==================== design 1
Figure 1. Placement view (design 1).
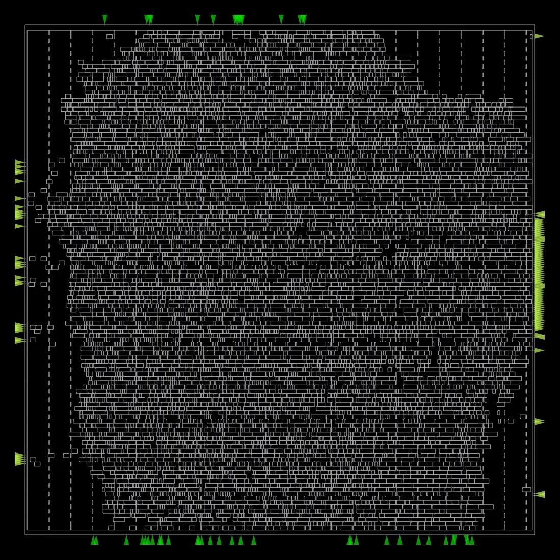
Figure 2. Wire density map (design 1).
The die is cut into 32 by 32 equal tiles; dark blue is low, red is high, scaled to the fullest tile. Values are wire area over tile area, all layers added.
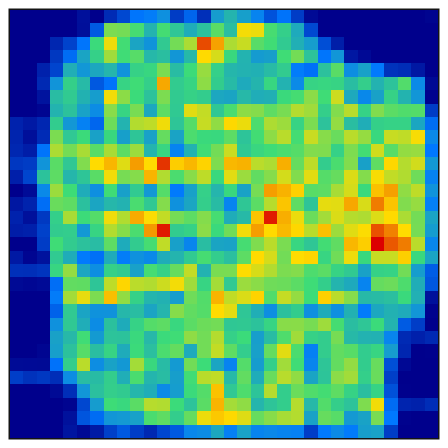
<file path="src/rtl/mvm_pkg.sv">
// Shared state encoding, default sizes and the saturating-add helper for the MVM engine.
// sat_add is only referenced when MVM_SATURATE_EN is defined.
package mvm_pkg;

    typedef enum logic [2:0] {
        IDLE,
        LOAD_B,
        COMPUTE,
        FLUSH,
        OUTPUT
    } state_t;

    localparam int DEFAULT_DATA_WIDTH = 8;
    localparam int DEFAULT_NUM_MAC    = 8;
    localparam int DEFAULT_VEC_LEN    = 8;

    // Widest accumulator the clamp helper supports.
    localparam int SAT_MAX_W = 64;

    typedef struct packed {
        logic                 ovf;
        logic [SAT_MAX_W-1:0] sum;
    } sat_res_t;

    // Adds two w-bit values held in the low bits of a and b, clamping to the
    // w-bit unsigned or two's-complement range and flagging any clamp.
    function automatic sat_res_t sat_add(
        input logic [SAT_MAX_W-1:0] a,
        input logic [SAT_MAX_W-1:0] b,
        input int unsigned          w,
        input logic                 is_signed
    );
        logic [SAT_MAX_W:0]   mask;
        logic [SAT_MAX_W:0]   s;
        logic [SAT_MAX_W-1:0] lmask;
        logic [SAT_MAX_W-1:0] smask;
        logic                 sa;
        logic                 sb;
        logic                 ss;
        sat_res_t             r;
        mask  = ((SAT_MAX_W+1)'(1) << w) - (SAT_MAX_W+1)'(1);
        lmask = mask[SAT_MAX_W-1:0];
        smask = lmask ^ (lmask >> 1);
        s     = ({1'b0, a} & mask) + ({1'b0, b} & mask);
        sa    = |(a & smask);
        sb    = |(b & smask);
        ss    = |(s[SAT_MAX_W-1:0] & smask);
        r.ovf = 1'b0;
        r.sum = s[SAT_MAX_W-1:0] & lmask;
        if (is_signed) begin
            if ((sa == sb) && (ss != sa)) begin
                r.ovf = 1'b1;
                r.sum = sa ? smask : (lmask >> 1);
            end
        end else if (s > mask) begin
            r.ovf = 1'b1;
            r.sum = lmask;
        end
        return r;
    endfunction

endpackage

</file>
<file path="src/rtl/mvm_mac_lane.sv">
// One MAC lane: registered product stage followed by an accumulate stage.
// With MVM_SATURATE_EN defined the accumulate clamps and reports a sticky overflow.
module mvm_mac_lane import mvm_pkg::*; #(
    parameter int DATA_WIDTH = DEFAULT_DATA_WIDTH,
    parameter int ACC_WIDTH  = 3*DATA_WIDTH
) (
    input  logic                  clk,
    input  logic                  rst_n,
    input  logic                  i_clr,
    input  logic                  i_vld_p0,
    input  logic                  i_signed,
    input  logic [DATA_WIDTH-1:0] i_a_p0,
    input  logic [DATA_WIDTH-1:0] i_b_p0,
`ifdef MVM_SATURATE_EN
    output logic                  o_ovf,
`endif
    output logic [ACC_WIDTH-1:0]  o_acc
);

    localparam int PW = 2*DATA_WIDTH;

    logic signed [PW-1:0]        w_sprod_p0;
    logic        [PW-1:0]        w_uprod_p0;
    logic        [PW-1:0]        r_prod_p1;
    logic                        r_vld_p1;
    logic        [ACC_WIDTH-1:0] w_ext_p1;
    logic        [ACC_WIDTH-1:0] w_acc_next;
    logic        [ACC_WIDTH-1:0] r_acc;

    assign w_sprod_p0 = PW'($signed(i_a_p0)) * PW'($signed(i_b_p0));
    assign w_uprod_p0 = PW'(i_a_p0) * PW'(i_b_p0);

    // ---- p0 -> p1: product register ----
    always_ff @(posedge clk or negedge rst_n) begin
        if (!rst_n) begin
            r_vld_p1  <= 1'b0;
            r_prod_p1 <= '0;
        end else if (i_clr) begin
            r_vld_p1  <= 1'b0;
        end else begin
            r_vld_p1 <= i_vld_p0;
            if (i_vld_p0) begin
                r_prod_p1 <= i_signed ? w_sprod_p0 : w_uprod_p0;
            end
        end
    end

    always_comb begin
        w_ext_p1 = ACC_WIDTH'(r_prod_p1);
        if (i_signed) begin
            w_ext_p1 = ACC_WIDTH'($signed(r_prod_p1));
        end
    end

`ifdef MVM_SATURATE_EN
    sat_res_t w_sat_p1;
    logic     r_ovf;

    assign w_sat_p1   = sat_add(SAT_MAX_W'(r_acc), SAT_MAX_W'(w_ext_p1), ACC_WIDTH, i_signed);
    assign w_acc_next = w_sat_p1.sum[ACC_WIDTH-1:0];

    always_ff @(posedge clk or negedge rst_n) begin
        if (!rst_n) begin
            r_ovf <= 1'b0;
        end else if (i_clr) begin
            r_ovf <= 1'b0;
        end else if (r_vld_p1 && w_sat_p1.ovf) begin
            r_ovf <= 1'b1;
        end
    end

    assign o_ovf = r_ovf;
`else
    assign w_acc_next = r_acc + w_ext_p1;
`endif

    // ---- p1 -> acc: accumulate ----
    always_ff @(posedge clk or negedge rst_n) begin
        if (!rst_n) begin
            r_acc <= '0;
        end else if (i_clr) begin
            r_acc <= '0;
        end else if (r_vld_p1) begin
            r_acc <= w_acc_next;
        end
    end

    assign o_acc = r_acc;

endmodule

</file>
<file path="src/rtl/mvm_stream_engine.sv">
// Matrix-vector engine: load B, stream A columns into NUM_MAC lanes, drain results over valid/ready.
// Define MVM_SATURATE_EN for clamping accumulators and a live sticky ovf flag.
module mvm_stream_engine import mvm_pkg::*; #(
    parameter  int DATA_WIDTH = DEFAULT_DATA_WIDTH,
    parameter  int NUM_MAC    = DEFAULT_NUM_MAC,
    parameter  int VEC_LEN    = DEFAULT_VEC_LEN,
    parameter  int ACC_WIDTH  = 3*DATA_WIDTH,
    localparam int IDX_W      = (NUM_MAC > 1) ? $clog2(NUM_MAC) : 1
) (
    input  logic                          clk,
    input  logic                          rst_n,
    input  logic                          start,
    input  logic                          signed_mode,
    output logic                          busy,
    output logic                          done,
    input  logic                          b_valid,
    output logic                          b_ready,
    input  logic [DATA_WIDTH-1:0]         b_data,
    input  logic                          a_valid,
    output logic                          a_ready,
    input  logic [NUM_MAC*DATA_WIDTH-1:0] a_data,
    output logic                          res_valid,
    input  logic                          res_ready,
    output logic [IDX_W-1:0]              res_idx,
    output logic [ACC_WIDTH-1:0]          res_data,
    input  logic [IDX_W-1:0]              rd_sel,
    output logic [ACC_WIDTH-1:0]          rd_data,
    output logic                          ovf
);

    localparam int CNT_W = (VEC_LEN > 1) ? $clog2(VEC_LEN) : 1;

    state_t                r_state;
    state_t                w_next_state;
    logic [CNT_W-1:0]      r_bcnt;
    logic [CNT_W-1:0]      r_acnt;
    logic [IDX_W-1:0]      r_ridx;
    logic                  r_smode;
    logic                  r_done;
    logic [DATA_WIDTH-1:0] r_b [VEC_LEN];
    logic [ACC_WIDTH-1:0]  w_acc [NUM_MAC];
    logic [ACC_WIDTH-1:0]  r_rd_data;
    logic [DATA_WIDTH-1:0] w_b_cur_p0;

    logic w_b_ready;
    logic w_a_ready;
    logic w_res_valid;
    logic w_start_acc;
    logic w_b_hs;
    logic w_a_hs;
    logic w_res_hs;
    logic w_b_last;
    logic w_a_last;
    logic w_res_last;

    // Ready/valid come only from the registered state, never from the peer's valid.
    assign w_b_ready   = (r_state == LOAD_B);
    assign w_a_ready   = (r_state == COMPUTE);
    assign w_res_valid = (r_state == OUTPUT);

    assign w_start_acc = start && (r_state == IDLE);
    assign w_b_hs      = b_valid && w_b_ready;
    assign w_a_hs      = a_valid && w_a_ready;
    assign w_res_hs    = w_res_valid && res_ready;
    assign w_b_last    = w_b_hs && (r_bcnt == CNT_W'(VEC_LEN-1));
    assign w_a_last    = w_a_hs && (r_acnt == CNT_W'(VEC_LEN-1));
    assign w_res_last  = w_res_hs && (r_ridx == IDX_W'(NUM_MAC-1));

    always_ff @(posedge clk or negedge rst_n) begin
        if (!rst_n) begin
            r_state <= IDLE;
        end else begin
            r_state <= w_next_state;
        end
    end

    always_comb begin
        w_next_state = r_state;
        unique case (r_state)
            IDLE:    if (w_start_acc) w_next_state = LOAD_B;
            LOAD_B:  if (w_b_last)    w_next_state = COMPUTE;
            COMPUTE: if (w_a_last)    w_next_state = FLUSH;
            FLUSH:                    w_next_state = OUTPUT;
            OUTPUT:  if (w_res_last)  w_next_state = IDLE;
            default:                  w_next_state = IDLE;
        endcase
    end

    always_ff @(posedge clk or negedge rst_n) begin
        if (!rst_n) begin
            r_bcnt  <= '0;
            r_acnt  <= '0;
            r_ridx  <= '0;
            r_smode <= 1'b0;
            r_done  <= 1'b0;
        end else begin
            r_done <= w_res_last;
            if (w_start_acc) begin
                r_bcnt  <= '0;
                r_acnt  <= '0;
                r_ridx  <= '0;
                r_smode <= signed_mode;
            end else begin
                if (w_b_hs) begin
                    r_bcnt <= w_b_last ? '0 : r_bcnt + 1'b1;
                end
                if (w_a_hs) begin
                    r_acnt <= w_a_last ? '0 : r_acnt + 1'b1;
                end
                if (w_res_hs) begin
                    r_ridx <= w_res_last ? '0 : r_ridx + 1'b1;
                end
            end
        end
    end

    always_ff @(posedge clk or negedge rst_n) begin
        if (!rst_n) begin
            for (int k = 0; k < VEC_LEN; k++) begin
                r_b[k] <= '0;
            end
        end else if (w_b_hs) begin
            r_b[r_bcnt] <= b_data;
        end
    end

    assign w_b_cur_p0 = r_b[r_acnt];

`ifdef MVM_SATURATE_EN
    logic [NUM_MAC-1:0] w_lane_ovf;
`endif

    for (genvar g = 0; g < NUM_MAC; g++) begin : g_lane
        mvm_mac_lane #(
            .DATA_WIDTH(DATA_WIDTH),
            .ACC_WIDTH (ACC_WIDTH)
        ) u_lane (
            .clk      (clk),
            .rst_n    (rst_n),
            .i_clr    (w_start_acc),
            .i_vld_p0 (w_a_hs),
            .i_signed (r_smode),
            .i_a_p0   (a_data[g*DATA_WIDTH +: DATA_WIDTH]),
            .i_b_p0   (w_b_cur_p0),
`ifdef MVM_SATURATE_EN
            .o_ovf    (w_lane_ovf[g]),
`endif
            .o_acc    (w_acc[g])
        );
    end

`ifdef MVM_SATURATE_EN
    assign ovf = |w_lane_ovf;
`else
    assign ovf = 1'b0;
`endif

    always_ff @(posedge clk or negedge rst_n) begin
        if (!rst_n) begin
            r_rd_data <= '0;
        end else begin
            r_rd_data <= (int'(rd_sel) < NUM_MAC) ? w_acc[rd_sel] : '0;
        end
    end

    assign busy      = (r_state != IDLE);
    assign done      = r_done;
    assign b_ready   = w_b_ready;
    assign a_ready   = w_a_ready;
    assign res_valid = w_res_valid;
    assign res_idx   = r_ridx;
    assign res_data  = w_acc[r_ridx];
    assign rd_data   = r_rd_data;

endmodule

</file>
<file path="config.mk">
export PLATFORM = sky130hd
export DESIGN_NAME = mvm_stream_engine
export DESIGN_NICKNAME = d
export VERILOG_FILES = /design/src/rtl/mvm_pkg.sv /design/src/rtl/mvm_mac_lane.sv /design/src/rtl/mvm_stream_engine.sv
export SDC_FILE = /design/constraint.sdc
export NUM_CORES = 2
export LEC_CHECK = 0
export CORE_UTILIZATION = 59
export DETAILED_ROUTE_END_ITERATION = 10
export HOLD_SLACK_MARGIN = 0.02
export MAX_ROUTING_LAYER = met4
export PLACE_DENSITY = 0.79
export SETUP_SLACK_MARGIN = 0.5
export SKIP_CTS_REPAIR_TIMING = 1
export SLEW_MARGIN = 5
export SYNTH_ARGS = -nofsm -noshare
export SYNTH_HDL_FRONTEND = slang
export SYNTH_SLANG_ARGS = --single-unit
export TNS_END_PERCENT = 100
</file>
<file path="constraint.sdc">
create_clock -name clk -period 5.95 [get_ports clk]
set_input_delay 0.595 -clock clk [delete_from_list [all_inputs] [get_ports clk]]
set_output_delay 0.595 -clock clk [all_outputs]
set_load 0.02 [all_outputs]
</file>
==> results.txt <==
Numbers from the implementation run.

The highest attainable clock frequency is 0.1708 GHz. The worst reg-to-reg path cell count is 22. Once placement finished, the instance area stood at 64710 µm².

The wire length of the first global-routing pass is between 200000 and 300000 µm. By area the synthesized netlist is led by sky130_fd_sc_hd__fa_1, sky130_fd_sc_hd__dfrtp_1, sky130_fd_sc_hd__ha_1. The inverter tally of the final layout excluding the clock network is 1286. The most used flip-flop cell is sky130_fd_sc_hd__dfrtp_1. The largest net degree at the start of global routing is 157.

The layer flagged by global routing as most heavily used is met2.

The final max-slew violation count recorded for this run is 0. The final report gives the standard cell area, fillers excluded, as 67520 µm². RePlAce ended its routability-driven mode at a weighted congestion of 0.9488.

The compound-cell area share of the yosys netlist is 11.04%. The met1 routed wirelength after detailed routing is 71130 µm. In the detailed route, the total length drawn on met3 is 14730 µm.

The number of enable flip-flop cells is 0. The slew at the pin closest to its max-slew limit is 1.349 ns. The slowest cell on the critical path is sky130_fd_sc_hd__mux4_2. The initialized floorplan defines ~120 standard-cell rows. The top cell types in the final layout, fill and taps aside, are sky130_fd_sc_hd__inv_1, sky130_fd_sc_hd__fa_1, sky130_fd_sc_hd__ha_1. The number of H-tree branching levels is 2. The capture point of the worst path is g_lane[1].u_lane.r_prod_p1[13]. The run finished with clean final reports. The skew report gives the latency at the later pin of the worst-skew pair as 0.63 ns.

The maximum clock skew at final layout is 0.03271 ns. The setup path with the least slack is of type reg2reg. A synthesized cell averages 9.092 µm². The count of antenna diodes in the layout is 2. Per the placement report, the placed cell count is 8144.

The share of the core area taken by cells at floorplan is 59.88%. The register with the most flip-flops in the layout has 192 of them.
Notes on Figure 1 above:
core outline area: 102300 µm²
flop share of the area: 15.70%
Non-Filler Instances: 8262
Tapcell Cnt: 1368

Notes on Figure 2 above:
- mean over tiles: 0.27
- fullest tile: 0.64
- nearly empty tiles: 11%


==================== design 2
### config.mk
export PLATFORM = sky130hd
export DESIGN_NAME = hazard_ctrl
export DESIGN_NICKNAME = d
export VERILOG_FILES = /design/src/rtl/hazard_pkg.sv /design/src/rtl/md_busy_timer.sv /design/src/rtl/hazard_ctrl.sv
export SDC_FILE = /design/constraint.sdc
export NUM_CORES = 1
export LEC_CHECK = 0
export ABC_AREA = 1
export CORE_MARGIN = 4
export CORE_UTILIZATION = 40
export CTS_BUF_LIST = sky130_fd_sc_hd__clkbuf_16
export CTS_CLUSTER_DIAMETER = 80
export DETAILED_ROUTE_END_ITERATION = 8
export DONT_BUFFER_PORTS = 1
export PLACE_DENSITY = 0.54
export SLEW_MARGIN = 40
export SYNTH_ARGS = -nofsm -noshare
export SYNTH_HDL_FRONTEND = slang
export SYNTH_HIERARCHICAL = 1
export SYNTH_SLANG_ARGS = --single-unit
### constraint.sdc
create_clock -name clk -period 1.2 [get_ports clk]
set_input_delay 0.18 -clock clk [delete_from_list [all_inputs] [get_ports clk]]
set_output_delay 0.18 -clock clk [all_outputs]
set_load 0.03 [all_outputs]
### src/rtl/hazard_pkg.sv
// Shared constants and types for the pipeline hazard controller.
// Optional feature macro used by hazard_ctrl: HAZ_PERF_CNT_EN (stall cycle counter).
package hazard_pkg;

    localparam int unsigned MD_CNT_W = 4;

    localparam logic [MD_CNT_W-1:0] MULT_LAT = 4'd5;
    localparam logic [MD_CNT_W-1:0] DIV_LAT  = 4'd10;

    localparam logic [4:0] REG_ZERO = 5'd0;

    typedef enum logic {
        IDLE = 1'b0,
        BUSY = 1'b1
    } md_state_t;

    // True when a non-zero destination feeds one of the sources actually read in D.
    function automatic logic src_hit(
        input logic [4:0] rd,
        input logic [4:0] rs,
        input logic [4:0] rt,
        input logic       use_rs,
        input logic       use_rt
    );
        return (rd != REG_ZERO) && ((use_rs && (rs == rd)) || (use_rt && (rt == rd)));
    endfunction

endpackage

### src/rtl/md_busy_timer.sv
// HI/LO unit busy timer: a down-counter loaded with the operation latency on issue.
//
// state | meaning
// IDLE  | md_cnt == 0, HI/LO free, a new mult/div may be accepted
// BUSY  | md_cnt != 0, operation in flight, counting down once per clock
module md_busy_timer
    import hazard_pkg::*;
(
    input  logic                clk,
    input  logic                reset_n,
    input  logic                md_start_E,
    input  logic                md_is_div_E,
    input  logic                flush_req,
    output logic                md_busy,
    output logic [MD_CNT_W-1:0] md_cnt
);

    md_state_t state;

    // Timer FSM; md_busy is kept as a register so it has no path from the inputs.
    // A flush only blocks a new issue; an operation already in BUSY runs to completion.
    always_ff @(posedge clk or negedge reset_n) begin
        if (!reset_n) begin
            state   <= IDLE;
            md_cnt  <= '0;
            md_busy <= 1'b0;
        end else begin
            case (state)
                IDLE: begin
                    if (md_start_E && !flush_req) begin
                        md_cnt  <= md_is_div_E ? DIV_LAT : MULT_LAT;
                        md_busy <= 1'b1;
                        state   <= BUSY;
                    end
                end
                BUSY: begin
                    md_cnt <= md_cnt - 1'b1;
                    if (md_cnt == 4'd1) begin
                        md_busy <= 1'b0;
                        state   <= IDLE;
                    end
                end
                default: begin
                    state   <= IDLE;
                    md_cnt  <= '0;
                    md_busy <= 1'b0;
                end
            endcase
        end
    end

    // A second issue while busy is ignored; the D-stage stall should make it impossible.
    a_no_start_while_busy : assert property (
        @(posedge clk) disable iff (!reset_n) !(md_start_E && (state == BUSY))
    );

endmodule

### src/rtl/hazard_ctrl.sv
// Pipeline hazard controller: load-use, branch-operand and HI/LO-busy stalls plus
// flush handling, producing PC / F-D enables and F-D / D-E clears.
// Optional feature macro: HAZ_PERF_CNT_EN adds a 32-bit stall cycle counter output.
module hazard_ctrl
    import hazard_pkg::*;
(
    input  logic                clk,
    input  logic                reset_n,
    input  logic [4:0]          rs_D,
    input  logic [4:0]          rt_D,
    input  logic                use_rs_D,
    input  logic                use_rt_D,
    input  logic                branch_D,
    input  logic [4:0]          rd_E,
    input  logic                regwrite_E,
    input  logic                memread_E,
    input  logic [4:0]          rd_M,
    input  logic                memread_M,
    input  logic                md_use_D,
    input  logic                md_start_E,
    input  logic                md_is_div_E,
    input  logic                flush_req,
    output logic                en_PC,
    output logic                en_FD,
    output logic                clr_FD,
    output logic                clr_DE,
    output logic                md_busy,
    output logic [MD_CNT_W-1:0] md_cnt
`ifdef HAZ_PERF_CNT_EN
    ,
    output logic [31:0]         stall_cnt
`endif
);

    logic hit_E;
    logic hit_M;
    logic load_use;
    logic br_haz;
    logic md_haz;
    logic stall;

    md_busy_timer u_md_timer (
        .clk         (clk),
        .reset_n     (reset_n),
        .md_start_E  (md_start_E),
        .md_is_div_E (md_is_div_E),
        .flush_req   (flush_req),
        .md_busy     (md_busy),
        .md_cnt      (md_cnt)
    );

    // Hazard detection; purely combinational so a stall acts in the same cycle.
    // md_start_E counts as busy so an instruction right behind an issue also waits.
    always_comb begin
        hit_E    = src_hit(rd_E, rs_D, rt_D, use_rs_D, use_rt_D);
        hit_M    = src_hit(rd_M, rs_D, rt_D, use_rs_D, use_rt_D);
        load_use = memread_E && regwrite_E && hit_E;
        br_haz   = branch_D && ((regwrite_E && hit_E) || (memread_M && hit_M));
        md_haz   = md_use_D && (md_busy || md_start_E);
        stall    = load_use || br_haz || md_haz;
    end

    // Enable/clear decode: flush beats stall; reset forces free-running outputs.
    always_comb begin
        en_PC  = 1'b1;
        en_FD  = 1'b1;
        clr_FD = 1'b0;
        clr_DE = 1'b0;
        if (reset_n) begin
            if (flush_req) begin
                clr_FD = 1'b1;
                clr_DE = 1'b1;
            end else if (stall) begin
                en_PC  = 1'b0;
                en_FD  = 1'b0;
                clr_DE = 1'b1;
            end
        end
    end

`ifdef HAZ_PERF_CNT_EN
    // Stall cycle counter; wraps naturally from all-ones to zero.
    always_ff @(posedge clk or negedge reset_n) begin
        if (!reset_n) begin
            stall_cnt <= '0;
        end else if (stall && !flush_req) begin
            stall_cnt <= stall_cnt + 32'd1;
        end
    end
`endif

endmodule

Figure 3. Placement view (design 2).
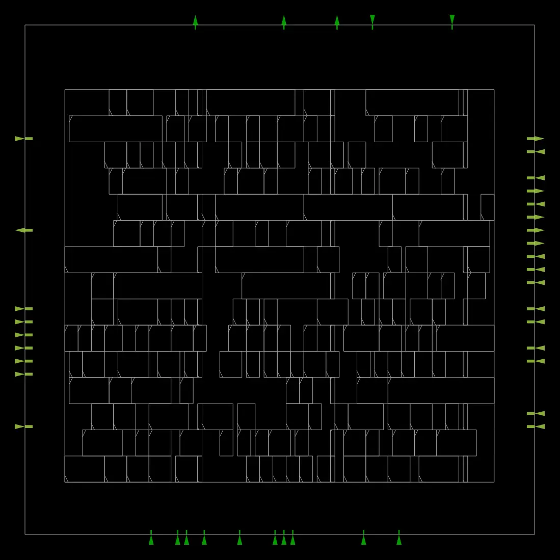
core outline area: 1821 µm²
Non-Filler Instances: 197
fraction of the core area covered by cells at the end of the flow: 66.05%
Tapcell Cnt: 25

==> results.txt <==
Numbers from the implementation run.

The routed layout reports a DRC error count of 0. The power attributed to combinational cells is 0.981 mW. The mean number of vias per cell is ~4.9. The final layout report lists a filler cell count of 190. Per the final report, the share of cell area in non-clock buffers is 7.284%. The critical path in the final layout is reported with a setup slack of -0.08834 ns. Per the log, the first TritonRoute iteration ended with a DRC count of 10.

Counting instances in the post-synthesis netlist gives the leading cell types as sky130_fd_sc_hd__nand2_1, sky130_fd_sc_hd__inv_1, sky130_fd_sc_hd__nor2_1. The power drawn by the sequential cells is 0.450 mW. The sequential share of the synthesized area is 18.58%.

The register ranked first by flip-flop count is u_md_timer/md_cnt. The cell count along the critical path is 12. The horizontal die dimension reported for this design is 52.95 µm.

The number of distinct library cell variants in the gate-level netlist after synthesis is 20. The kind of cell adding the most delay to the critical path is simple AND/OR/NAND/NOR gates. The terminating pin of the worst hold path is u_md_timer/md_busy. The top cell type's share of synthesized area is 34.83%.

Setup repair after global routing could not meet its margin everywhere. The clock transition at the registers of the reported paths is ~0.030 ns. The number of antenna violations at the first check in global routing was 0. The clock root buffer master is sky130_fd_sc_hd__clkbuf_16. The run finished, with violations left. The largest individual stage delay along the critical path comes from the cell sky130_fd_sc_hd__buf_12. Entering global routing, the biggest net connects 7 pins. The final layout contains a sequential cell count of 6. The count of buffers from port buffering is 0. The final reports fail on negative setup slack. The layer flagged by global routing as most heavily used is met2. The routed design uses 278 µm of met3 wire. The worst reg-to-reg path cell count is 4. The synthesized design contains 6 register bits. The cell total in the yosys stat output is 161. The largest family of logic cells by area is simple AND/OR/NAND/NOR gates. The number of nets with antenna violations after detailed routing is 0.

The net total in the final layout is between 200 and 250. Before placement the cells fill 44.40% of the core. In the global route stage, met3 resource usage came out at 6.479%. The synthesized design contains 0 enable-type register cells.

According to the CTS report, the clock sink count is 6. The number of global-route vias before repair is roughly 870. The routed wire length on met2 is 1030 µm.

The routed layout has 966 vias. Per the synthesis report, the simple-gate share of the synthesized area is about three fifths. The clock passes through at most 2 buffers. The power report puts the leakage power at 0.6631 nW. Per the OpenROAD floorplan log, the height of the die is 52.95 µm. The highest attainable clock frequency is 0.7762 GHz.

The TritonCTS clock tree is yes. In this run the critical register-to-register path is captured at u_md_timer/md_cnt[1]. The cell area after layout is 1202 µm².

STA reports the tightest min-delay check as being of type in2reg. The ratio of cells with drive above 1 in the final layout is 38.37%. Summed over all nets, the switching power comes to 0.8345 mW. In the placement report, post-DP HPWL is listed as 1791 µm. The setup slack on the worst flop-to-flop path is 0.09 ns. The met1 routed wirelength after detailed routing is 966 µm. The critical path start-end classification is in2out.

In this run, CTS created clock tree buffers numbering 3. Registers take 153.9 µm². 0 antenna diodes ended up in the layout.

The last timing report of the flow puts the setup violation total at 3. The internal power contribution is 1.147 mW. Max-slew check failures listed in the final report amount to 0. Per the detailed placement report, the placed cell area equals 915.9 µm². The logs give a warning total of 30.
Figure 4. Clock wires, drivers and flops (design 2).
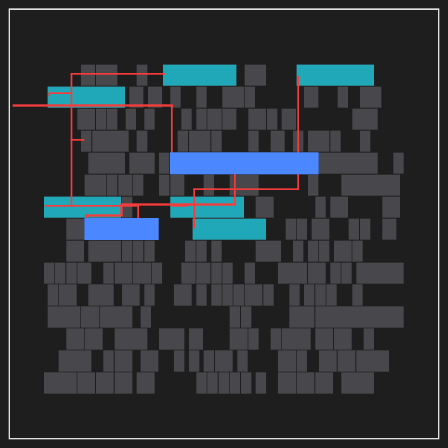
- clock drivers: blue (count 3)
- flip-flops: cyan (count 6)
- clock wires: red (length 134 µm)
- routed clock nets: 4
Worst-Skew Late Latency: 0.23 ns
clock network fraction of design power: 27.8%
power consumed by the clock network: 0.551 mW
worst clock skew: 0.003396 ns


==================== design 3
### src/rtl/if_fetch_stage.sv
// RV32 instruction-fetch stage: owns the fetch PC, issues credit-limited imem reads and queues
// returned words for decode. Define FETCH_PERF_EN to add perf_fetched/perf_stall counters.
module if_fetch_stage #(
    parameter logic [31:0] RESET_PC = 32'h0000_0000,
    parameter int          QDEPTH   = 2
) (
    input  logic        clk,
    input  logic        reset,
    output logic        imem_req_valid,
    input  logic        imem_req_ready,
    output logic [31:0] imem_req_addr,
    input  logic        imem_rsp_valid,
    input  logic [31:0] imem_rsp_data,
    input  logic        redirect_valid,
    input  logic [31:0] redirect_pc,
    output logic        out_valid,
    input  logic        out_ready,
    output logic [31:0] out_pc,
    output logic [31:0] out_instr,
    output logic [31:0] pc,
`ifdef FETCH_PERF_EN
    output logic [31:0] perf_fetched,
    output logic [31:0] perf_stall,
`endif
    output logic [31:0] cycle
);

    localparam int PW = $clog2(QDEPTH);
    localparam int CW = $clog2(QDEPTH) + 1;

    logic [31:0]   pc_q, pc_d;
    logic [31:0]   cycle_q;
    logic [CW-1:0] in_flight_q, in_flight_d;
    logic [CW-1:0] drop_q, drop_d;

    logic [31:0]   pf_mem_q [QDEPTH];
    logic [PW-1:0] pf_wr_q, pf_wr_d, pf_rd_q, pf_rd_d;

    logic [31:0]   q_pc_q    [QDEPTH];
    logic [31:0]   q_instr_q [QDEPTH];
    logic [PW-1:0] q_wr_q, q_wr_d, q_rd_q, q_rd_d;
    logic [CW-1:0] q_cnt_q, q_cnt_d;

    logic [31:0]   hold_pc_q, hold_instr_q;

    logic credit_ok;
    logic req_fire;
    logic rsp_acc;
    logic rsp_keep;
    logic out_fire;

    // Every issued request must already own a queue slot, so responses can never overflow it.
    assign credit_ok      = ({1'b0, in_flight_q} + {1'b0, q_cnt_q}) < (CW + 1)'(QDEPTH);
    assign imem_req_valid = !reset && credit_ok;
    assign imem_req_addr  = pc_q;
    assign req_fire       = imem_req_valid && imem_req_ready;

    assign rsp_acc  = imem_rsp_valid && (in_flight_q != '0);
    assign rsp_keep = rsp_acc && (drop_q == '0) && !redirect_valid;

    assign out_valid = (q_cnt_q != '0);
    assign out_fire  = out_valid && out_ready;
    assign out_pc    = out_valid ? q_pc_q[q_rd_q]    : hold_pc_q;
    assign out_instr = out_valid ? q_instr_q[q_rd_q] : hold_instr_q;

    assign pc    = pc_q;
    assign cycle = cycle_q;

    always_comb begin
        pc_d        = pc_q;
        in_flight_d = in_flight_q;
        drop_d      = drop_q;
        pf_wr_d     = pf_wr_q;
        pf_rd_d     = pf_rd_q;
        q_wr_d      = q_wr_q;
        q_rd_d      = q_rd_q;
        q_cnt_d     = q_cnt_q;

        if (req_fire && !rsp_acc) begin
            in_flight_d = in_flight_q + CW'(1);
        end else if (!req_fire && rsp_acc) begin
            in_flight_d = in_flight_q - CW'(1);
        end

        // A redirect squashes everything outstanding, including a request issued this same cycle.
        if (redirect_valid) begin
            pc_d    = redirect_pc & 32'hFFFF_FFFC;
            drop_d  = in_flight_d;
            pf_wr_d = '0;
            pf_rd_d = '0;
            q_wr_d  = '0;
            q_rd_d  = '0;
            q_cnt_d = '0;
        end else begin
            if (req_fire) begin
                pc_d    = pc_q + 32'd4;
                pf_wr_d = pf_wr_q + PW'(1);
            end
            if (rsp_acc && (drop_q != '0)) begin
                drop_d = drop_q - CW'(1);
            end
            if (rsp_keep) begin
                pf_rd_d = pf_rd_q + PW'(1);
                q_wr_d  = q_wr_q + PW'(1);
            end
            if (out_fire) begin
                q_rd_d = q_rd_q + PW'(1);
            end
            if (rsp_keep && !out_fire) begin
                q_cnt_d = q_cnt_q + CW'(1);
            end else if (!rsp_keep && out_fire) begin
                q_cnt_d = q_cnt_q - CW'(1);
            end
        end
    end

    always_ff @(posedge clk or posedge reset) begin
        if (reset) begin
            pc_q         <= RESET_PC;
            cycle_q      <= '0;
            in_flight_q  <= '0;
            drop_q       <= '0;
            pf_wr_q      <= '0;
            pf_rd_q      <= '0;
            q_wr_q       <= '0;
            q_rd_q       <= '0;
            q_cnt_q      <= '0;
            hold_pc_q    <= '0;
            hold_instr_q <= '0;
        end else begin
            pc_q        <= pc_d;
            cycle_q     <= cycle_q + 32'd1;
            in_flight_q <= in_flight_d;
            drop_q      <= drop_d;
            pf_wr_q     <= pf_wr_d;
            pf_rd_q     <= pf_rd_d;
            q_wr_q      <= q_wr_d;
            q_rd_q      <= q_rd_d;
            q_cnt_q     <= q_cnt_d;
            if (out_valid) begin
                hold_pc_q    <= q_pc_q[q_rd_q];
                hold_instr_q <= q_instr_q[q_rd_q];
            end
        end
    end

    // Storage arrays: PC-FIFO tracks addresses of live requests, queue pairs them with returned words.
    always_ff @(posedge clk or posedge reset) begin
        if (reset) begin
            for (int i = 0; i < QDEPTH; i++) begin
                pf_mem_q[i]  <= '0;
                q_pc_q[i]    <= '0;
                q_instr_q[i] <= '0;
            end
        end else begin
            if (req_fire && !redirect_valid) begin
                pf_mem_q[pf_wr_q] <= pc_q;
            end
            if (rsp_keep) begin
                q_pc_q[q_wr_q]    <= pf_mem_q[pf_rd_q];
                q_instr_q[q_wr_q] <= imem_rsp_data;
            end
        end
    end

`ifdef FETCH_PERF_EN
    logic [31:0] perf_fetched_q, perf_stall_q;

    always_ff @(posedge clk or posedge reset) begin
        if (reset) begin
            perf_fetched_q <= '0;
            perf_stall_q   <= '0;
        end else begin
            if (out_fire) begin
                perf_fetched_q <= perf_fetched_q + 32'd1;
            end
            if (!out_valid) begin
                perf_stall_q <= perf_stall_q + 32'd1;
            end
        end
    end

    assign perf_fetched = perf_fetched_q;
    assign perf_stall   = perf_stall_q;
`endif

    a_rsp_unexpected: assert property (@(posedge clk) disable iff (reset)
        !(imem_rsp_valid && (in_flight_q == '0)));

    a_queue_overflow: assert property (@(posedge clk) disable iff (reset)
        !(rsp_keep && (q_cnt_q == CW'(QDEPTH))));

endmodule

### config.mk
export PLATFORM = sky130hd
export DESIGN_NAME = if_fetch_stage
export DESIGN_NICKNAME = d
export VERILOG_FILES = /design/src/rtl/if_fetch_stage.sv
export SDC_FILE = /design/constraint.sdc
export NUM_CORES = 1
export LEC_CHECK = 0
export CAP_MARGIN = 20
export CELL_PAD_IN_SITES_DETAIL_PLACEMENT = 1
export CELL_PAD_IN_SITES_GLOBAL_PLACEMENT = 1
export CORE_MARGIN = 8
export CORE_UTILIZATION = 42
export DETAILED_ROUTE_END_ITERATION = 7
export PLACE_DENSITY = 0.87
export SYNTH_ARGS = -nofsm -noshare
export SYNTH_HDL_FRONTEND = slang
export SYNTH_SLANG_ARGS = --single-unit
### constraint.sdc
create_clock -name clk -period 15.8 [get_ports clk]
set_input_delay 3.16 -clock clk [delete_from_list [all_inputs] [get_ports clk]]
set_output_delay 3.16 -clock clk [all_outputs]
set_load 0.005 [all_outputs]
Figure 5. Placement view (design 3).
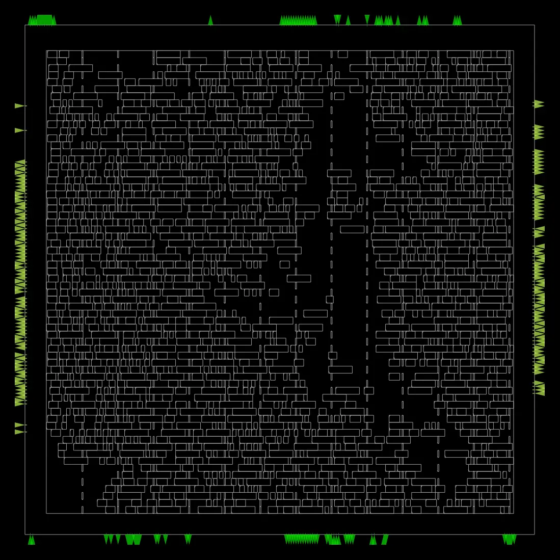
sequential cell count: 320
Non-Filler Instances: 1847

==> results.txt <==
Numbers from the implementation run.

The compound-cell area share of the yosys netlist is 7.007%. In this run the cell area measured after placement is 16300 µm². Summing over the stages, the warning tally comes to 28. The synthesized netlist was found by Yosys to have 1203 cells. Of the total power, the share spent switching nets is 30.21%. TritonCTS built the clock tree. For this run, global-route usage on met3 was measured as 4.327%. The power consumed by the clock network is 0.829 mW. Per the gpl log, the routability congestion estimate is a little under 0.8. The min-delay analysis places its worst path in the category reg2reg. The floorplan step set the die width to between 150 and 200 µm. The die outline height is 197.6 µm. The worst register-to-register path depth is 6. The sum of met3 wire segment lengths after detailed routing is 1984 µm. The number of clock buffer instances in the layout is about 52.

The flow ran to the end, and the final reports show no timing, DRC or antenna violations. The startpoint of the most critical setup path is reset. The clock transition at the registers of the reported paths is 0.06 ns. The largest net degree at the start of global routing is 96. The inserted tap cell count is around 440. The part of the total power dissipated in the clock network is between 20% and 30%. Counting instances in the post-synthesis netlist gives the leading cell types as sky130_fd_sc_hd__dfrtp_1, sky130_fd_sc_hd__nand2_1, sky130_fd_sc_hd__mux2_2. The clock passes through at most 3 buffers. The largest registers in the layout are q_instr_q (64), pf_mem_q (60), q_pc_q (60). After layout the signal buffers, clock cells excluded, come to 13.77% of cell area.

The area recorded from the Yosys report for this design is 13860 µm². sky130_fd_sc_hd__dfrtp_1 takes more of the synthesized area than any other cell. Looking at the hold checks, the worst path lands on q_pc_q[15]. The net total in the final layout is 1457. The area fraction in mux cells is 16.54%.

The tally of yosys warning messages is 0. The part of the cycle the worst path needs is 48.07%.

==================== design 4
Figure 6. Sizing map (design 4).
Bar = 50 µm.
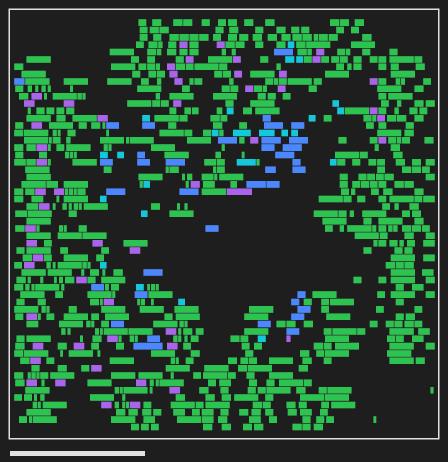
### src/rtl/mem_port_arbiter_pkg.sv
// Shared types for mem_port_arbiter: FSM states and grant identifiers.
package mem_arb_pkg;

    typedef enum logic [1:0] {
        IDLE   = 2'd0,
        BUSY_I = 2'd1,
        BUSY_D = 2'd2
    } arb_state_e;

    localparam logic GNT_I = 1'b0;
    localparam logic GNT_D = 1'b1;

endpackage

### src/rtl/mem_port_arbiter_if.sv
// Bus bundle between the core (fetch + MEM stage), the arbiter and the memory wrapper.
// The slave modport is the arbiter's view; master is the surrounding core/memory side.
interface mem_port_arbiter_if #(
    parameter int ADDR_WIDTH = 32,
    parameter int DATA_WIDTH = 32
);
    logic                      if_req;
    logic [ADDR_WIDTH-1:0]     if_addr;
    logic                      if_done;
    logic [DATA_WIDTH-1:0]     if_rdata;
    logic                      if_err;

    logic                      d_req;
    logic                      d_we;
    logic [ADDR_WIDTH-1:0]     d_addr;
    logic [DATA_WIDTH-1:0]     d_wdata;
    logic [DATA_WIDTH/8-1:0]   d_wstrb;
    logic                      d_done;
    logic [DATA_WIDTH-1:0]     d_rdata;
    logic                      d_err;

    logic                      mem_req;
    logic                      mem_we;
    logic [ADDR_WIDTH-1:0]     mem_addr;
    logic [DATA_WIDTH-1:0]     mem_wdata;
    logic [DATA_WIDTH/8-1:0]   mem_wstrb;
    logic                      mem_ack;
    logic [DATA_WIDTH-1:0]     mem_rdata;

    modport slave (
        input  if_req, if_addr,
        output if_done, if_rdata, if_err,
        input  d_req, d_we, d_addr, d_wdata, d_wstrb,
        output d_done, d_rdata, d_err,
        output mem_req, mem_we, mem_addr, mem_wdata, mem_wstrb,
        input  mem_ack, mem_rdata
    );

    modport master (
        output if_req, if_addr,
        input  if_done, if_rdata, if_err,
        output d_req, d_we, d_addr, d_wdata, d_wstrb,
        input  d_done, d_rdata, d_err,
        input  mem_req, mem_we, mem_addr, mem_wdata, mem_wstrb,
        output mem_ack, mem_rdata
    );

endinterface

### src/rtl/mem_port_arbiter_rr_pick2.sv
// Combinational two-way round-robin picker: bit 0 = fetch, bit 1 = data; ties go to the side not last granted.
module rr_pick2
    import mem_arb_pkg::*;
(
    input  logic [1:0] req,
    input  logic       last,
    output logic [1:0] gnt
);

    always_comb begin
        gnt = 2'b00;
        case (req)
            2'b01:   gnt = 2'b01;
            2'b10:   gnt = 2'b10;
            2'b11:   gnt = (last == GNT_D) ? 2'b01 : 2'b10;
            default: gnt = 2'b00;
        endcase
    end

endmodule

### src/rtl/mem_port_arbiter.sv
// Round-robin arbiter sharing one single-ported memory between fetch and MEM stage, one access in flight.
// Optional BUSY watchdog enabled by defining MEM_ARB_TIMEOUT_EN.
module mem_port_arbiter
    import mem_arb_pkg::*;
#(
    parameter int ADDR_WIDTH     = 32,
    parameter int DATA_WIDTH     = 32,
    parameter int TIMEOUT_CYCLES = 64
) (
    input  logic                clk,
    input  logic                rst_n,
    mem_port_arbiter_if.slave   bus
);

    localparam int STRB_W = DATA_WIDTH / 8;

    arb_state_e              state_q, state_d;
    logic                    last_q;
    logic [1:0]              req_m, gnt;
    logic                    grant_i, grant_d, finish_ok, finish_to;

    logic                    mem_req_q, mem_we_q;
    logic [ADDR_WIDTH-1:0]   mem_addr_q;
    logic [DATA_WIDTH-1:0]   mem_wdata_q;
    logic [STRB_W-1:0]       mem_wstrb_q;

    logic                    if_done_q, if_err_q, d_done_q, d_err_q;
    logic [DATA_WIDTH-1:0]   if_rdata_q, d_rdata_q;

    // A requester whose done pulse is out this cycle is still holding its old request.
    assign req_m = {bus.d_req & ~d_done_q, bus.if_req & ~if_done_q};

    rr_pick2 u_pick (
        .req  (req_m),
        .last (last_q),
        .gnt  (gnt)
    );

`ifdef MEM_ARB_TIMEOUT_EN
    localparam int CNT_W = $clog2(TIMEOUT_CYCLES + 1);
    logic [CNT_W-1:0] to_cnt_q;
    logic             to_expire;

    assign to_expire = (to_cnt_q == CNT_W'(TIMEOUT_CYCLES - 1));

    always_ff @(posedge clk or negedge rst_n) begin
        if (!rst_n)
            to_cnt_q <= '0;
        else if (grant_i || grant_d)
            to_cnt_q <= '0;
        else if (state_q != IDLE && !bus.mem_ack)
            to_cnt_q <= to_cnt_q + 1'b1;
    end
`else
    localparam int unused_timeout_cycles = TIMEOUT_CYCLES;
    logic to_expire;
    assign to_expire = 1'b0;
`endif

    always_ff @(posedge clk or negedge rst_n) begin
        if (!rst_n)
            state_q <= IDLE;
        else
            state_q <= state_d;
    end

    always_comb begin
        state_d   = state_q;
        grant_i   = 1'b0;
        grant_d   = 1'b0;
        finish_ok = 1'b0;
        finish_to = 1'b0;
        case (state_q)
            IDLE: begin
                if (gnt[0]) begin
                    state_d = BUSY_I;
                    grant_i = 1'b1;
                end else if (gnt[1]) begin
                    state_d = BUSY_D;
                    grant_d = 1'b1;
                end
            end
            BUSY_I, BUSY_D: begin
                // A completion arriving on the expiry cycle still counts as a normal completion.
                if (bus.mem_ack) begin
                    state_d   = IDLE;
                    finish_ok = 1'b1;
                end else if (to_expire) begin
                    state_d   = IDLE;
                    finish_to = 1'b1;
                end
            end
            default: state_d = IDLE;
        endcase
    end

    always_ff @(posedge clk or negedge rst_n) begin
        if (!rst_n) begin
            last_q      <= GNT_D;
            mem_req_q   <= 1'b0;
            mem_we_q    <= 1'b0;
            mem_addr_q  <= '0;
            mem_wdata_q <= '0;
            mem_wstrb_q <= '0;
        end else begin
            if (grant_i) begin
                last_q      <= GNT_I;
                mem_req_q   <= 1'b1;
                mem_we_q    <= 1'b0;
                mem_addr_q  <= bus.if_addr;
                mem_wdata_q <= '0;
                mem_wstrb_q <= '0;
            end else if (grant_d) begin
                last_q      <= GNT_D;
                mem_req_q   <= 1'b1;
                mem_we_q    <= bus.d_we;
                mem_addr_q  <= bus.d_addr;
                mem_wdata_q <= bus.d_wdata;
                mem_wstrb_q <= bus.d_we ? bus.d_wstrb : '0;
            end else if (finish_ok || finish_to) begin
                mem_req_q   <= 1'b0;
            end
        end
    end

    always_ff @(posedge clk or negedge rst_n) begin
        if (!rst_n) begin
            if_done_q  <= 1'b0;
            if_err_q   <= 1'b0;
            if_rdata_q <= '0;
            d_done_q   <= 1'b0;
            d_err_q    <= 1'b0;
            d_rdata_q  <= '0;
        end else begin
            if_done_q <= 1'b0;
            d_done_q  <= 1'b0;
            if ((finish_ok || finish_to) && state_q == BUSY_I) begin
                if_done_q  <= 1'b1;
                if_err_q   <= finish_to;
                if_rdata_q <= finish_to ? '0 : bus.mem_rdata;
            end
            if ((finish_ok || finish_to) && state_q == BUSY_D) begin
                d_done_q  <= 1'b1;
                d_err_q   <= finish_to;
                d_rdata_q <= (finish_to || mem_we_q) ? '0 : bus.mem_rdata;
            end
        end
    end

    assign bus.mem_req   = mem_req_q;
    assign bus.mem_we    = mem_we_q;
    assign bus.mem_addr  = mem_addr_q;
    assign bus.mem_wdata = mem_wdata_q;
    assign bus.mem_wstrb = mem_wstrb_q;

    assign bus.if_done   = if_done_q;
    assign bus.if_rdata  = if_rdata_q;
    assign bus.if_err    = if_err_q;
    assign bus.d_done    = d_done_q;
    assign bus.d_rdata   = d_rdata_q;
    assign bus.d_err     = d_err_q;

endmodule

### src/flat_wrapper.sv
// flat-port wrapper written by rule: the top's interface ports become plain ports
module mem_port_arbiter_flat import mem_arb_pkg::*;
#(
    parameter int ADDR_WIDTH     = 32,
    parameter int DATA_WIDTH     = 32,
    parameter int TIMEOUT_CYCLES = 64
)
  (clk, rst_n, bus_if_req, bus_if_addr, bus_if_done, bus_if_rdata, bus_if_err, bus_d_req, bus_d_we, bus_d_addr, bus_d_wdata, bus_d_wstrb, bus_d_done, bus_d_rdata, bus_d_err, bus_mem_req, bus_mem_we, bus_mem_addr, bus_mem_wdata, bus_mem_wstrb, bus_mem_ack, bus_mem_rdata);
  mem_port_arbiter_if #(.ADDR_WIDTH(ADDR_WIDTH), .DATA_WIDTH(DATA_WIDTH)) bus_i ();
  input  logic clk;
  input  logic rst_n;
  input wire logic [$bits(bus_i.if_req)-1:0] bus_if_req;
  input wire logic [$bits(bus_i.if_addr)-1:0] bus_if_addr;
  output wire logic [$bits(bus_i.if_done)-1:0] bus_if_done;
  output wire logic [$bits(bus_i.if_rdata)-1:0] bus_if_rdata;
  output wire logic [$bits(bus_i.if_err)-1:0] bus_if_err;
  input wire logic [$bits(bus_i.d_req)-1:0] bus_d_req;
  input wire logic [$bits(bus_i.d_we)-1:0] bus_d_we;
  input wire logic [$bits(bus_i.d_addr)-1:0] bus_d_addr;
  input wire logic [$bits(bus_i.d_wdata)-1:0] bus_d_wdata;
  input wire logic [$bits(bus_i.d_wstrb)-1:0] bus_d_wstrb;
  output wire logic [$bits(bus_i.d_done)-1:0] bus_d_done;
  output wire logic [$bits(bus_i.d_rdata)-1:0] bus_d_rdata;
  output wire logic [$bits(bus_i.d_err)-1:0] bus_d_err;
  output wire logic [$bits(bus_i.mem_req)-1:0] bus_mem_req;
  output wire logic [$bits(bus_i.mem_we)-1:0] bus_mem_we;
  output wire logic [$bits(bus_i.mem_addr)-1:0] bus_mem_addr;
  output wire logic [$bits(bus_i.mem_wdata)-1:0] bus_mem_wdata;
  output wire logic [$bits(bus_i.mem_wstrb)-1:0] bus_mem_wstrb;
  input wire logic [$bits(bus_i.mem_ack)-1:0] bus_mem_ack;
  input wire logic [$bits(bus_i.mem_rdata)-1:0] bus_mem_rdata;
  assign bus_i.if_req = bus_if_req;
  assign bus_i.if_addr = bus_if_addr;
  assign bus_if_done = bus_i.if_done;
  assign bus_if_rdata = bus_i.if_rdata;
  assign bus_if_err = bus_i.if_err;
  assign bus_i.d_req = bus_d_req;
  assign bus_i.d_we = bus_d_we;
  assign bus_i.d_addr = bus_d_addr;
  assign bus_i.d_wdata = bus_d_wdata;
  assign bus_i.d_wstrb = bus_d_wstrb;
  assign bus_d_done = bus_i.d_done;
  assign bus_d_rdata = bus_i.d_rdata;
  assign bus_d_err = bus_i.d_err;
  assign bus_mem_req = bus_i.mem_req;
  assign bus_mem_we = bus_i.mem_we;
  assign bus_mem_addr = bus_i.mem_addr;
  assign bus_mem_wdata = bus_i.mem_wdata;
  assign bus_mem_wstrb = bus_i.mem_wstrb;
  assign bus_i.mem_ack = bus_mem_ack;
  assign bus_i.mem_rdata = bus_mem_rdata;
  mem_port_arbiter #(.ADDR_WIDTH(ADDR_WIDTH), .DATA_WIDTH(DATA_WIDTH), .TIMEOUT_CYCLES(TIMEOUT_CYCLES)) u_core (.clk(clk), .rst_n(rst_n), .bus(bus_i));
endmodule
### config.mk
export PLATFORM = sky130hd
export DESIGN_NAME = mem_port_arbiter_flat
export DESIGN_NICKNAME = d
export VERILOG_FILES = /design/src/rtl/mem_port_arbiter_pkg.sv /design/src/rtl/mem_port_arbiter_if.sv /design/src/rtl/mem_port_arbiter_rr_pick2.sv /design/src/rtl/mem_port_arbiter.sv /design/src/flat_wrapper.sv
export SDC_FILE = /design/constraint.sdc
export NUM_CORES = 1
export LEC_CHECK = 0
export CORE_UTILIZATION = 25
export CTS_BUF_LIST = sky130_fd_sc_hd__clkbuf_8
export CTS_CLUSTER_DIAMETER = 60
export DETAILED_ROUTE_END_ITERATION = 10
export PLACE_DENSITY = 0.52
export SYNTH_ARGS = -nofsm -noshare
export SYNTH_HDL_FRONTEND = slang
export SYNTH_SLANG_ARGS = --single-unit
### constraint.sdc
create_clock -name clk -period 2.3 [get_ports clk]
set_clock_uncertainty 0.2 [all_clocks]
set_input_delay 0.46 -clock clk [delete_from_list [all_inputs] [get_ports clk]]
set_output_delay 0.46 -clock clk [all_outputs]
set_load 0.05 [all_outputs]
==> results.txt <==
Numbers from the implementation run.

In the synthesized netlist the async set-or-reset flop fraction comes to 100.0%. The capture point of the worst register-to-register path is recorded as u_core.bus.mem_addr[5]. Setup repair after global routing left no endpoint under its margin. Per the TritonCTS log, the buffer count is 17. Power spread over the standard cell area amounts to 1576 nW/µm². The total of endpoints with negative setup slack in the final report is 0. Buffers inserted to repair hold after CTS numbered 1.

The met1 routed wirelength after detailed routing is 8046 µm. The area fraction of the largest cell type after synthesis is 56.50%. The number of global-route vias before repair is 5499.

The die is between 150 and 200 µm wide. The synthesized netlist contains 34 unique library cells. The area of the die is 25080 µm². TritonCTS built the clock tree. The routed layout has 5277 vias.

The inverter tally of the final layout excluding the clock network is 6. The fraction of cell area in sequential cells is reported as 36.37%. The number of maximum-capacitance violations recorded for the run is 0. The cell count after synthesis came out at ~520. The boundary pin count is 276. met2 is the most crowded layer. Of the total power, registers draw 27.9%. The flow ran to the end, and the final reports show no timing, DRC or antenna violations. The global routing usage on met1 is a little under 20%.
Notes on Figure 6 above:
- _3 and _4 cells: cyan (cells 24; most used buf_4)
- _2 cells: purple (cells 54; most used mux2_2)
- _0 and _1 cells: green (cells 681; most used dfrtp_1)
- _6 and larger: blue (cells 37; most used clkbuf_8)
signed area change from the synthesized netlist to the final layout: 56.52%
fin worst setup slack: 0.06013 ns
nonclk buf count: 295


==================== design 5
--- config.mk ---
export PLATFORM = sky130hd
export DESIGN_NAME = sumador_serie_nbits
export DESIGN_NICKNAME = d
export VERILOG_FILES = /design/src/rtl/sumador_serie_nbits.sv
export SDC_FILE = /design/constraint.sdc
export NUM_CORES = 1
export LEC_CHECK = 0
export ABC_AREA = 0
export ABC_CLOCK_PERIOD_IN_PS = 1800
export CAP_MARGIN = 5
export CORE_ASPECT_RATIO = 0.9
export CORE_MARGIN = 1.5
export CORE_UTILIZATION = 46
export CTS_CLUSTER_DIAMETER = 30
export DETAILED_ROUTE_END_ITERATION = 6
export GPL_ROUTABILITY_DRIVEN = 0
export PLACE_DENSITY = 0.72
export REMOVE_ABC_BUFFERS = 1
export SETUP_SLACK_MARGIN = 0.02
export SLEW_MARGIN = 20
export SYNTH_ARGS = -nofsm -noshare
export SYNTH_HDL_FRONTEND = slang
export SYNTH_SLANG_ARGS = --single-unit
--- constraint.sdc ---
create_clock -name clk -period 1.8 [get_ports clk]
set_input_delay 0.27 -clock clk [delete_from_list [all_inputs] [get_ports clk]]
set_output_delay 0.27 -clock clk [all_outputs]
set_load 0.05 [all_outputs]
--- src/rtl/sumador_serie_nbits.sv ---
// Multi-cycle adder S = A + B + Cin that consumes CHUNK bits per clock, LSB chunk first.
// It latches the operands on start, uses a start/busy/done handshake and reports carry-out and signed overflow.
module sumador_serie_nbits #(
  parameter int unsigned WIDTH = 8,
  parameter int unsigned CHUNK = 2
) (
  input  logic             clk,
  input  logic             rst,
  input  logic             start,
  input  logic [WIDTH-1:0] A,
  input  logic [WIDTH-1:0] B,
  input  logic             Cin,
  output logic             busy,
  output logic             done,
  output logic [WIDTH-1:0] S,
  output logic             C,
  output logic             OV
);

  localparam int unsigned N     = WIDTH / CHUNK;
  localparam int unsigned CNT_W = (N > 1) ? $clog2(N) : 1;

  if (CHUNK < 1 || CHUNK > WIDTH || (WIDTH % CHUNK) != 0) begin : g_param_err
    $error("sumador_serie_nbits: CHUNK must divide WIDTH and lie in 1..WIDTH");
  end

  typedef enum logic {
    IDLE = 1'b0,
    SUMA = 1'b1
  } state_t;

  state_t           state_q, state_d;
  logic [WIDTH-1:0] a_q, a_d;
  logic [WIDTH-1:0] b_q, b_d;
  logic [WIDTH-1:0] res_q, res_d;
  logic [WIDTH-1:0] s_q, s_d;
  logic             carry_q, carry_d;
  logic             c_q, c_d;
  logic             ov_q, ov_d;
  logic             busy_q, busy_d;
  logic             done_q, done_d;
  logic [CNT_W-1:0] cnt_q, cnt_d;

  logic [CHUNK:0]   chunk_sum_c;
  logic [WIDTH-1:0] res_shift_c;
  logic             msb_cin_c;
  logic             last_c;

  // One CHUNK-wide slice of the ripple, fed by the running carry
  assign chunk_sum_c = (CHUNK+1)'(a_q[CHUNK-1:0]) + (CHUNK+1)'(b_q[CHUNK-1:0])
                     + (CHUNK+1)'(carry_q);
  // New sum chunk enters from the MSB side so the LSB chunk lands at bit 0 after N steps
  assign res_shift_c = (res_q >> CHUNK)
                     | (WIDTH'(chunk_sum_c[CHUNK-1:0]) << (WIDTH - CHUNK));
  // Carry into the top bit of the current chunk; only meaningful on the last chunk
  assign msb_cin_c   = chunk_sum_c[CHUNK-1] ^ a_q[CHUNK-1] ^ b_q[CHUNK-1];
  assign last_c      = (cnt_q == CNT_W'(N - 1));

  always_ff @(posedge clk) begin
    if (rst) begin
      state_q <= IDLE;
      a_q     <= '0;
      b_q     <= '0;
      res_q   <= '0;
      s_q     <= '0;
      carry_q <= 1'b0;
      c_q     <= 1'b0;
      ov_q    <= 1'b0;
      busy_q  <= 1'b0;
      done_q  <= 1'b0;
      cnt_q   <= '0;
    end else begin
      state_q <= state_d;
      a_q     <= a_d;
      b_q     <= b_d;
      res_q   <= res_d;
      s_q     <= s_d;
      carry_q <= carry_d;
      c_q     <= c_d;
      ov_q    <= ov_d;
      busy_q  <= busy_d;
      done_q  <= done_d;
      cnt_q   <= cnt_d;
    end
  end

  always_comb begin
    state_d = state_q;
    a_d     = a_q;
    b_d     = b_q;
    res_d   = res_q;
    s_d     = s_q;
    carry_d = carry_q;
    c_d     = c_q;
    ov_d    = ov_q;
    busy_d  = busy_q;
    done_d  = 1'b0;
    cnt_d   = cnt_q;

    unique case (state_q)
      IDLE: begin
        if (start) begin
          a_d     = A;
          b_d     = B;
          carry_d = Cin;
          res_d   = '0;
          cnt_d   = '0;
          busy_d  = 1'b1;
          state_d = SUMA;
        end
      end
      SUMA: begin
        a_d     = a_q >> CHUNK;
        b_d     = b_q >> CHUNK;
        res_d   = res_shift_c;
        carry_d = chunk_sum_c[CHUNK];
        cnt_d   = cnt_q + CNT_W'(1);
        if (last_c) begin
          s_d     = res_shift_c;
          c_d     = chunk_sum_c[CHUNK];
          ov_d    = msb_cin_c ^ chunk_sum_c[CHUNK];
          done_d  = 1'b1;
          busy_d  = 1'b0;
          cnt_d   = '0;
          state_d = IDLE;
        end
      end
      default: state_d = IDLE;
    endcase
  end

  assign busy = busy_q;
  assign done = done_q;
  assign S    = s_q;
  assign C    = c_q;
  assign OV   = ov_q;

endmodule

Figure 7. Clock wires, drivers and flops (design 5).
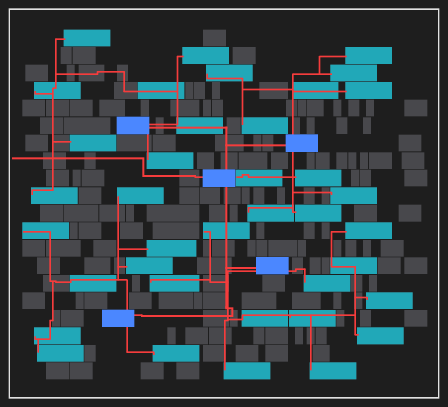
- flip-flops: cyan (count 38)
- clock drivers: blue (count 5)
- clock wires: red (length 464 µm)
- routed clock nets: 6
Worst-Skew Late Latency: 0.29 ns
clock network fraction of design power: 32.9%
power consumed by the clock network: 0.550 mW
worst clock skew: 0.009159 ns

Figure 8. Wire density map (design 5).
The die is cut into 13 by 12 equal tiles; dark blue is low, red is high, scaled to the fullest tile. Values are wire area over tile area, all layers added.
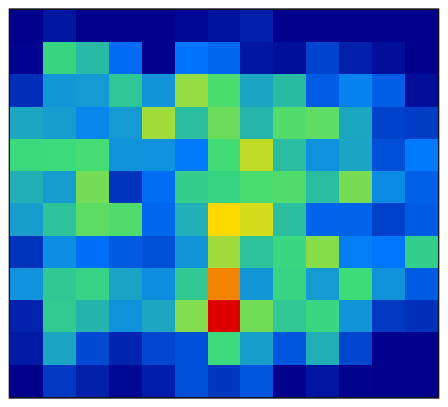
- tiles over half the peak: 15%
- nearly empty tiles: 14%
- emptiest ninth of the die: top right
total via count in the routed design: 1184
total routed wirelength: 2856 µm
Wirelength per Cell: 11.95 µm
overall routing resource usage: 16.09%

==> results.txt <==
Numbers from the implementation run.

Per the final report, max-transition violations number 0. During synthesis, Yosys emitted a total of 0 warnings. The number of global-route vias before repair is 1158. Measured against its own limit, the worst slew margin works out to 66.80%. Post-CTS repair ended up resizing 3 cells. The count of hold buffers inserted by post-cts repair is 0.

Ranked by power, first place goes to registers. Per STA, the worst path accumulates the most delay in the family adder cells. The combinational power reported by the tool is roughly 0.23 mW.

Once layout is done, the placed cells without fillers occupy roughly 2100 µm². The max-cap violation count is 0. The highest layer used for signal routing is met4. By area the synthesized netlist is led by sky130_fd_sc_hd__dfxtp_1, sky130_fd_sc_hd__mux2i_1, sky130_fd_sc_hd__nor2_1. The cell total after placement is between 200 and 250.

The most critical setup path has its startpoint at carry_q. The flop count is 38. The global routing usage on met2 is 29.14%.

The clock root buffer master is sky130_fd_sc_hd__clkbuf_8. Setup slack closes at roughly 0.041 ns. The cell accounting for the most synthesized area is sky130_fd_sc_hd__dfxtp_1. The global-route layer with the greatest usage is met2. In the final routing, the length of wire on met1 measures about 1300 µm. At the end of the flow, the number of nets in the layout was 218. The floorplan row count is 20. The worst setup path is captured at a flip-flop. Summing the areas of all and, or, nand and nor instances in the mapped netlist gives 16.82% of the synthesized area.

The leakage power summed over all cells is 0.8122 nW. Ranking logic cells in the layout by count gives the top entries sky130_fd_sc_hd__dfxtp_1, sky130_fd_sc_hd__clkdlybuf4s50_1, sky130_fd_sc_hd__nor2_1. Of the total power, the share spent switching nets is 24.40%.

The run finished with clean final reports. The total grt overflow is 0. Walking the worst path, the cells encountered are fa_2, fa_1, xor2_1, xnor2_1, a211oi_1. Across the whole layout, storage elements account for 763.2 µm². The post-synthesis instance total is 164. The horizontal die dimension is 66.45 µm.

The number of setup buffers added after CTS is 0. The data required time at the worst endpoint is 2.01 ns. Setup slack on the worst path after placement came out at -0.06078 ns. Per the detail_route log, met3 wirelength is 151 µm. For the worst reg-to-reg path, the startpoint reported by OpenROAD is carry_q.

The number of distinct library cell variants in the gate-level netlist after synthesis is 23. Counting instances in the post-synthesis netlist gives the leading cell types as sky130_fd_sc_hd__dfxtp_1, sky130_fd_sc_hd__nor2_1, sky130_fd_sc_hd__nand2_1. The area-dominant cell class after layout is combinational gates. The data arrival time reported for the critical path is 1.97 ns. Yosys stat counts between 150 and 200 cells in the synthesized netlist. For the sequential group, total power comes out at 0.896 mW. The power report puts the net switching power at 0.4077 mW. The top cell type's share of synthesized area is 45.65%. The path type of the worst min-delay path is reg2reg. The most common logic cell in the routed design is sky130_fd_sc_hd__dfxtp_1.
Figure 9. Sizing map (design 5).
Bar = 20 µm.
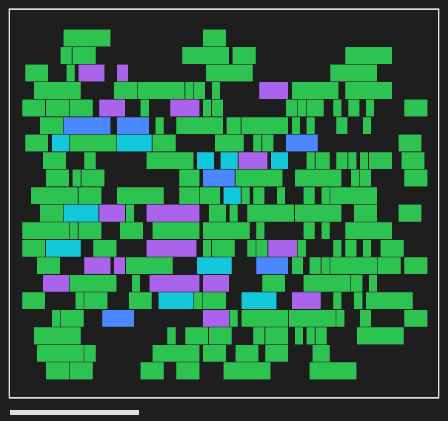
- _2 cells: purple (cells 17; most used mux2_2)
- _3 and _4 cells: cyan (cells 11; most used mux2_4)
- _0 and _1 cells: green (cells 161; most used dfxtp_1)
- _6 and larger: blue (cells 6; most used clkbuf_8)


==================== design 6
--- src/rtl/guess_game_pkg.sv ---
// Shared types and default sizing for the guess-game controller.
package guess_game_pkg;

  typedef enum logic [2:0] {
    IDLE    = 3'd0,
    ARMED   = 3'd1,
    COMPARE = 3'd2,
    WIN     = 3'd3,
    LOSE    = 3'd4
  } state_t;

  localparam int DEF_WIDTH     = 3;
  localparam int DEF_MAX_TRIES = 5;
  localparam int DEF_TRY_W     = 3;

endpackage

--- src/rtl/guess_game_ctrl_if.sv ---
// Player/comparator-facing bus of the guess-game controller.
// master = player and comparator side, slave = controller side.
interface guess_game_ctrl_if #(
  parameter int WIDTH = guess_game_pkg::DEF_WIDTH,
  parameter int TRY_W = guess_game_pkg::DEF_TRY_W
);
  logic [WIDTH-1:0] secret_in;
  logic             set_secret;
  logic [WIDTH-1:0] guess_in;
  logic             guess_valid;
  logic [WIDTH-1:0] cmp_left;
  logic [WIDTH-1:0] cmp_right;
  logic             cmp_gt;
  logic             cmp_eq;
  logic             cmp_lt;
  logic             ready;
  logic             led_high;
  logic             led_low;
  logic             led_win;
  logic             led_lose;
  logic [TRY_W-1:0] tries;
  logic             cmp_err;

  modport master (
    output secret_in, set_secret, guess_in, guess_valid, cmp_gt, cmp_eq, cmp_lt,
    input  cmp_left, cmp_right, ready, led_high, led_low, led_win, led_lose,
           tries, cmp_err
  );

  modport slave (
    input  secret_in, set_secret, guess_in, guess_valid, cmp_gt, cmp_eq, cmp_lt,
    output cmp_left, cmp_right, ready, led_high, led_low, led_win, led_lose,
           tries, cmp_err
  );
endinterface

--- src/rtl/guess_game_ctrl.sv ---
// Guess-game controller: holds the secret, registers guesses into the
// external comparator, interprets its flags and drives the result LEDs.
module guess_game_ctrl
  import guess_game_pkg::*;
#(
  parameter int WIDTH     = DEF_WIDTH,
  parameter int MAX_TRIES = DEF_MAX_TRIES,
  parameter int TRY_W     = DEF_TRY_W
) (
  input  logic               clk,
  input  logic               rst_n,
  guess_game_ctrl_if.slave   bus
);

  localparam logic [TRY_W-1:0] MAX_T = TRY_W'(MAX_TRIES);

  state_t           r_state;
  state_t           w_next;
  logic [WIDTH-1:0] r_left;
  logic [WIDTH-1:0] r_right;
  logic [TRY_W-1:0] r_tries;
  logic             r_high;
  logic             r_low;
  logic             r_win;
  logic             r_lose;
  logic             r_err;
  logic             w_onehot;
  logic             w_last_try;
  logic             w_ready;

  // Attempt counter must never wrap, even if MAX_TRIES is near the top.
  function automatic logic [TRY_W-1:0] sat_inc(input logic [TRY_W-1:0] v);
    return (v >= MAX_T) ? MAX_T : v + TRY_W'(1);
  endfunction

  assign w_onehot   = ({bus.cmp_gt, bus.cmp_eq, bus.cmp_lt} == 3'b100) ||
                      ({bus.cmp_gt, bus.cmp_eq, bus.cmp_lt} == 3'b010) ||
                      ({bus.cmp_gt, bus.cmp_eq, bus.cmp_lt} == 3'b001);
  assign w_last_try = (sat_inc(r_tries) == MAX_T);

  // State register; reset drops any game in progress, secret included.
  always_ff @(posedge clk or negedge rst_n) begin
    if (!rst_n) r_state <= IDLE;
    else        r_state <= w_next;
  end

  // Next-state logic; a new secret overrides everything, including a
  // comparison in flight or a guess arriving in the same cycle.
  always_comb begin
    w_next = r_state;
    if (bus.set_secret) begin
      w_next = ARMED;
    end else begin
      case (r_state)
        IDLE:    w_next = IDLE;
        ARMED:   if (bus.guess_valid) w_next = COMPARE;
        COMPARE: begin
          if (!w_onehot)       w_next = ARMED;
          else if (bus.cmp_eq) w_next = WIN;
          else if (w_last_try) w_next = LOSE;
          else                 w_next = ARMED;
        end
        WIN:     w_next = WIN;
        LOSE:    w_next = LOSE;
        default: w_next = IDLE;
      endcase
    end
  end

  // Output decode: guesses are accepted only while armed.
  always_comb begin
    w_ready = 1'b0;
    if (r_state == ARMED) w_ready = 1'b1;
  end

  // Operand, attempt counter, LED and error registers.
  always_ff @(posedge clk or negedge rst_n) begin
    if (!rst_n) begin
      r_left  <= '0;
      r_right <= '0;
      r_tries <= '0;
      r_high  <= 1'b0;
      r_low   <= 1'b0;
      r_win   <= 1'b0;
      r_lose  <= 1'b0;
      r_err   <= 1'b0;
    end else if (bus.set_secret) begin
      r_right <= bus.secret_in;
      r_tries <= '0;
      r_high  <= 1'b0;
      r_low   <= 1'b0;
      r_win   <= 1'b0;
      r_lose  <= 1'b0;
      r_err   <= 1'b0;
    end else if (r_state == ARMED && bus.guess_valid) begin
      r_left <= bus.guess_in;
    end else if (r_state == COMPARE) begin
      if (!w_onehot) begin
        r_err <= 1'b1;
      end else begin
        r_tries <= sat_inc(r_tries);
        if (bus.cmp_eq) begin
          r_win  <= 1'b1;
          r_high <= 1'b0;
          r_low  <= 1'b0;
        end else begin
          r_high <= bus.cmp_gt;
          r_low  <= bus.cmp_lt;
          if (w_last_try) r_lose <= 1'b1;
        end
      end
    end
  end

  assign bus.cmp_left  = r_left;
  assign bus.cmp_right = r_right;
  assign bus.ready     = w_ready;
  assign bus.led_high  = r_high;
  assign bus.led_low   = r_low;
  assign bus.led_win   = r_win;
  assign bus.led_lose  = r_lose;
  assign bus.tries     = r_tries;
  assign bus.cmp_err   = r_err;

endmodule

--- src/flat_wrapper.sv ---
// flat-port wrapper written by rule: the top's interface ports become plain ports
module guess_game_ctrl_flat import guess_game_pkg::*;
#(
  parameter int WIDTH     = DEF_WIDTH,
  parameter int MAX_TRIES = DEF_MAX_TRIES,
  parameter int TRY_W     = DEF_TRY_W
)
  (clk, rst_n, bus_secret_in, bus_set_secret, bus_guess_in, bus_guess_valid, bus_cmp_gt, bus_cmp_eq, bus_cmp_lt, bus_cmp_left, bus_cmp_right, bus_ready, bus_led_high, bus_led_low, bus_led_win, bus_led_lose, bus_tries, bus_cmp_err);
  guess_game_ctrl_if #(.WIDTH(WIDTH), .TRY_W(TRY_W)) bus_i ();
  input  logic clk;
  input  logic rst_n;
  input wire logic [$bits(bus_i.secret_in)-1:0] bus_secret_in;
  input wire logic [$bits(bus_i.set_secret)-1:0] bus_set_secret;
  input wire logic [$bits(bus_i.guess_in)-1:0] bus_guess_in;
  input wire logic [$bits(bus_i.guess_valid)-1:0] bus_guess_valid;
  input wire logic [$bits(bus_i.cmp_gt)-1:0] bus_cmp_gt;
  input wire logic [$bits(bus_i.cmp_eq)-1:0] bus_cmp_eq;
  input wire logic [$bits(bus_i.cmp_lt)-1:0] bus_cmp_lt;
  output wire logic [$bits(bus_i.cmp_left)-1:0] bus_cmp_left;
  output wire logic [$bits(bus_i.cmp_right)-1:0] bus_cmp_right;
  output wire logic [$bits(bus_i.ready)-1:0] bus_ready;
  output wire logic [$bits(bus_i.led_high)-1:0] bus_led_high;
  output wire logic [$bits(bus_i.led_low)-1:0] bus_led_low;
  output wire logic [$bits(bus_i.led_win)-1:0] bus_led_win;
  output wire logic [$bits(bus_i.led_lose)-1:0] bus_led_lose;
  output wire logic [$bits(bus_i.tries)-1:0] bus_tries;
  output wire logic [$bits(bus_i.cmp_err)-1:0] bus_cmp_err;
  assign bus_i.secret_in = bus_secret_in;
  assign bus_i.set_secret = bus_set_secret;
  assign bus_i.guess_in = bus_guess_in;
  assign bus_i.guess_valid = bus_guess_valid;
  assign bus_i.cmp_gt = bus_cmp_gt;
  assign bus_i.cmp_eq = bus_cmp_eq;
  assign bus_i.cmp_lt = bus_cmp_lt;
  assign bus_cmp_left = bus_i.cmp_left;
  assign bus_cmp_right = bus_i.cmp_right;
  assign bus_ready = bus_i.ready;
  assign bus_led_high = bus_i.led_high;
  assign bus_led_low = bus_i.led_low;
  assign bus_led_win = bus_i.led_win;
  assign bus_led_lose = bus_i.led_lose;
  assign bus_tries = bus_i.tries;
  assign bus_cmp_err = bus_i.cmp_err;
  guess_game_ctrl #(.WIDTH(WIDTH), .MAX_TRIES(MAX_TRIES), .TRY_W(TRY_W)) u_core (.clk(clk), .rst_n(rst_n), .bus(bus_i));
endmodule
--- config.mk ---
export PLATFORM = sky130hd
export DESIGN_NAME = guess_game_ctrl_flat
export DESIGN_NICKNAME = d
export VERILOG_FILES = /design/src/rtl/guess_game_pkg.sv /design/src/rtl/guess_game_ctrl_if.sv /design/src/rtl/guess_game_ctrl.sv /design/src/flat_wrapper.sv
export SDC_FILE = /design/constraint.sdc
export NUM_CORES = 1
export LEC_CHECK = 0
export ABC_CLOCK_PERIOD_IN_PS = 1700
export CAP_MARGIN = 20
export CORE_MARGIN = 4
export CORE_UTILIZATION = 44
export CTS_CLUSTER_DIAMETER = 80
export DETAILED_ROUTE_END_ITERATION = 8
export PLACE_DENSITY_LB_ADDON = 0.15
export SETUP_SLACK_MARGIN = 0.5
export SYNTH_ARGS = -nofsm -noshare
export SYNTH_HDL_FRONTEND = slang
export SYNTH_SLANG_ARGS = --single-unit
--- constraint.sdc ---
create_clock -name clk -period 1.7 [get_ports clk]
set_clock_uncertainty 0.05 [all_clocks]
set_input_delay 0.34 -clock clk [delete_from_list [all_inputs] [get_ports clk]]
set_output_delay 0.34 -clock clk [all_outputs]
set_load 0.01 [all_outputs]
Figure 10. Sizing map (design 6).
Bar = 20 µm.
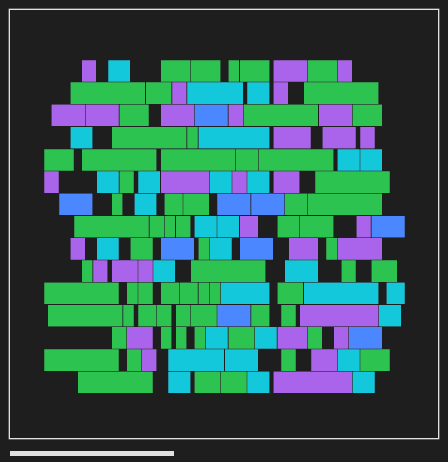
- _6 and larger: blue (cells 9; most used buf_6)
- _2 cells: purple (cells 32; most used buf_2)
- _3 and _4 cells: cyan (cells 30; most used buf_4)
- _0 and _1 cells: green (cells 67; most used dfrtp_1)
fin worst setup slack: 0.1374 ns
nonclk buf count: 54
post-route cell area: 1435 µm²
signed area change from the synthesized netlist to the final layout: 65.99%

==> results.txt <==
Numbers from the implementation run.

The flow ran to the end, and the final reports show no timing, DRC or antenna violations. Per the synthesis report, the XOR/XNOR share of the synthesized area is approximately 1.0%. The sum of met3 wire segment lengths after detailed routing is just over 90 µm.

Of the post-synthesis cell area, the dominant cell type holds 49.20%. The core region is 1802 µm². The final layout report lists a clock buffer count of 3.

The total of endpoints with negative setup slack in the final report is 0. The number of global-route vias before repair was 887. For this run, the post-layout net count is 154. The final timing summary puts the cycle share of the worst path at 91.92%. The overall fraction of global-route tracks in use is 18.49%. Per STA, the library cell used most along the worst path is sky130_fd_sc_hd__a21oi_1. The starting DRC count in detailed routing is 18. Summed over all cells, the static leakage comes to between 0.6 and 0.7 nW. The design draws 0.9069 mW. The group that draws the most power in this run is registers. The routed wire length on met2 is 1324 µm.

For reference, the placement row count at floorplan is 15. The element type at the critical path end is a flip-flop. Measured against the total synthesized area, the mux share comes to 7.815%. The cell total in the yosys stat output is 83. The power drawn by the sequential cells is 0.450 mW. The worst reg-to-reg path cell count is 5.

The power per cell area is between 600 and 700 nW/µm². The global routing usage on met2 is a little over a third. Per the synth log, the flip-flop and latch total comes to 17.

In this run, flip-flops and latches consume 49.6% of the power. The global-route layer with the greatest usage is met2. The number of distinct library cell variants in the gate-level netlist after synthesis is 33.

Pin placement for this block handled 28 I/O pins. Per the OpenROAD floorplan log, the height of the die is 52.33 µm. The detailed router put a total of 958 µm of wire on met1.

Leaving out filler cells and counting taps, the final layout contains between 150 and 200. Ranked by total area, the top cell class in this layout is combinational gates. Timing would allow up to 0.6400 GHz. Looking at area per cell type in the netlist, the leader is sky130_fd_sc_hd__dfrtp_1. By area the synthesized netlist is led by sky130_fd_sc_hd__dfrtp_1, sky130_fd_sc_hd__mux2_2, sky130_fd_sc_hd__a21oi_1. The switching portion of total power comes to 28.43%. For reference, the clock transition at the flip-flops on the worst setup and hold paths is 0.11 ns. At the worst endpoint, the arrival time is 1.73 ns. The cell total after placement is between 100 and 150.

The worst slew slack as a fraction of its limit is 79.62%. The inverter tally of the final layout excluding the clock network is 4. The number of antenna violations at the first check in global routing is 0.

After synthesis, the largest family of logic cells by area is simple AND/OR/NAND/NOR gates. The synthesis report gives the async set-or-reset register share as 100.0%. The kind of cell adding the most delay to the critical path is simple AND/OR/NAND/NOR gates.

Per the post-route antenna check, the number of violating nets is 0. The area of the die is around 2700 µm².

==================== design 7
[src/rtl/pmem_arb_pkg.sv]
// Shared types for the I/D physical-memory arbiter.
// Holds FSM states, requester ids and width defaults.
package pmem_arb_pkg;

  localparam int LINE_W_DEF = 256;
  localparam int ADDR_W_DEF = 32;

  typedef enum logic [1:0] {
    IDLE,
    SERVE_I,
    SERVE_D,
    GAP
  } state_t;

  typedef enum logic {
    REQ_I,
    REQ_D
  } req_id_t;

  typedef struct packed {
    logic rd;
    logic wr;
  } op_t;

endpackage

[src/rtl/pmem_arbiter.sv]
// Round-robin arbiter sharing one physical memory port
// between the instruction and data caches.
module pmem_arbiter
  import pmem_arb_pkg::*;
#(
  parameter int LINE_W = LINE_W_DEF,
  parameter int ADDR_W = ADDR_W_DEF
) (
  input  logic              clk,
  input  logic              rst_n,
  input  logic              i_read,
  input  logic [ADDR_W-1:0] i_address,
  output logic [LINE_W-1:0] i_rdata,
  output logic              i_resp,
  input  logic              d_read,
  input  logic              d_write,
  input  logic [ADDR_W-1:0] d_address,
  input  logic [LINE_W-1:0] d_wdata,
  output logic [LINE_W-1:0] d_rdata,
  output logic              d_resp,
  output logic              pmem_read,
  output logic              pmem_write,
  output logic [ADDR_W-1:0] pmem_address,
  output logic [LINE_W-1:0] pmem_wdata,
  input  logic [LINE_W-1:0] pmem_rdata,
  input  logic              pmem_resp
);

  state_t            state;
  state_t            state_nx;
  req_id_t           last;
  req_id_t           last_nx;
  op_t               op_q;
  op_t               op_nx;
  logic [ADDR_W-1:0] addr_q;
  logic [ADDR_W-1:0] addr_nx;
  logic [LINE_W-1:0] wdata_q;
  logic [LINE_W-1:0] wdata_nx;

  logic pend_i;
  logic pend_d;
  logic win_i;
  logic win_d;
  logic grant;

  // D wins a tie unless it was the one served last
  always_comb begin
    pend_i = i_read;
    pend_d = d_read | d_write;
    win_d  = pend_d & (~pend_i | (last == REQ_I));
    win_i  = pend_i & ~win_d;
  end

  always_comb begin
    op_nx    = op_q;
    addr_nx  = addr_q;
    wdata_nx = wdata_q;
    unique case (1'b1)
      win_d: begin
        op_nx.wr = d_write;
        op_nx.rd = ~d_write;
        addr_nx  = d_address;
        wdata_nx = d_wdata;
      end
      win_i: begin
        op_nx.wr = 1'b0;
        op_nx.rd = 1'b1;
        addr_nx  = i_address;
      end
      default: begin
        op_nx = op_q;
      end
    endcase
  end

  always_comb begin
    state_nx   = state;
    last_nx    = last;
    grant      = 1'b0;
    pmem_read  = 1'b0;
    pmem_write = 1'b0;
    i_resp     = 1'b0;
    d_resp     = 1'b0;
    unique case (state)
      IDLE: begin
        if (win_d) begin
          state_nx = SERVE_D;
          last_nx  = REQ_D;
          grant    = 1'b1;
        end else if (win_i) begin
          state_nx = SERVE_I;
          last_nx  = REQ_I;
          grant    = 1'b1;
        end
      end
      SERVE_I: begin
        pmem_read  = op_q.rd;
        pmem_write = op_q.wr;
        if (pmem_resp) begin
          i_resp   = 1'b1;
          state_nx = GAP;
        end
      end
      SERVE_D: begin
        pmem_read  = op_q.rd;
        pmem_write = op_q.wr;
        if (pmem_resp) begin
          d_resp   = 1'b1;
          state_nx = GAP;
        end
      end
      GAP: begin
        state_nx = IDLE;
      end
      default: begin
        state_nx = IDLE;
      end
    endcase
  end

  always_ff @(posedge clk or negedge rst_n) begin
    if (!rst_n) begin
      state <= IDLE;
      last  <= REQ_I;
    end else begin
      state <= state_nx;
      last  <= last_nx;
    end
  end

  // Command copies only move on a grant, so requesters may
  // change their inputs freely once they are being served.
  always_ff @(posedge clk or negedge rst_n) begin
    if (!rst_n) begin
      op_q    <= '0;
      addr_q  <= '0;
      wdata_q <= '0;
    end else if (grant) begin
      op_q    <= op_nx;
      addr_q  <= addr_nx;
      wdata_q <= wdata_nx;
    end
  end

  assign pmem_address = addr_q;
  assign pmem_wdata   = wdata_q;
  assign i_rdata      = pmem_rdata;
  assign d_rdata      = pmem_rdata;

endmodule
[config.mk]
export PLATFORM = sky130hd
export DESIGN_NAME = pmem_arbiter
export DESIGN_NICKNAME = d
export VERILOG_FILES = /design/src/rtl/pmem_arb_pkg.sv /design/src/rtl/pmem_arbiter.sv
export SDC_FILE = /design/constraint.sdc
export NUM_CORES = 1
export LEC_CHECK = 0
export ABC_AREA = 0
export ABC_CLOCK_PERIOD_IN_PS = 2900
export CORE_AREA = 2 2 539 541
export DETAILED_ROUTE_END_ITERATION = 10
export DIE_AREA = 0 0 541 543
export PLACE_DENSITY = 0.3
export SYNTH_ARGS = -nofsm -noshare
export SYNTH_HDL_FRONTEND = slang
export SYNTH_SLANG_ARGS = --single-unit
[constraint.sdc]
create_clock -name clk -period 2.9 [get_ports clk]
set_clock_uncertainty 0.2 [all_clocks]
set_input_delay 0.29 -clock clk [delete_from_list [all_inputs] [get_ports clk]]
set_output_delay 0.29 -clock clk [all_outputs]
set_load 0.01 [all_outputs]
Figure 11. Wire density map (design 7).
The die is cut into 27 by 27 equal tiles; dark blue is low, red is high, scaled to the fullest tile. Values are wire area over tile area, all layers added.
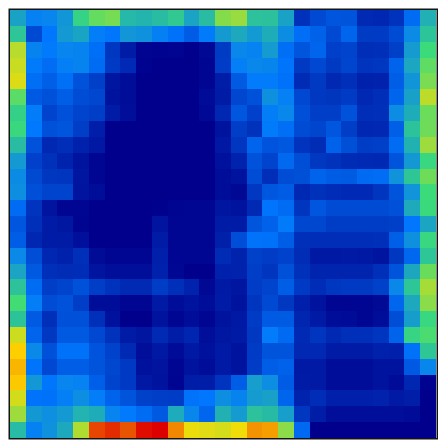
- tiles over half the peak: 5.5%
- mean over tiles: 0.088
- nearly empty tiles: 17%
- densest ninth of the die: bottom left
- fullest tile: 0.52

Figure 12. Placement view (design 7).
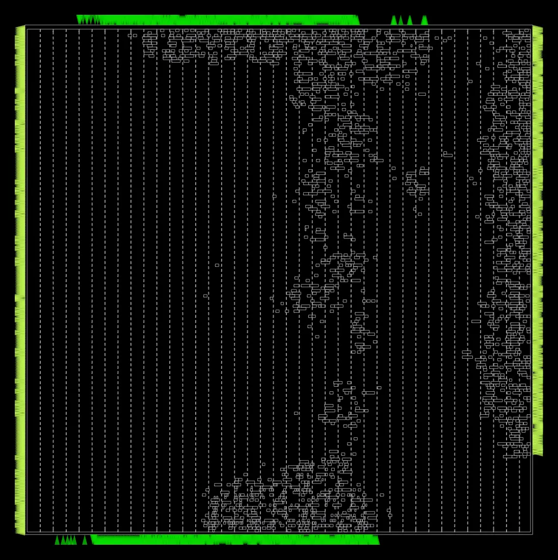
flop share of the area: 28.08%
row count: 197

==> results.txt <==
Numbers from the implementation run.

The sequential share of the synthesized area is 45.64%. STA classifies the critical path startpoint as a flip-flop. The critical path endpoint has a required time of 3.27 ns. Per the cell usage report, the commonest logic cells after layout are sky130_fd_sc_hd__clkdlybuf4s50_1, sky130_fd_sc_hd__dfrtp_1, sky130_fd_sc_hd__mux2_4. Before any placement, the netlist area is recorded as 16060 µm². The kind of cell adding the most delay to the critical path is buffers and inverters. The power drawn by the sequential cells is 7.62 mW. For met2 alone, demand over resource in global routing was 15.12%. The run finished with clean final reports. The count of pins over their slew limit is 0. In this run the worst path has a maximum fanout of 24.

The worst register-to-register path has a setup slack of 0.29 ns. The post-route netlist has between 20% and 30% of its cells at a drive strength greater than 1. Measured on the finished design, the core utilization comes to 9.086%. The cell total in the yosys stat output is 1269. After technology mapping, the gate count stands at approximately 1300. The compound-cell area share of the yosys netlist is under 10%. The starting DRC count in detailed routing is 435. The count of antenna diodes in the layout is 5. The standard cell area after detailed placement is approximately 23000 µm². The inserted tap cell count is ~3800. The cell sequence reported for the critical path is inv_1, ha_1, o31a_2, buf_12, nor2_1, a31oi_1, dlygate4sd3_1. The sum of met3 wire segment lengths after detailed routing is 30570 µm. The wire length of the first global-routing pass is 168400 µm.

All stages included, the depth of the critical timing path comes to 7. The power per cell area is between 1000 and 1500 nW/µm². CTS built an H-tree with a depth of 2. The global-route layer with the greatest usage is met2.

The maximum ir drop on the vdd rail is 410.8 µV. The synthesized flop and latch total is 293. The count of buffers from port buffering is 617. For this run, design rule violations remaining after detail routing come to 0. Global routing consumed, over all layers together, under 10% of the routing resources. The worst slack on hold paths is 0.07151 ns. The number of global-route vias before repair is 11640. The part of the cycle the worst path needs is 89.87%.

The part of the total power dissipated in the clock network is 19.8%. The switching power total is between 10 and 15 mW. The path with the worst hold slack has its endpoint at pmem_wdata[233]. The final instance count without filler cells is 5382.

The clock-cell share of area is under 10%. The heaviest power group is combinational logic. The cell area after layout is 26110 µm². The area taken by multi-input logic gates is 4496 µm². In this run, power in combinational logic comes to around 14 mW. Setup repair after global routing left no endpoint under its margin. Measured against the total synthesized area, the mux share comes to 22.75%. The main area contributors are sky130_fd_sc_hd__dfrtp_1, sky130_fd_sc_hd__buf_4, sky130_fd_sc_hd__mux2_4. The global routing report lists met1 layer usage as 7.602%. Routing resource usage on met3 recorded by global route was under 10%. Entering global routing, the biggest net connects 54 pins. Signal routing reaches up to met5.

The arrival time reported for the critical path endpoint is 2.98 ns. The register with the most flip-flops in the layout has 256 of them. The combinational fraction of design power is between 50% and 60%. The worst slew slack as a fraction of its limit is 46.67%. Of the combinational cells, the family taking the most area is buffers and inverters. In the Yosys stats the netlist draws on 26 distinct library cells.

The clock root buffer master is sky130_fd_sc_hd__clkbuf_16. The final RePlAce weighted congestion is between 0.7 and 0.8. The net count of the mapped netlist is 1855.

The internal power of the cells totals 16.80 mW. Per the synthesis report, the simple-gate share of the synthesized area is 2.126%. The critical path's slowest stage uses the library cell sky130_fd_sc_hd__dlygate4sd3_1. Together, buffers and inverters on the worst path number 3.

==================== design 8
[src/rtl/rel_compare_pkg.sv]
// Shared types and helpers for the pipelined relational-compare unit.
//   rel_op_e  : opcode encoding carried on in_op (codes 6 and 7 are reserved)
//   rel_beat_t: payload held in each pipeline stage
//   rel_eval  : turns core lt/eq flags into the opcode's 1-bit result
package rel_compare_pkg;

  typedef enum logic [2:0] {
    OP_LT = 3'd0,
    OP_LE = 3'd1,
    OP_GT = 3'd2,
    OP_GE = 3'd3,
    OP_EQ = 3'd4,
    OP_NE = 3'd5
  } rel_op_e;

  typedef struct packed {
    logic last;
    logic cmp;
  } rel_beat_t;

  // Reserved codes fall through to 0 so the beat still flows with a defined result.
  function automatic logic rel_eval(input logic [2:0] op, input logic lt, input logic eq);
    logic r;
    r = 1'b0;
    case (op)
      OP_LT:   r = lt;
      OP_LE:   r = lt | eq;
      OP_GT:   r = ~lt & ~eq;
      OP_GE:   r = ~lt;
      OP_EQ:   r = eq;
      OP_NE:   r = ~eq;
      default: r = 1'b0;
    endcase
    return r;
  endfunction

endpackage

[src/rtl/rel_compare_core.sv]
// Combinational operand extension and magnitude compare.
//   a, b : operands of width AW, BW
//   sgn  : 1 = both operands are two's complement
//   lt   : a < b at the common compare width
//   eq   : a == b at the common compare width
module rel_compare_core #(
  parameter int unsigned AW = 9,
  parameter int unsigned BW = 6
) (
  input  logic [AW-1:0] a,
  input  logic [BW-1:0] b,
  input  logic          sgn,
  output logic          lt,
  output logic          eq
);

  localparam int unsigned CW = (AW > BW) ? AW : BW;

  // One guard bit above CW lets a single signed compare serve both modes:
  // the guard is the sign in signed mode and 0 (pure magnitude) otherwise.
  logic signed [AW:0] a_s;
  logic signed [BW:0] b_s;
  logic signed [CW:0] a_x;
  logic signed [CW:0] b_x;

  assign a_s = {sgn & a[AW-1], a};
  assign b_s = {sgn & b[BW-1], b};
  assign a_x = (CW+1)'(a_s);
  assign b_x = (CW+1)'(b_s);

  assign lt = (a_x < b_x);
  assign eq = (a_x == b_x);

endmodule

[src/rtl/rel_compare_pipe.sv]
// Pipelined relational-compare unit with per-group ALL/ANY reductions.
//   clk, rst_n          : clock, async active-low reset
//   in_valid/in_ready   : input handshake (in_ready combinational from out_ready)
//   in_op, in_signed    : opcode and signed-mode select
//   in_a, in_b, in_last : operands and group delimiter
//   out_valid/out_ready : output handshake
//   out_res             : compare result zero-extended to OW
//   out_last            : in_last carried with the beat
//   out_all, out_any    : group AND/OR including the current beat
module rel_compare_pipe
  import rel_compare_pkg::*;
#(
  parameter int unsigned AW  = 9,
  parameter int unsigned BW  = 6,
  parameter int unsigned OW  = 16,
  parameter int unsigned LAT = 2
) (
  input  logic          clk,
  input  logic          rst_n,
  input  logic          in_valid,
  output logic          in_ready,
  input  logic [2:0]    in_op,
  input  logic          in_signed,
  input  logic [AW-1:0] in_a,
  input  logic [BW-1:0] in_b,
  input  logic          in_last,
  output logic          out_valid,
  input  logic          out_ready,
  output logic [OW-1:0] out_res,
  output logic          out_last,
  output logic          out_all,
  output logic          out_any
);

  logic            cmp_lt;
  logic            cmp_eq;
  logic            cmp_c;
  logic [LAT-1:0]  v;
  logic [LAT-1:0]  adv;
  rel_beat_t       beat_q [LAT];
  logic            all_acc;
  logic            any_acc;
  logic            out_hs;

  rel_compare_core #(.AW(AW), .BW(BW)) u_core (
    .a   (in_a),
    .b   (in_b),
    .sgn (in_signed),
    .lt  (cmp_lt),
    .eq  (cmp_eq)
  );

  assign cmp_c = rel_eval(in_op, cmp_lt, cmp_eq);

  // Stage k may advance if out_ready is high or any stage at or after k is empty.
  always_comb begin
    logic [LAT-1:0] nv;
    adv = '0;
    nv  = ~v;
    for (int k = 0; k < LAT; k++) begin
      adv[k] = out_ready | (|(nv >> k));
    end
  end

  assign in_ready = adv[0];

  // Valid/payload chain: stage 0 captures the compare, later stages just shift.
  always_ff @(posedge clk or negedge rst_n) begin
    if (!rst_n) begin
      v <= '0;
      for (int k = 0; k < LAT; k++) begin
        beat_q[k] <= '0;
      end
    end else begin
      if (adv[0]) begin
        v[0] <= in_valid;
        if (in_valid) begin
          beat_q[0].cmp  <= cmp_c;
          beat_q[0].last <= in_last;
        end
      end
      for (int k = 1; k < LAT; k++) begin
        if (adv[k]) begin
          v[k] <= v[k-1];
          if (v[k-1]) begin
            beat_q[k] <= beat_q[k-1];
          end
        end
      end
    end
  end

  assign out_hs = out_valid & out_ready;

  // Group accumulators fold in each beat at the output handshake.
  always_ff @(posedge clk or negedge rst_n) begin
    if (!rst_n) begin
      all_acc <= 1'b1;
      any_acc <= 1'b0;
    end else if (out_hs) begin
      if (beat_q[LAT-1].last) begin
        all_acc <= 1'b1;
        any_acc <= 1'b0;
      end else begin
        all_acc <= all_acc & beat_q[LAT-1].cmp;
        any_acc <= any_acc | beat_q[LAT-1].cmp;
      end
    end
  end

  assign out_valid = v[LAT-1];
  assign out_res   = OW'(beat_q[LAT-1].cmp);
  assign out_last  = beat_q[LAT-1].last;
  assign out_all   = all_acc & beat_q[LAT-1].cmp;
  assign out_any   = any_acc | beat_q[LAT-1].cmp;

endmodule
[config.mk]
export PLATFORM = sky130hd
export DESIGN_NAME = rel_compare_pipe
export DESIGN_NICKNAME = d
export VERILOG_FILES = /design/src/rtl/rel_compare_pkg.sv /design/src/rtl/rel_compare_core.sv /design/src/rtl/rel_compare_pipe.sv
export SDC_FILE = /design/constraint.sdc
export NUM_CORES = 1
export LEC_CHECK = 0
export ABC_CLOCK_PERIOD_IN_PS = 1450
export CORE_MARGIN = 2
export CORE_UTILIZATION = 25
export DETAILED_ROUTE_END_ITERATION = 8
export SLEW_MARGIN = 10
export SYNTH_ARGS = -nofsm -noshare
export SYNTH_HDL_FRONTEND = slang
export SYNTH_SLANG_ARGS = --single-unit
[constraint.sdc]
create_clock -name clk -period 1.45 [get_ports clk]
set_clock_uncertainty 0.05 [all_clocks]
set_input_delay 0.29 -clock clk [delete_from_list [all_inputs] [get_ports clk]]
set_output_delay 0.29 -clock clk [all_outputs]
set_load 0.005 [all_outputs]
Figure 13. Signal wires on met3 (design 8).
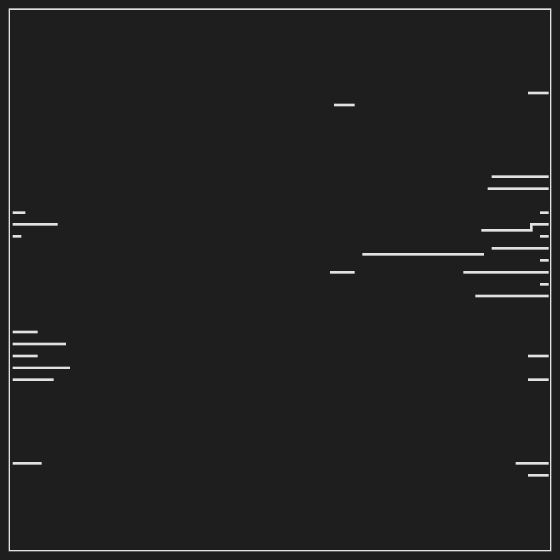
- nets with wire on the layer: 25
- longest straight run: 13.6 µm

Figure 14. Clock wires, drivers and flops (design 8).
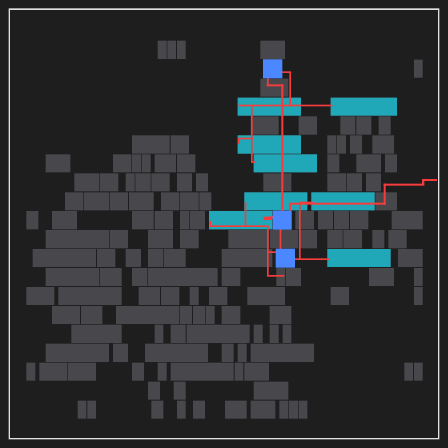
- clock drivers: blue (count 3)
- flip-flops: cyan (count 8)
- clock wires: red (length 132 µm)
- routed clock nets: 4

==> results.txt <==
Numbers from the implementation run.

The flow ran to the end, but the final reports show violations. The checks that failed: negative setup slack. The layout buffer count excluding clock buffers is 50. The final report lists the setup-violating endpoint count as 1.

The worst slack on hold paths is 0.2475 ns. In the final layout, flip-flops and latches occupy 201.4 µm². The count of pins over their slew limit is 0. There are 8 flip-flops and latches. The number of global-route vias before repair was roughly 790.

The critical-path maximum fanout is 2. Walking the worst path, the cells encountered are buf_6, and2_4, ha_4, nand4_4, a211oi_4, nor2_2, mux2_4, o311a_1, a31oi_1. The layout contains a multi-input combinational cell count of approximately 76. In the synthesized netlist, mux cells make up under 10% of the area. Of the total standard cell area in the layout, the sequential portion is ~14%. The highest attainable clock frequency is approximately 0.55 GHz.

Counting the inverters off the clock network in the layout gives 9. The area of the die is between 3000 and 4000 µm². The smallest setup slack after layout is -0.3681 ns.

The top cell type's share of synthesized area is about a fifth. The area-dominant cell class after layout is combinational gates. The total grt overflow is 0. STA classifies the critical path startpoint as an input pin. The data required time at the worst endpoint is 1.59 ns.

After detailed routing, the met3 layer carries 108 µm of wire. Sequential cells were found to cover 24.39% of the synthesized design area. The number of antenna violations at the first check in global routing was 0. The netlist uses 30 different library cells. Walking the critical path from launch to capture passes 9 cell instances. The worst reg-to-reg path cell count is 7. The initial core utilization is about a quarter.

The root buffer cell chosen for the clock tree is sky130_fd_sc_hd__clkbuf_4. The floorplan row count is 20. Setup slack on the worst path after placement came out at -1.140 ns. Sorting the synthesis cell report by count puts at the top sky130_fd_sc_hd__buf_4. The inserted tap cell count is 44. The mean number of vias per cell is 4.251. Across the VDD grid, the largest voltage drop is 246.1 µV. The largest net degree at the start of global routing is 9. The leakage power summed over all cells is 0.6609 nW. The global-route layer with the greatest usage is met2. OpenSTA lists the critical path endpoint as beat_q[2]. The area growth from synthesis to final layout is 75.30%. The synthesized netlist occupies a cell area of 825.8 µm². The element type at the critical path end is a flip-flop.


==> notes/layouts.md <==
Pictures saved along the way, in no particular order.

Sizing map.
image #1
Bar = 100 µm.
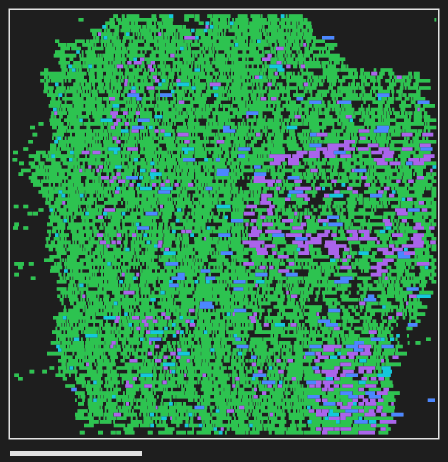
image #2
Bar = 20 µm.
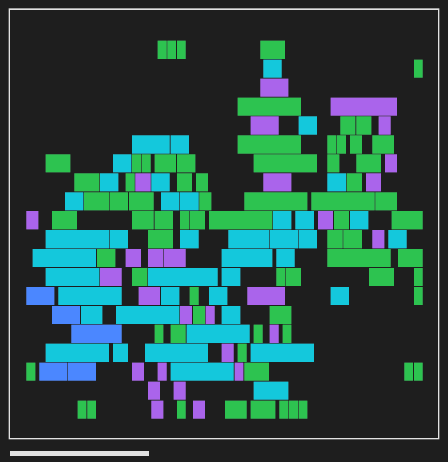
image #3
Bar = 50 µm.
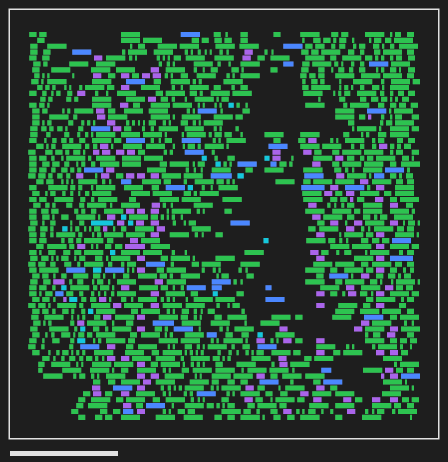
image #4
Bar = 20 µm.
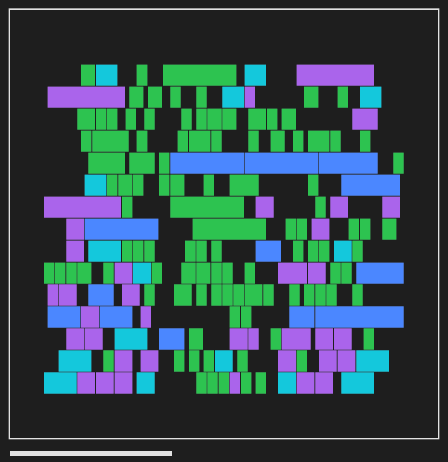
Design 1 is image #1.
Design 2 is image #4.
Design 8 is image #2.
Design 3 is image #3.

Key to image #3:
- _6 and larger: blue (cells 51; most used clkbuf_16)
- _2 cells: purple (cells 133; most used mux2_2)
- _3 and _4 cells: cyan (cells 20; most used buf_4)
- _0 and _1 cells: green (cells 1201; most used dfrtp_1)


## Gallery

Clock wires, drivers and flops.
panel A
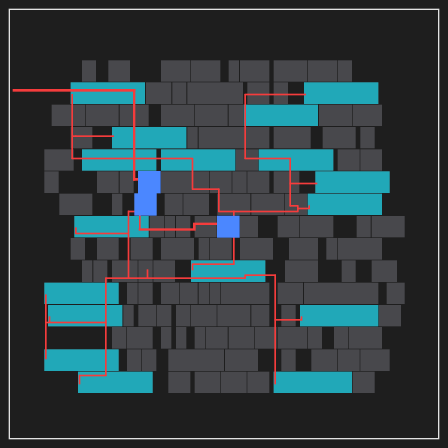
panel B
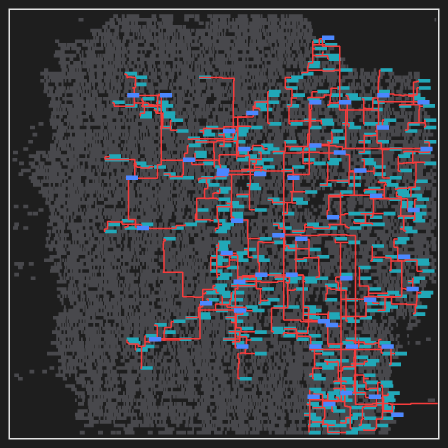
panel C
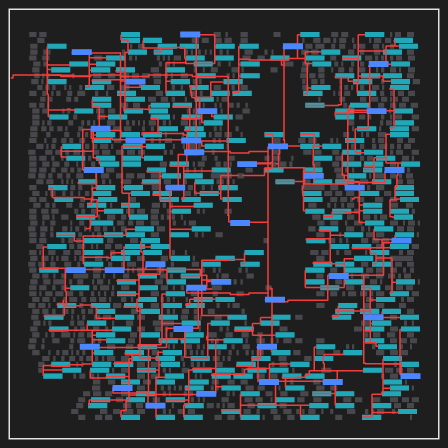
panel D
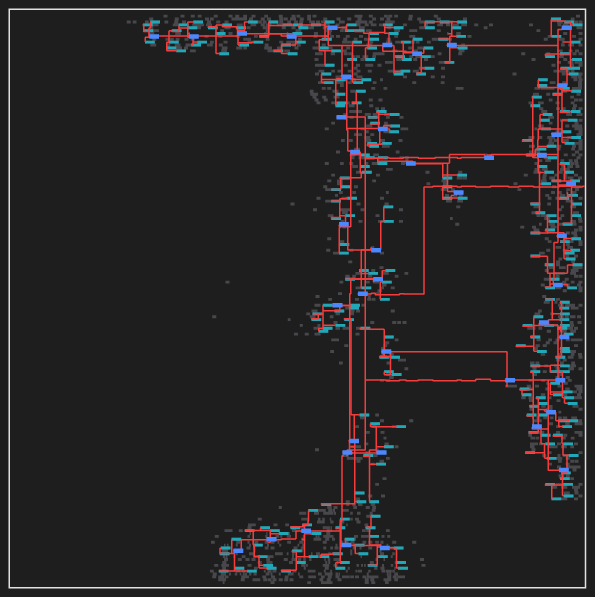
panel E
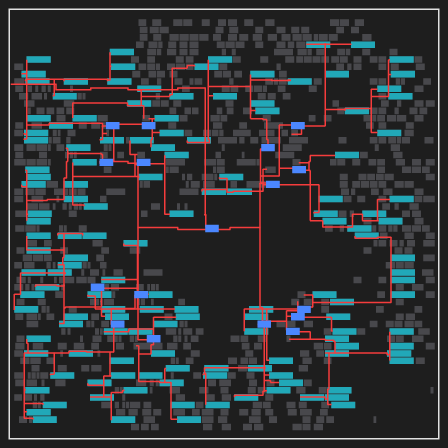
- panel D = design 7
- panel A = design 6
- panel C = design 3
- panel E = design 4
- panel B = design 1
The one with the most sequential cells is panel B.
The one with the fewest sequential cells is panel A.

Power is estimated from default activity; no workload was simulated.
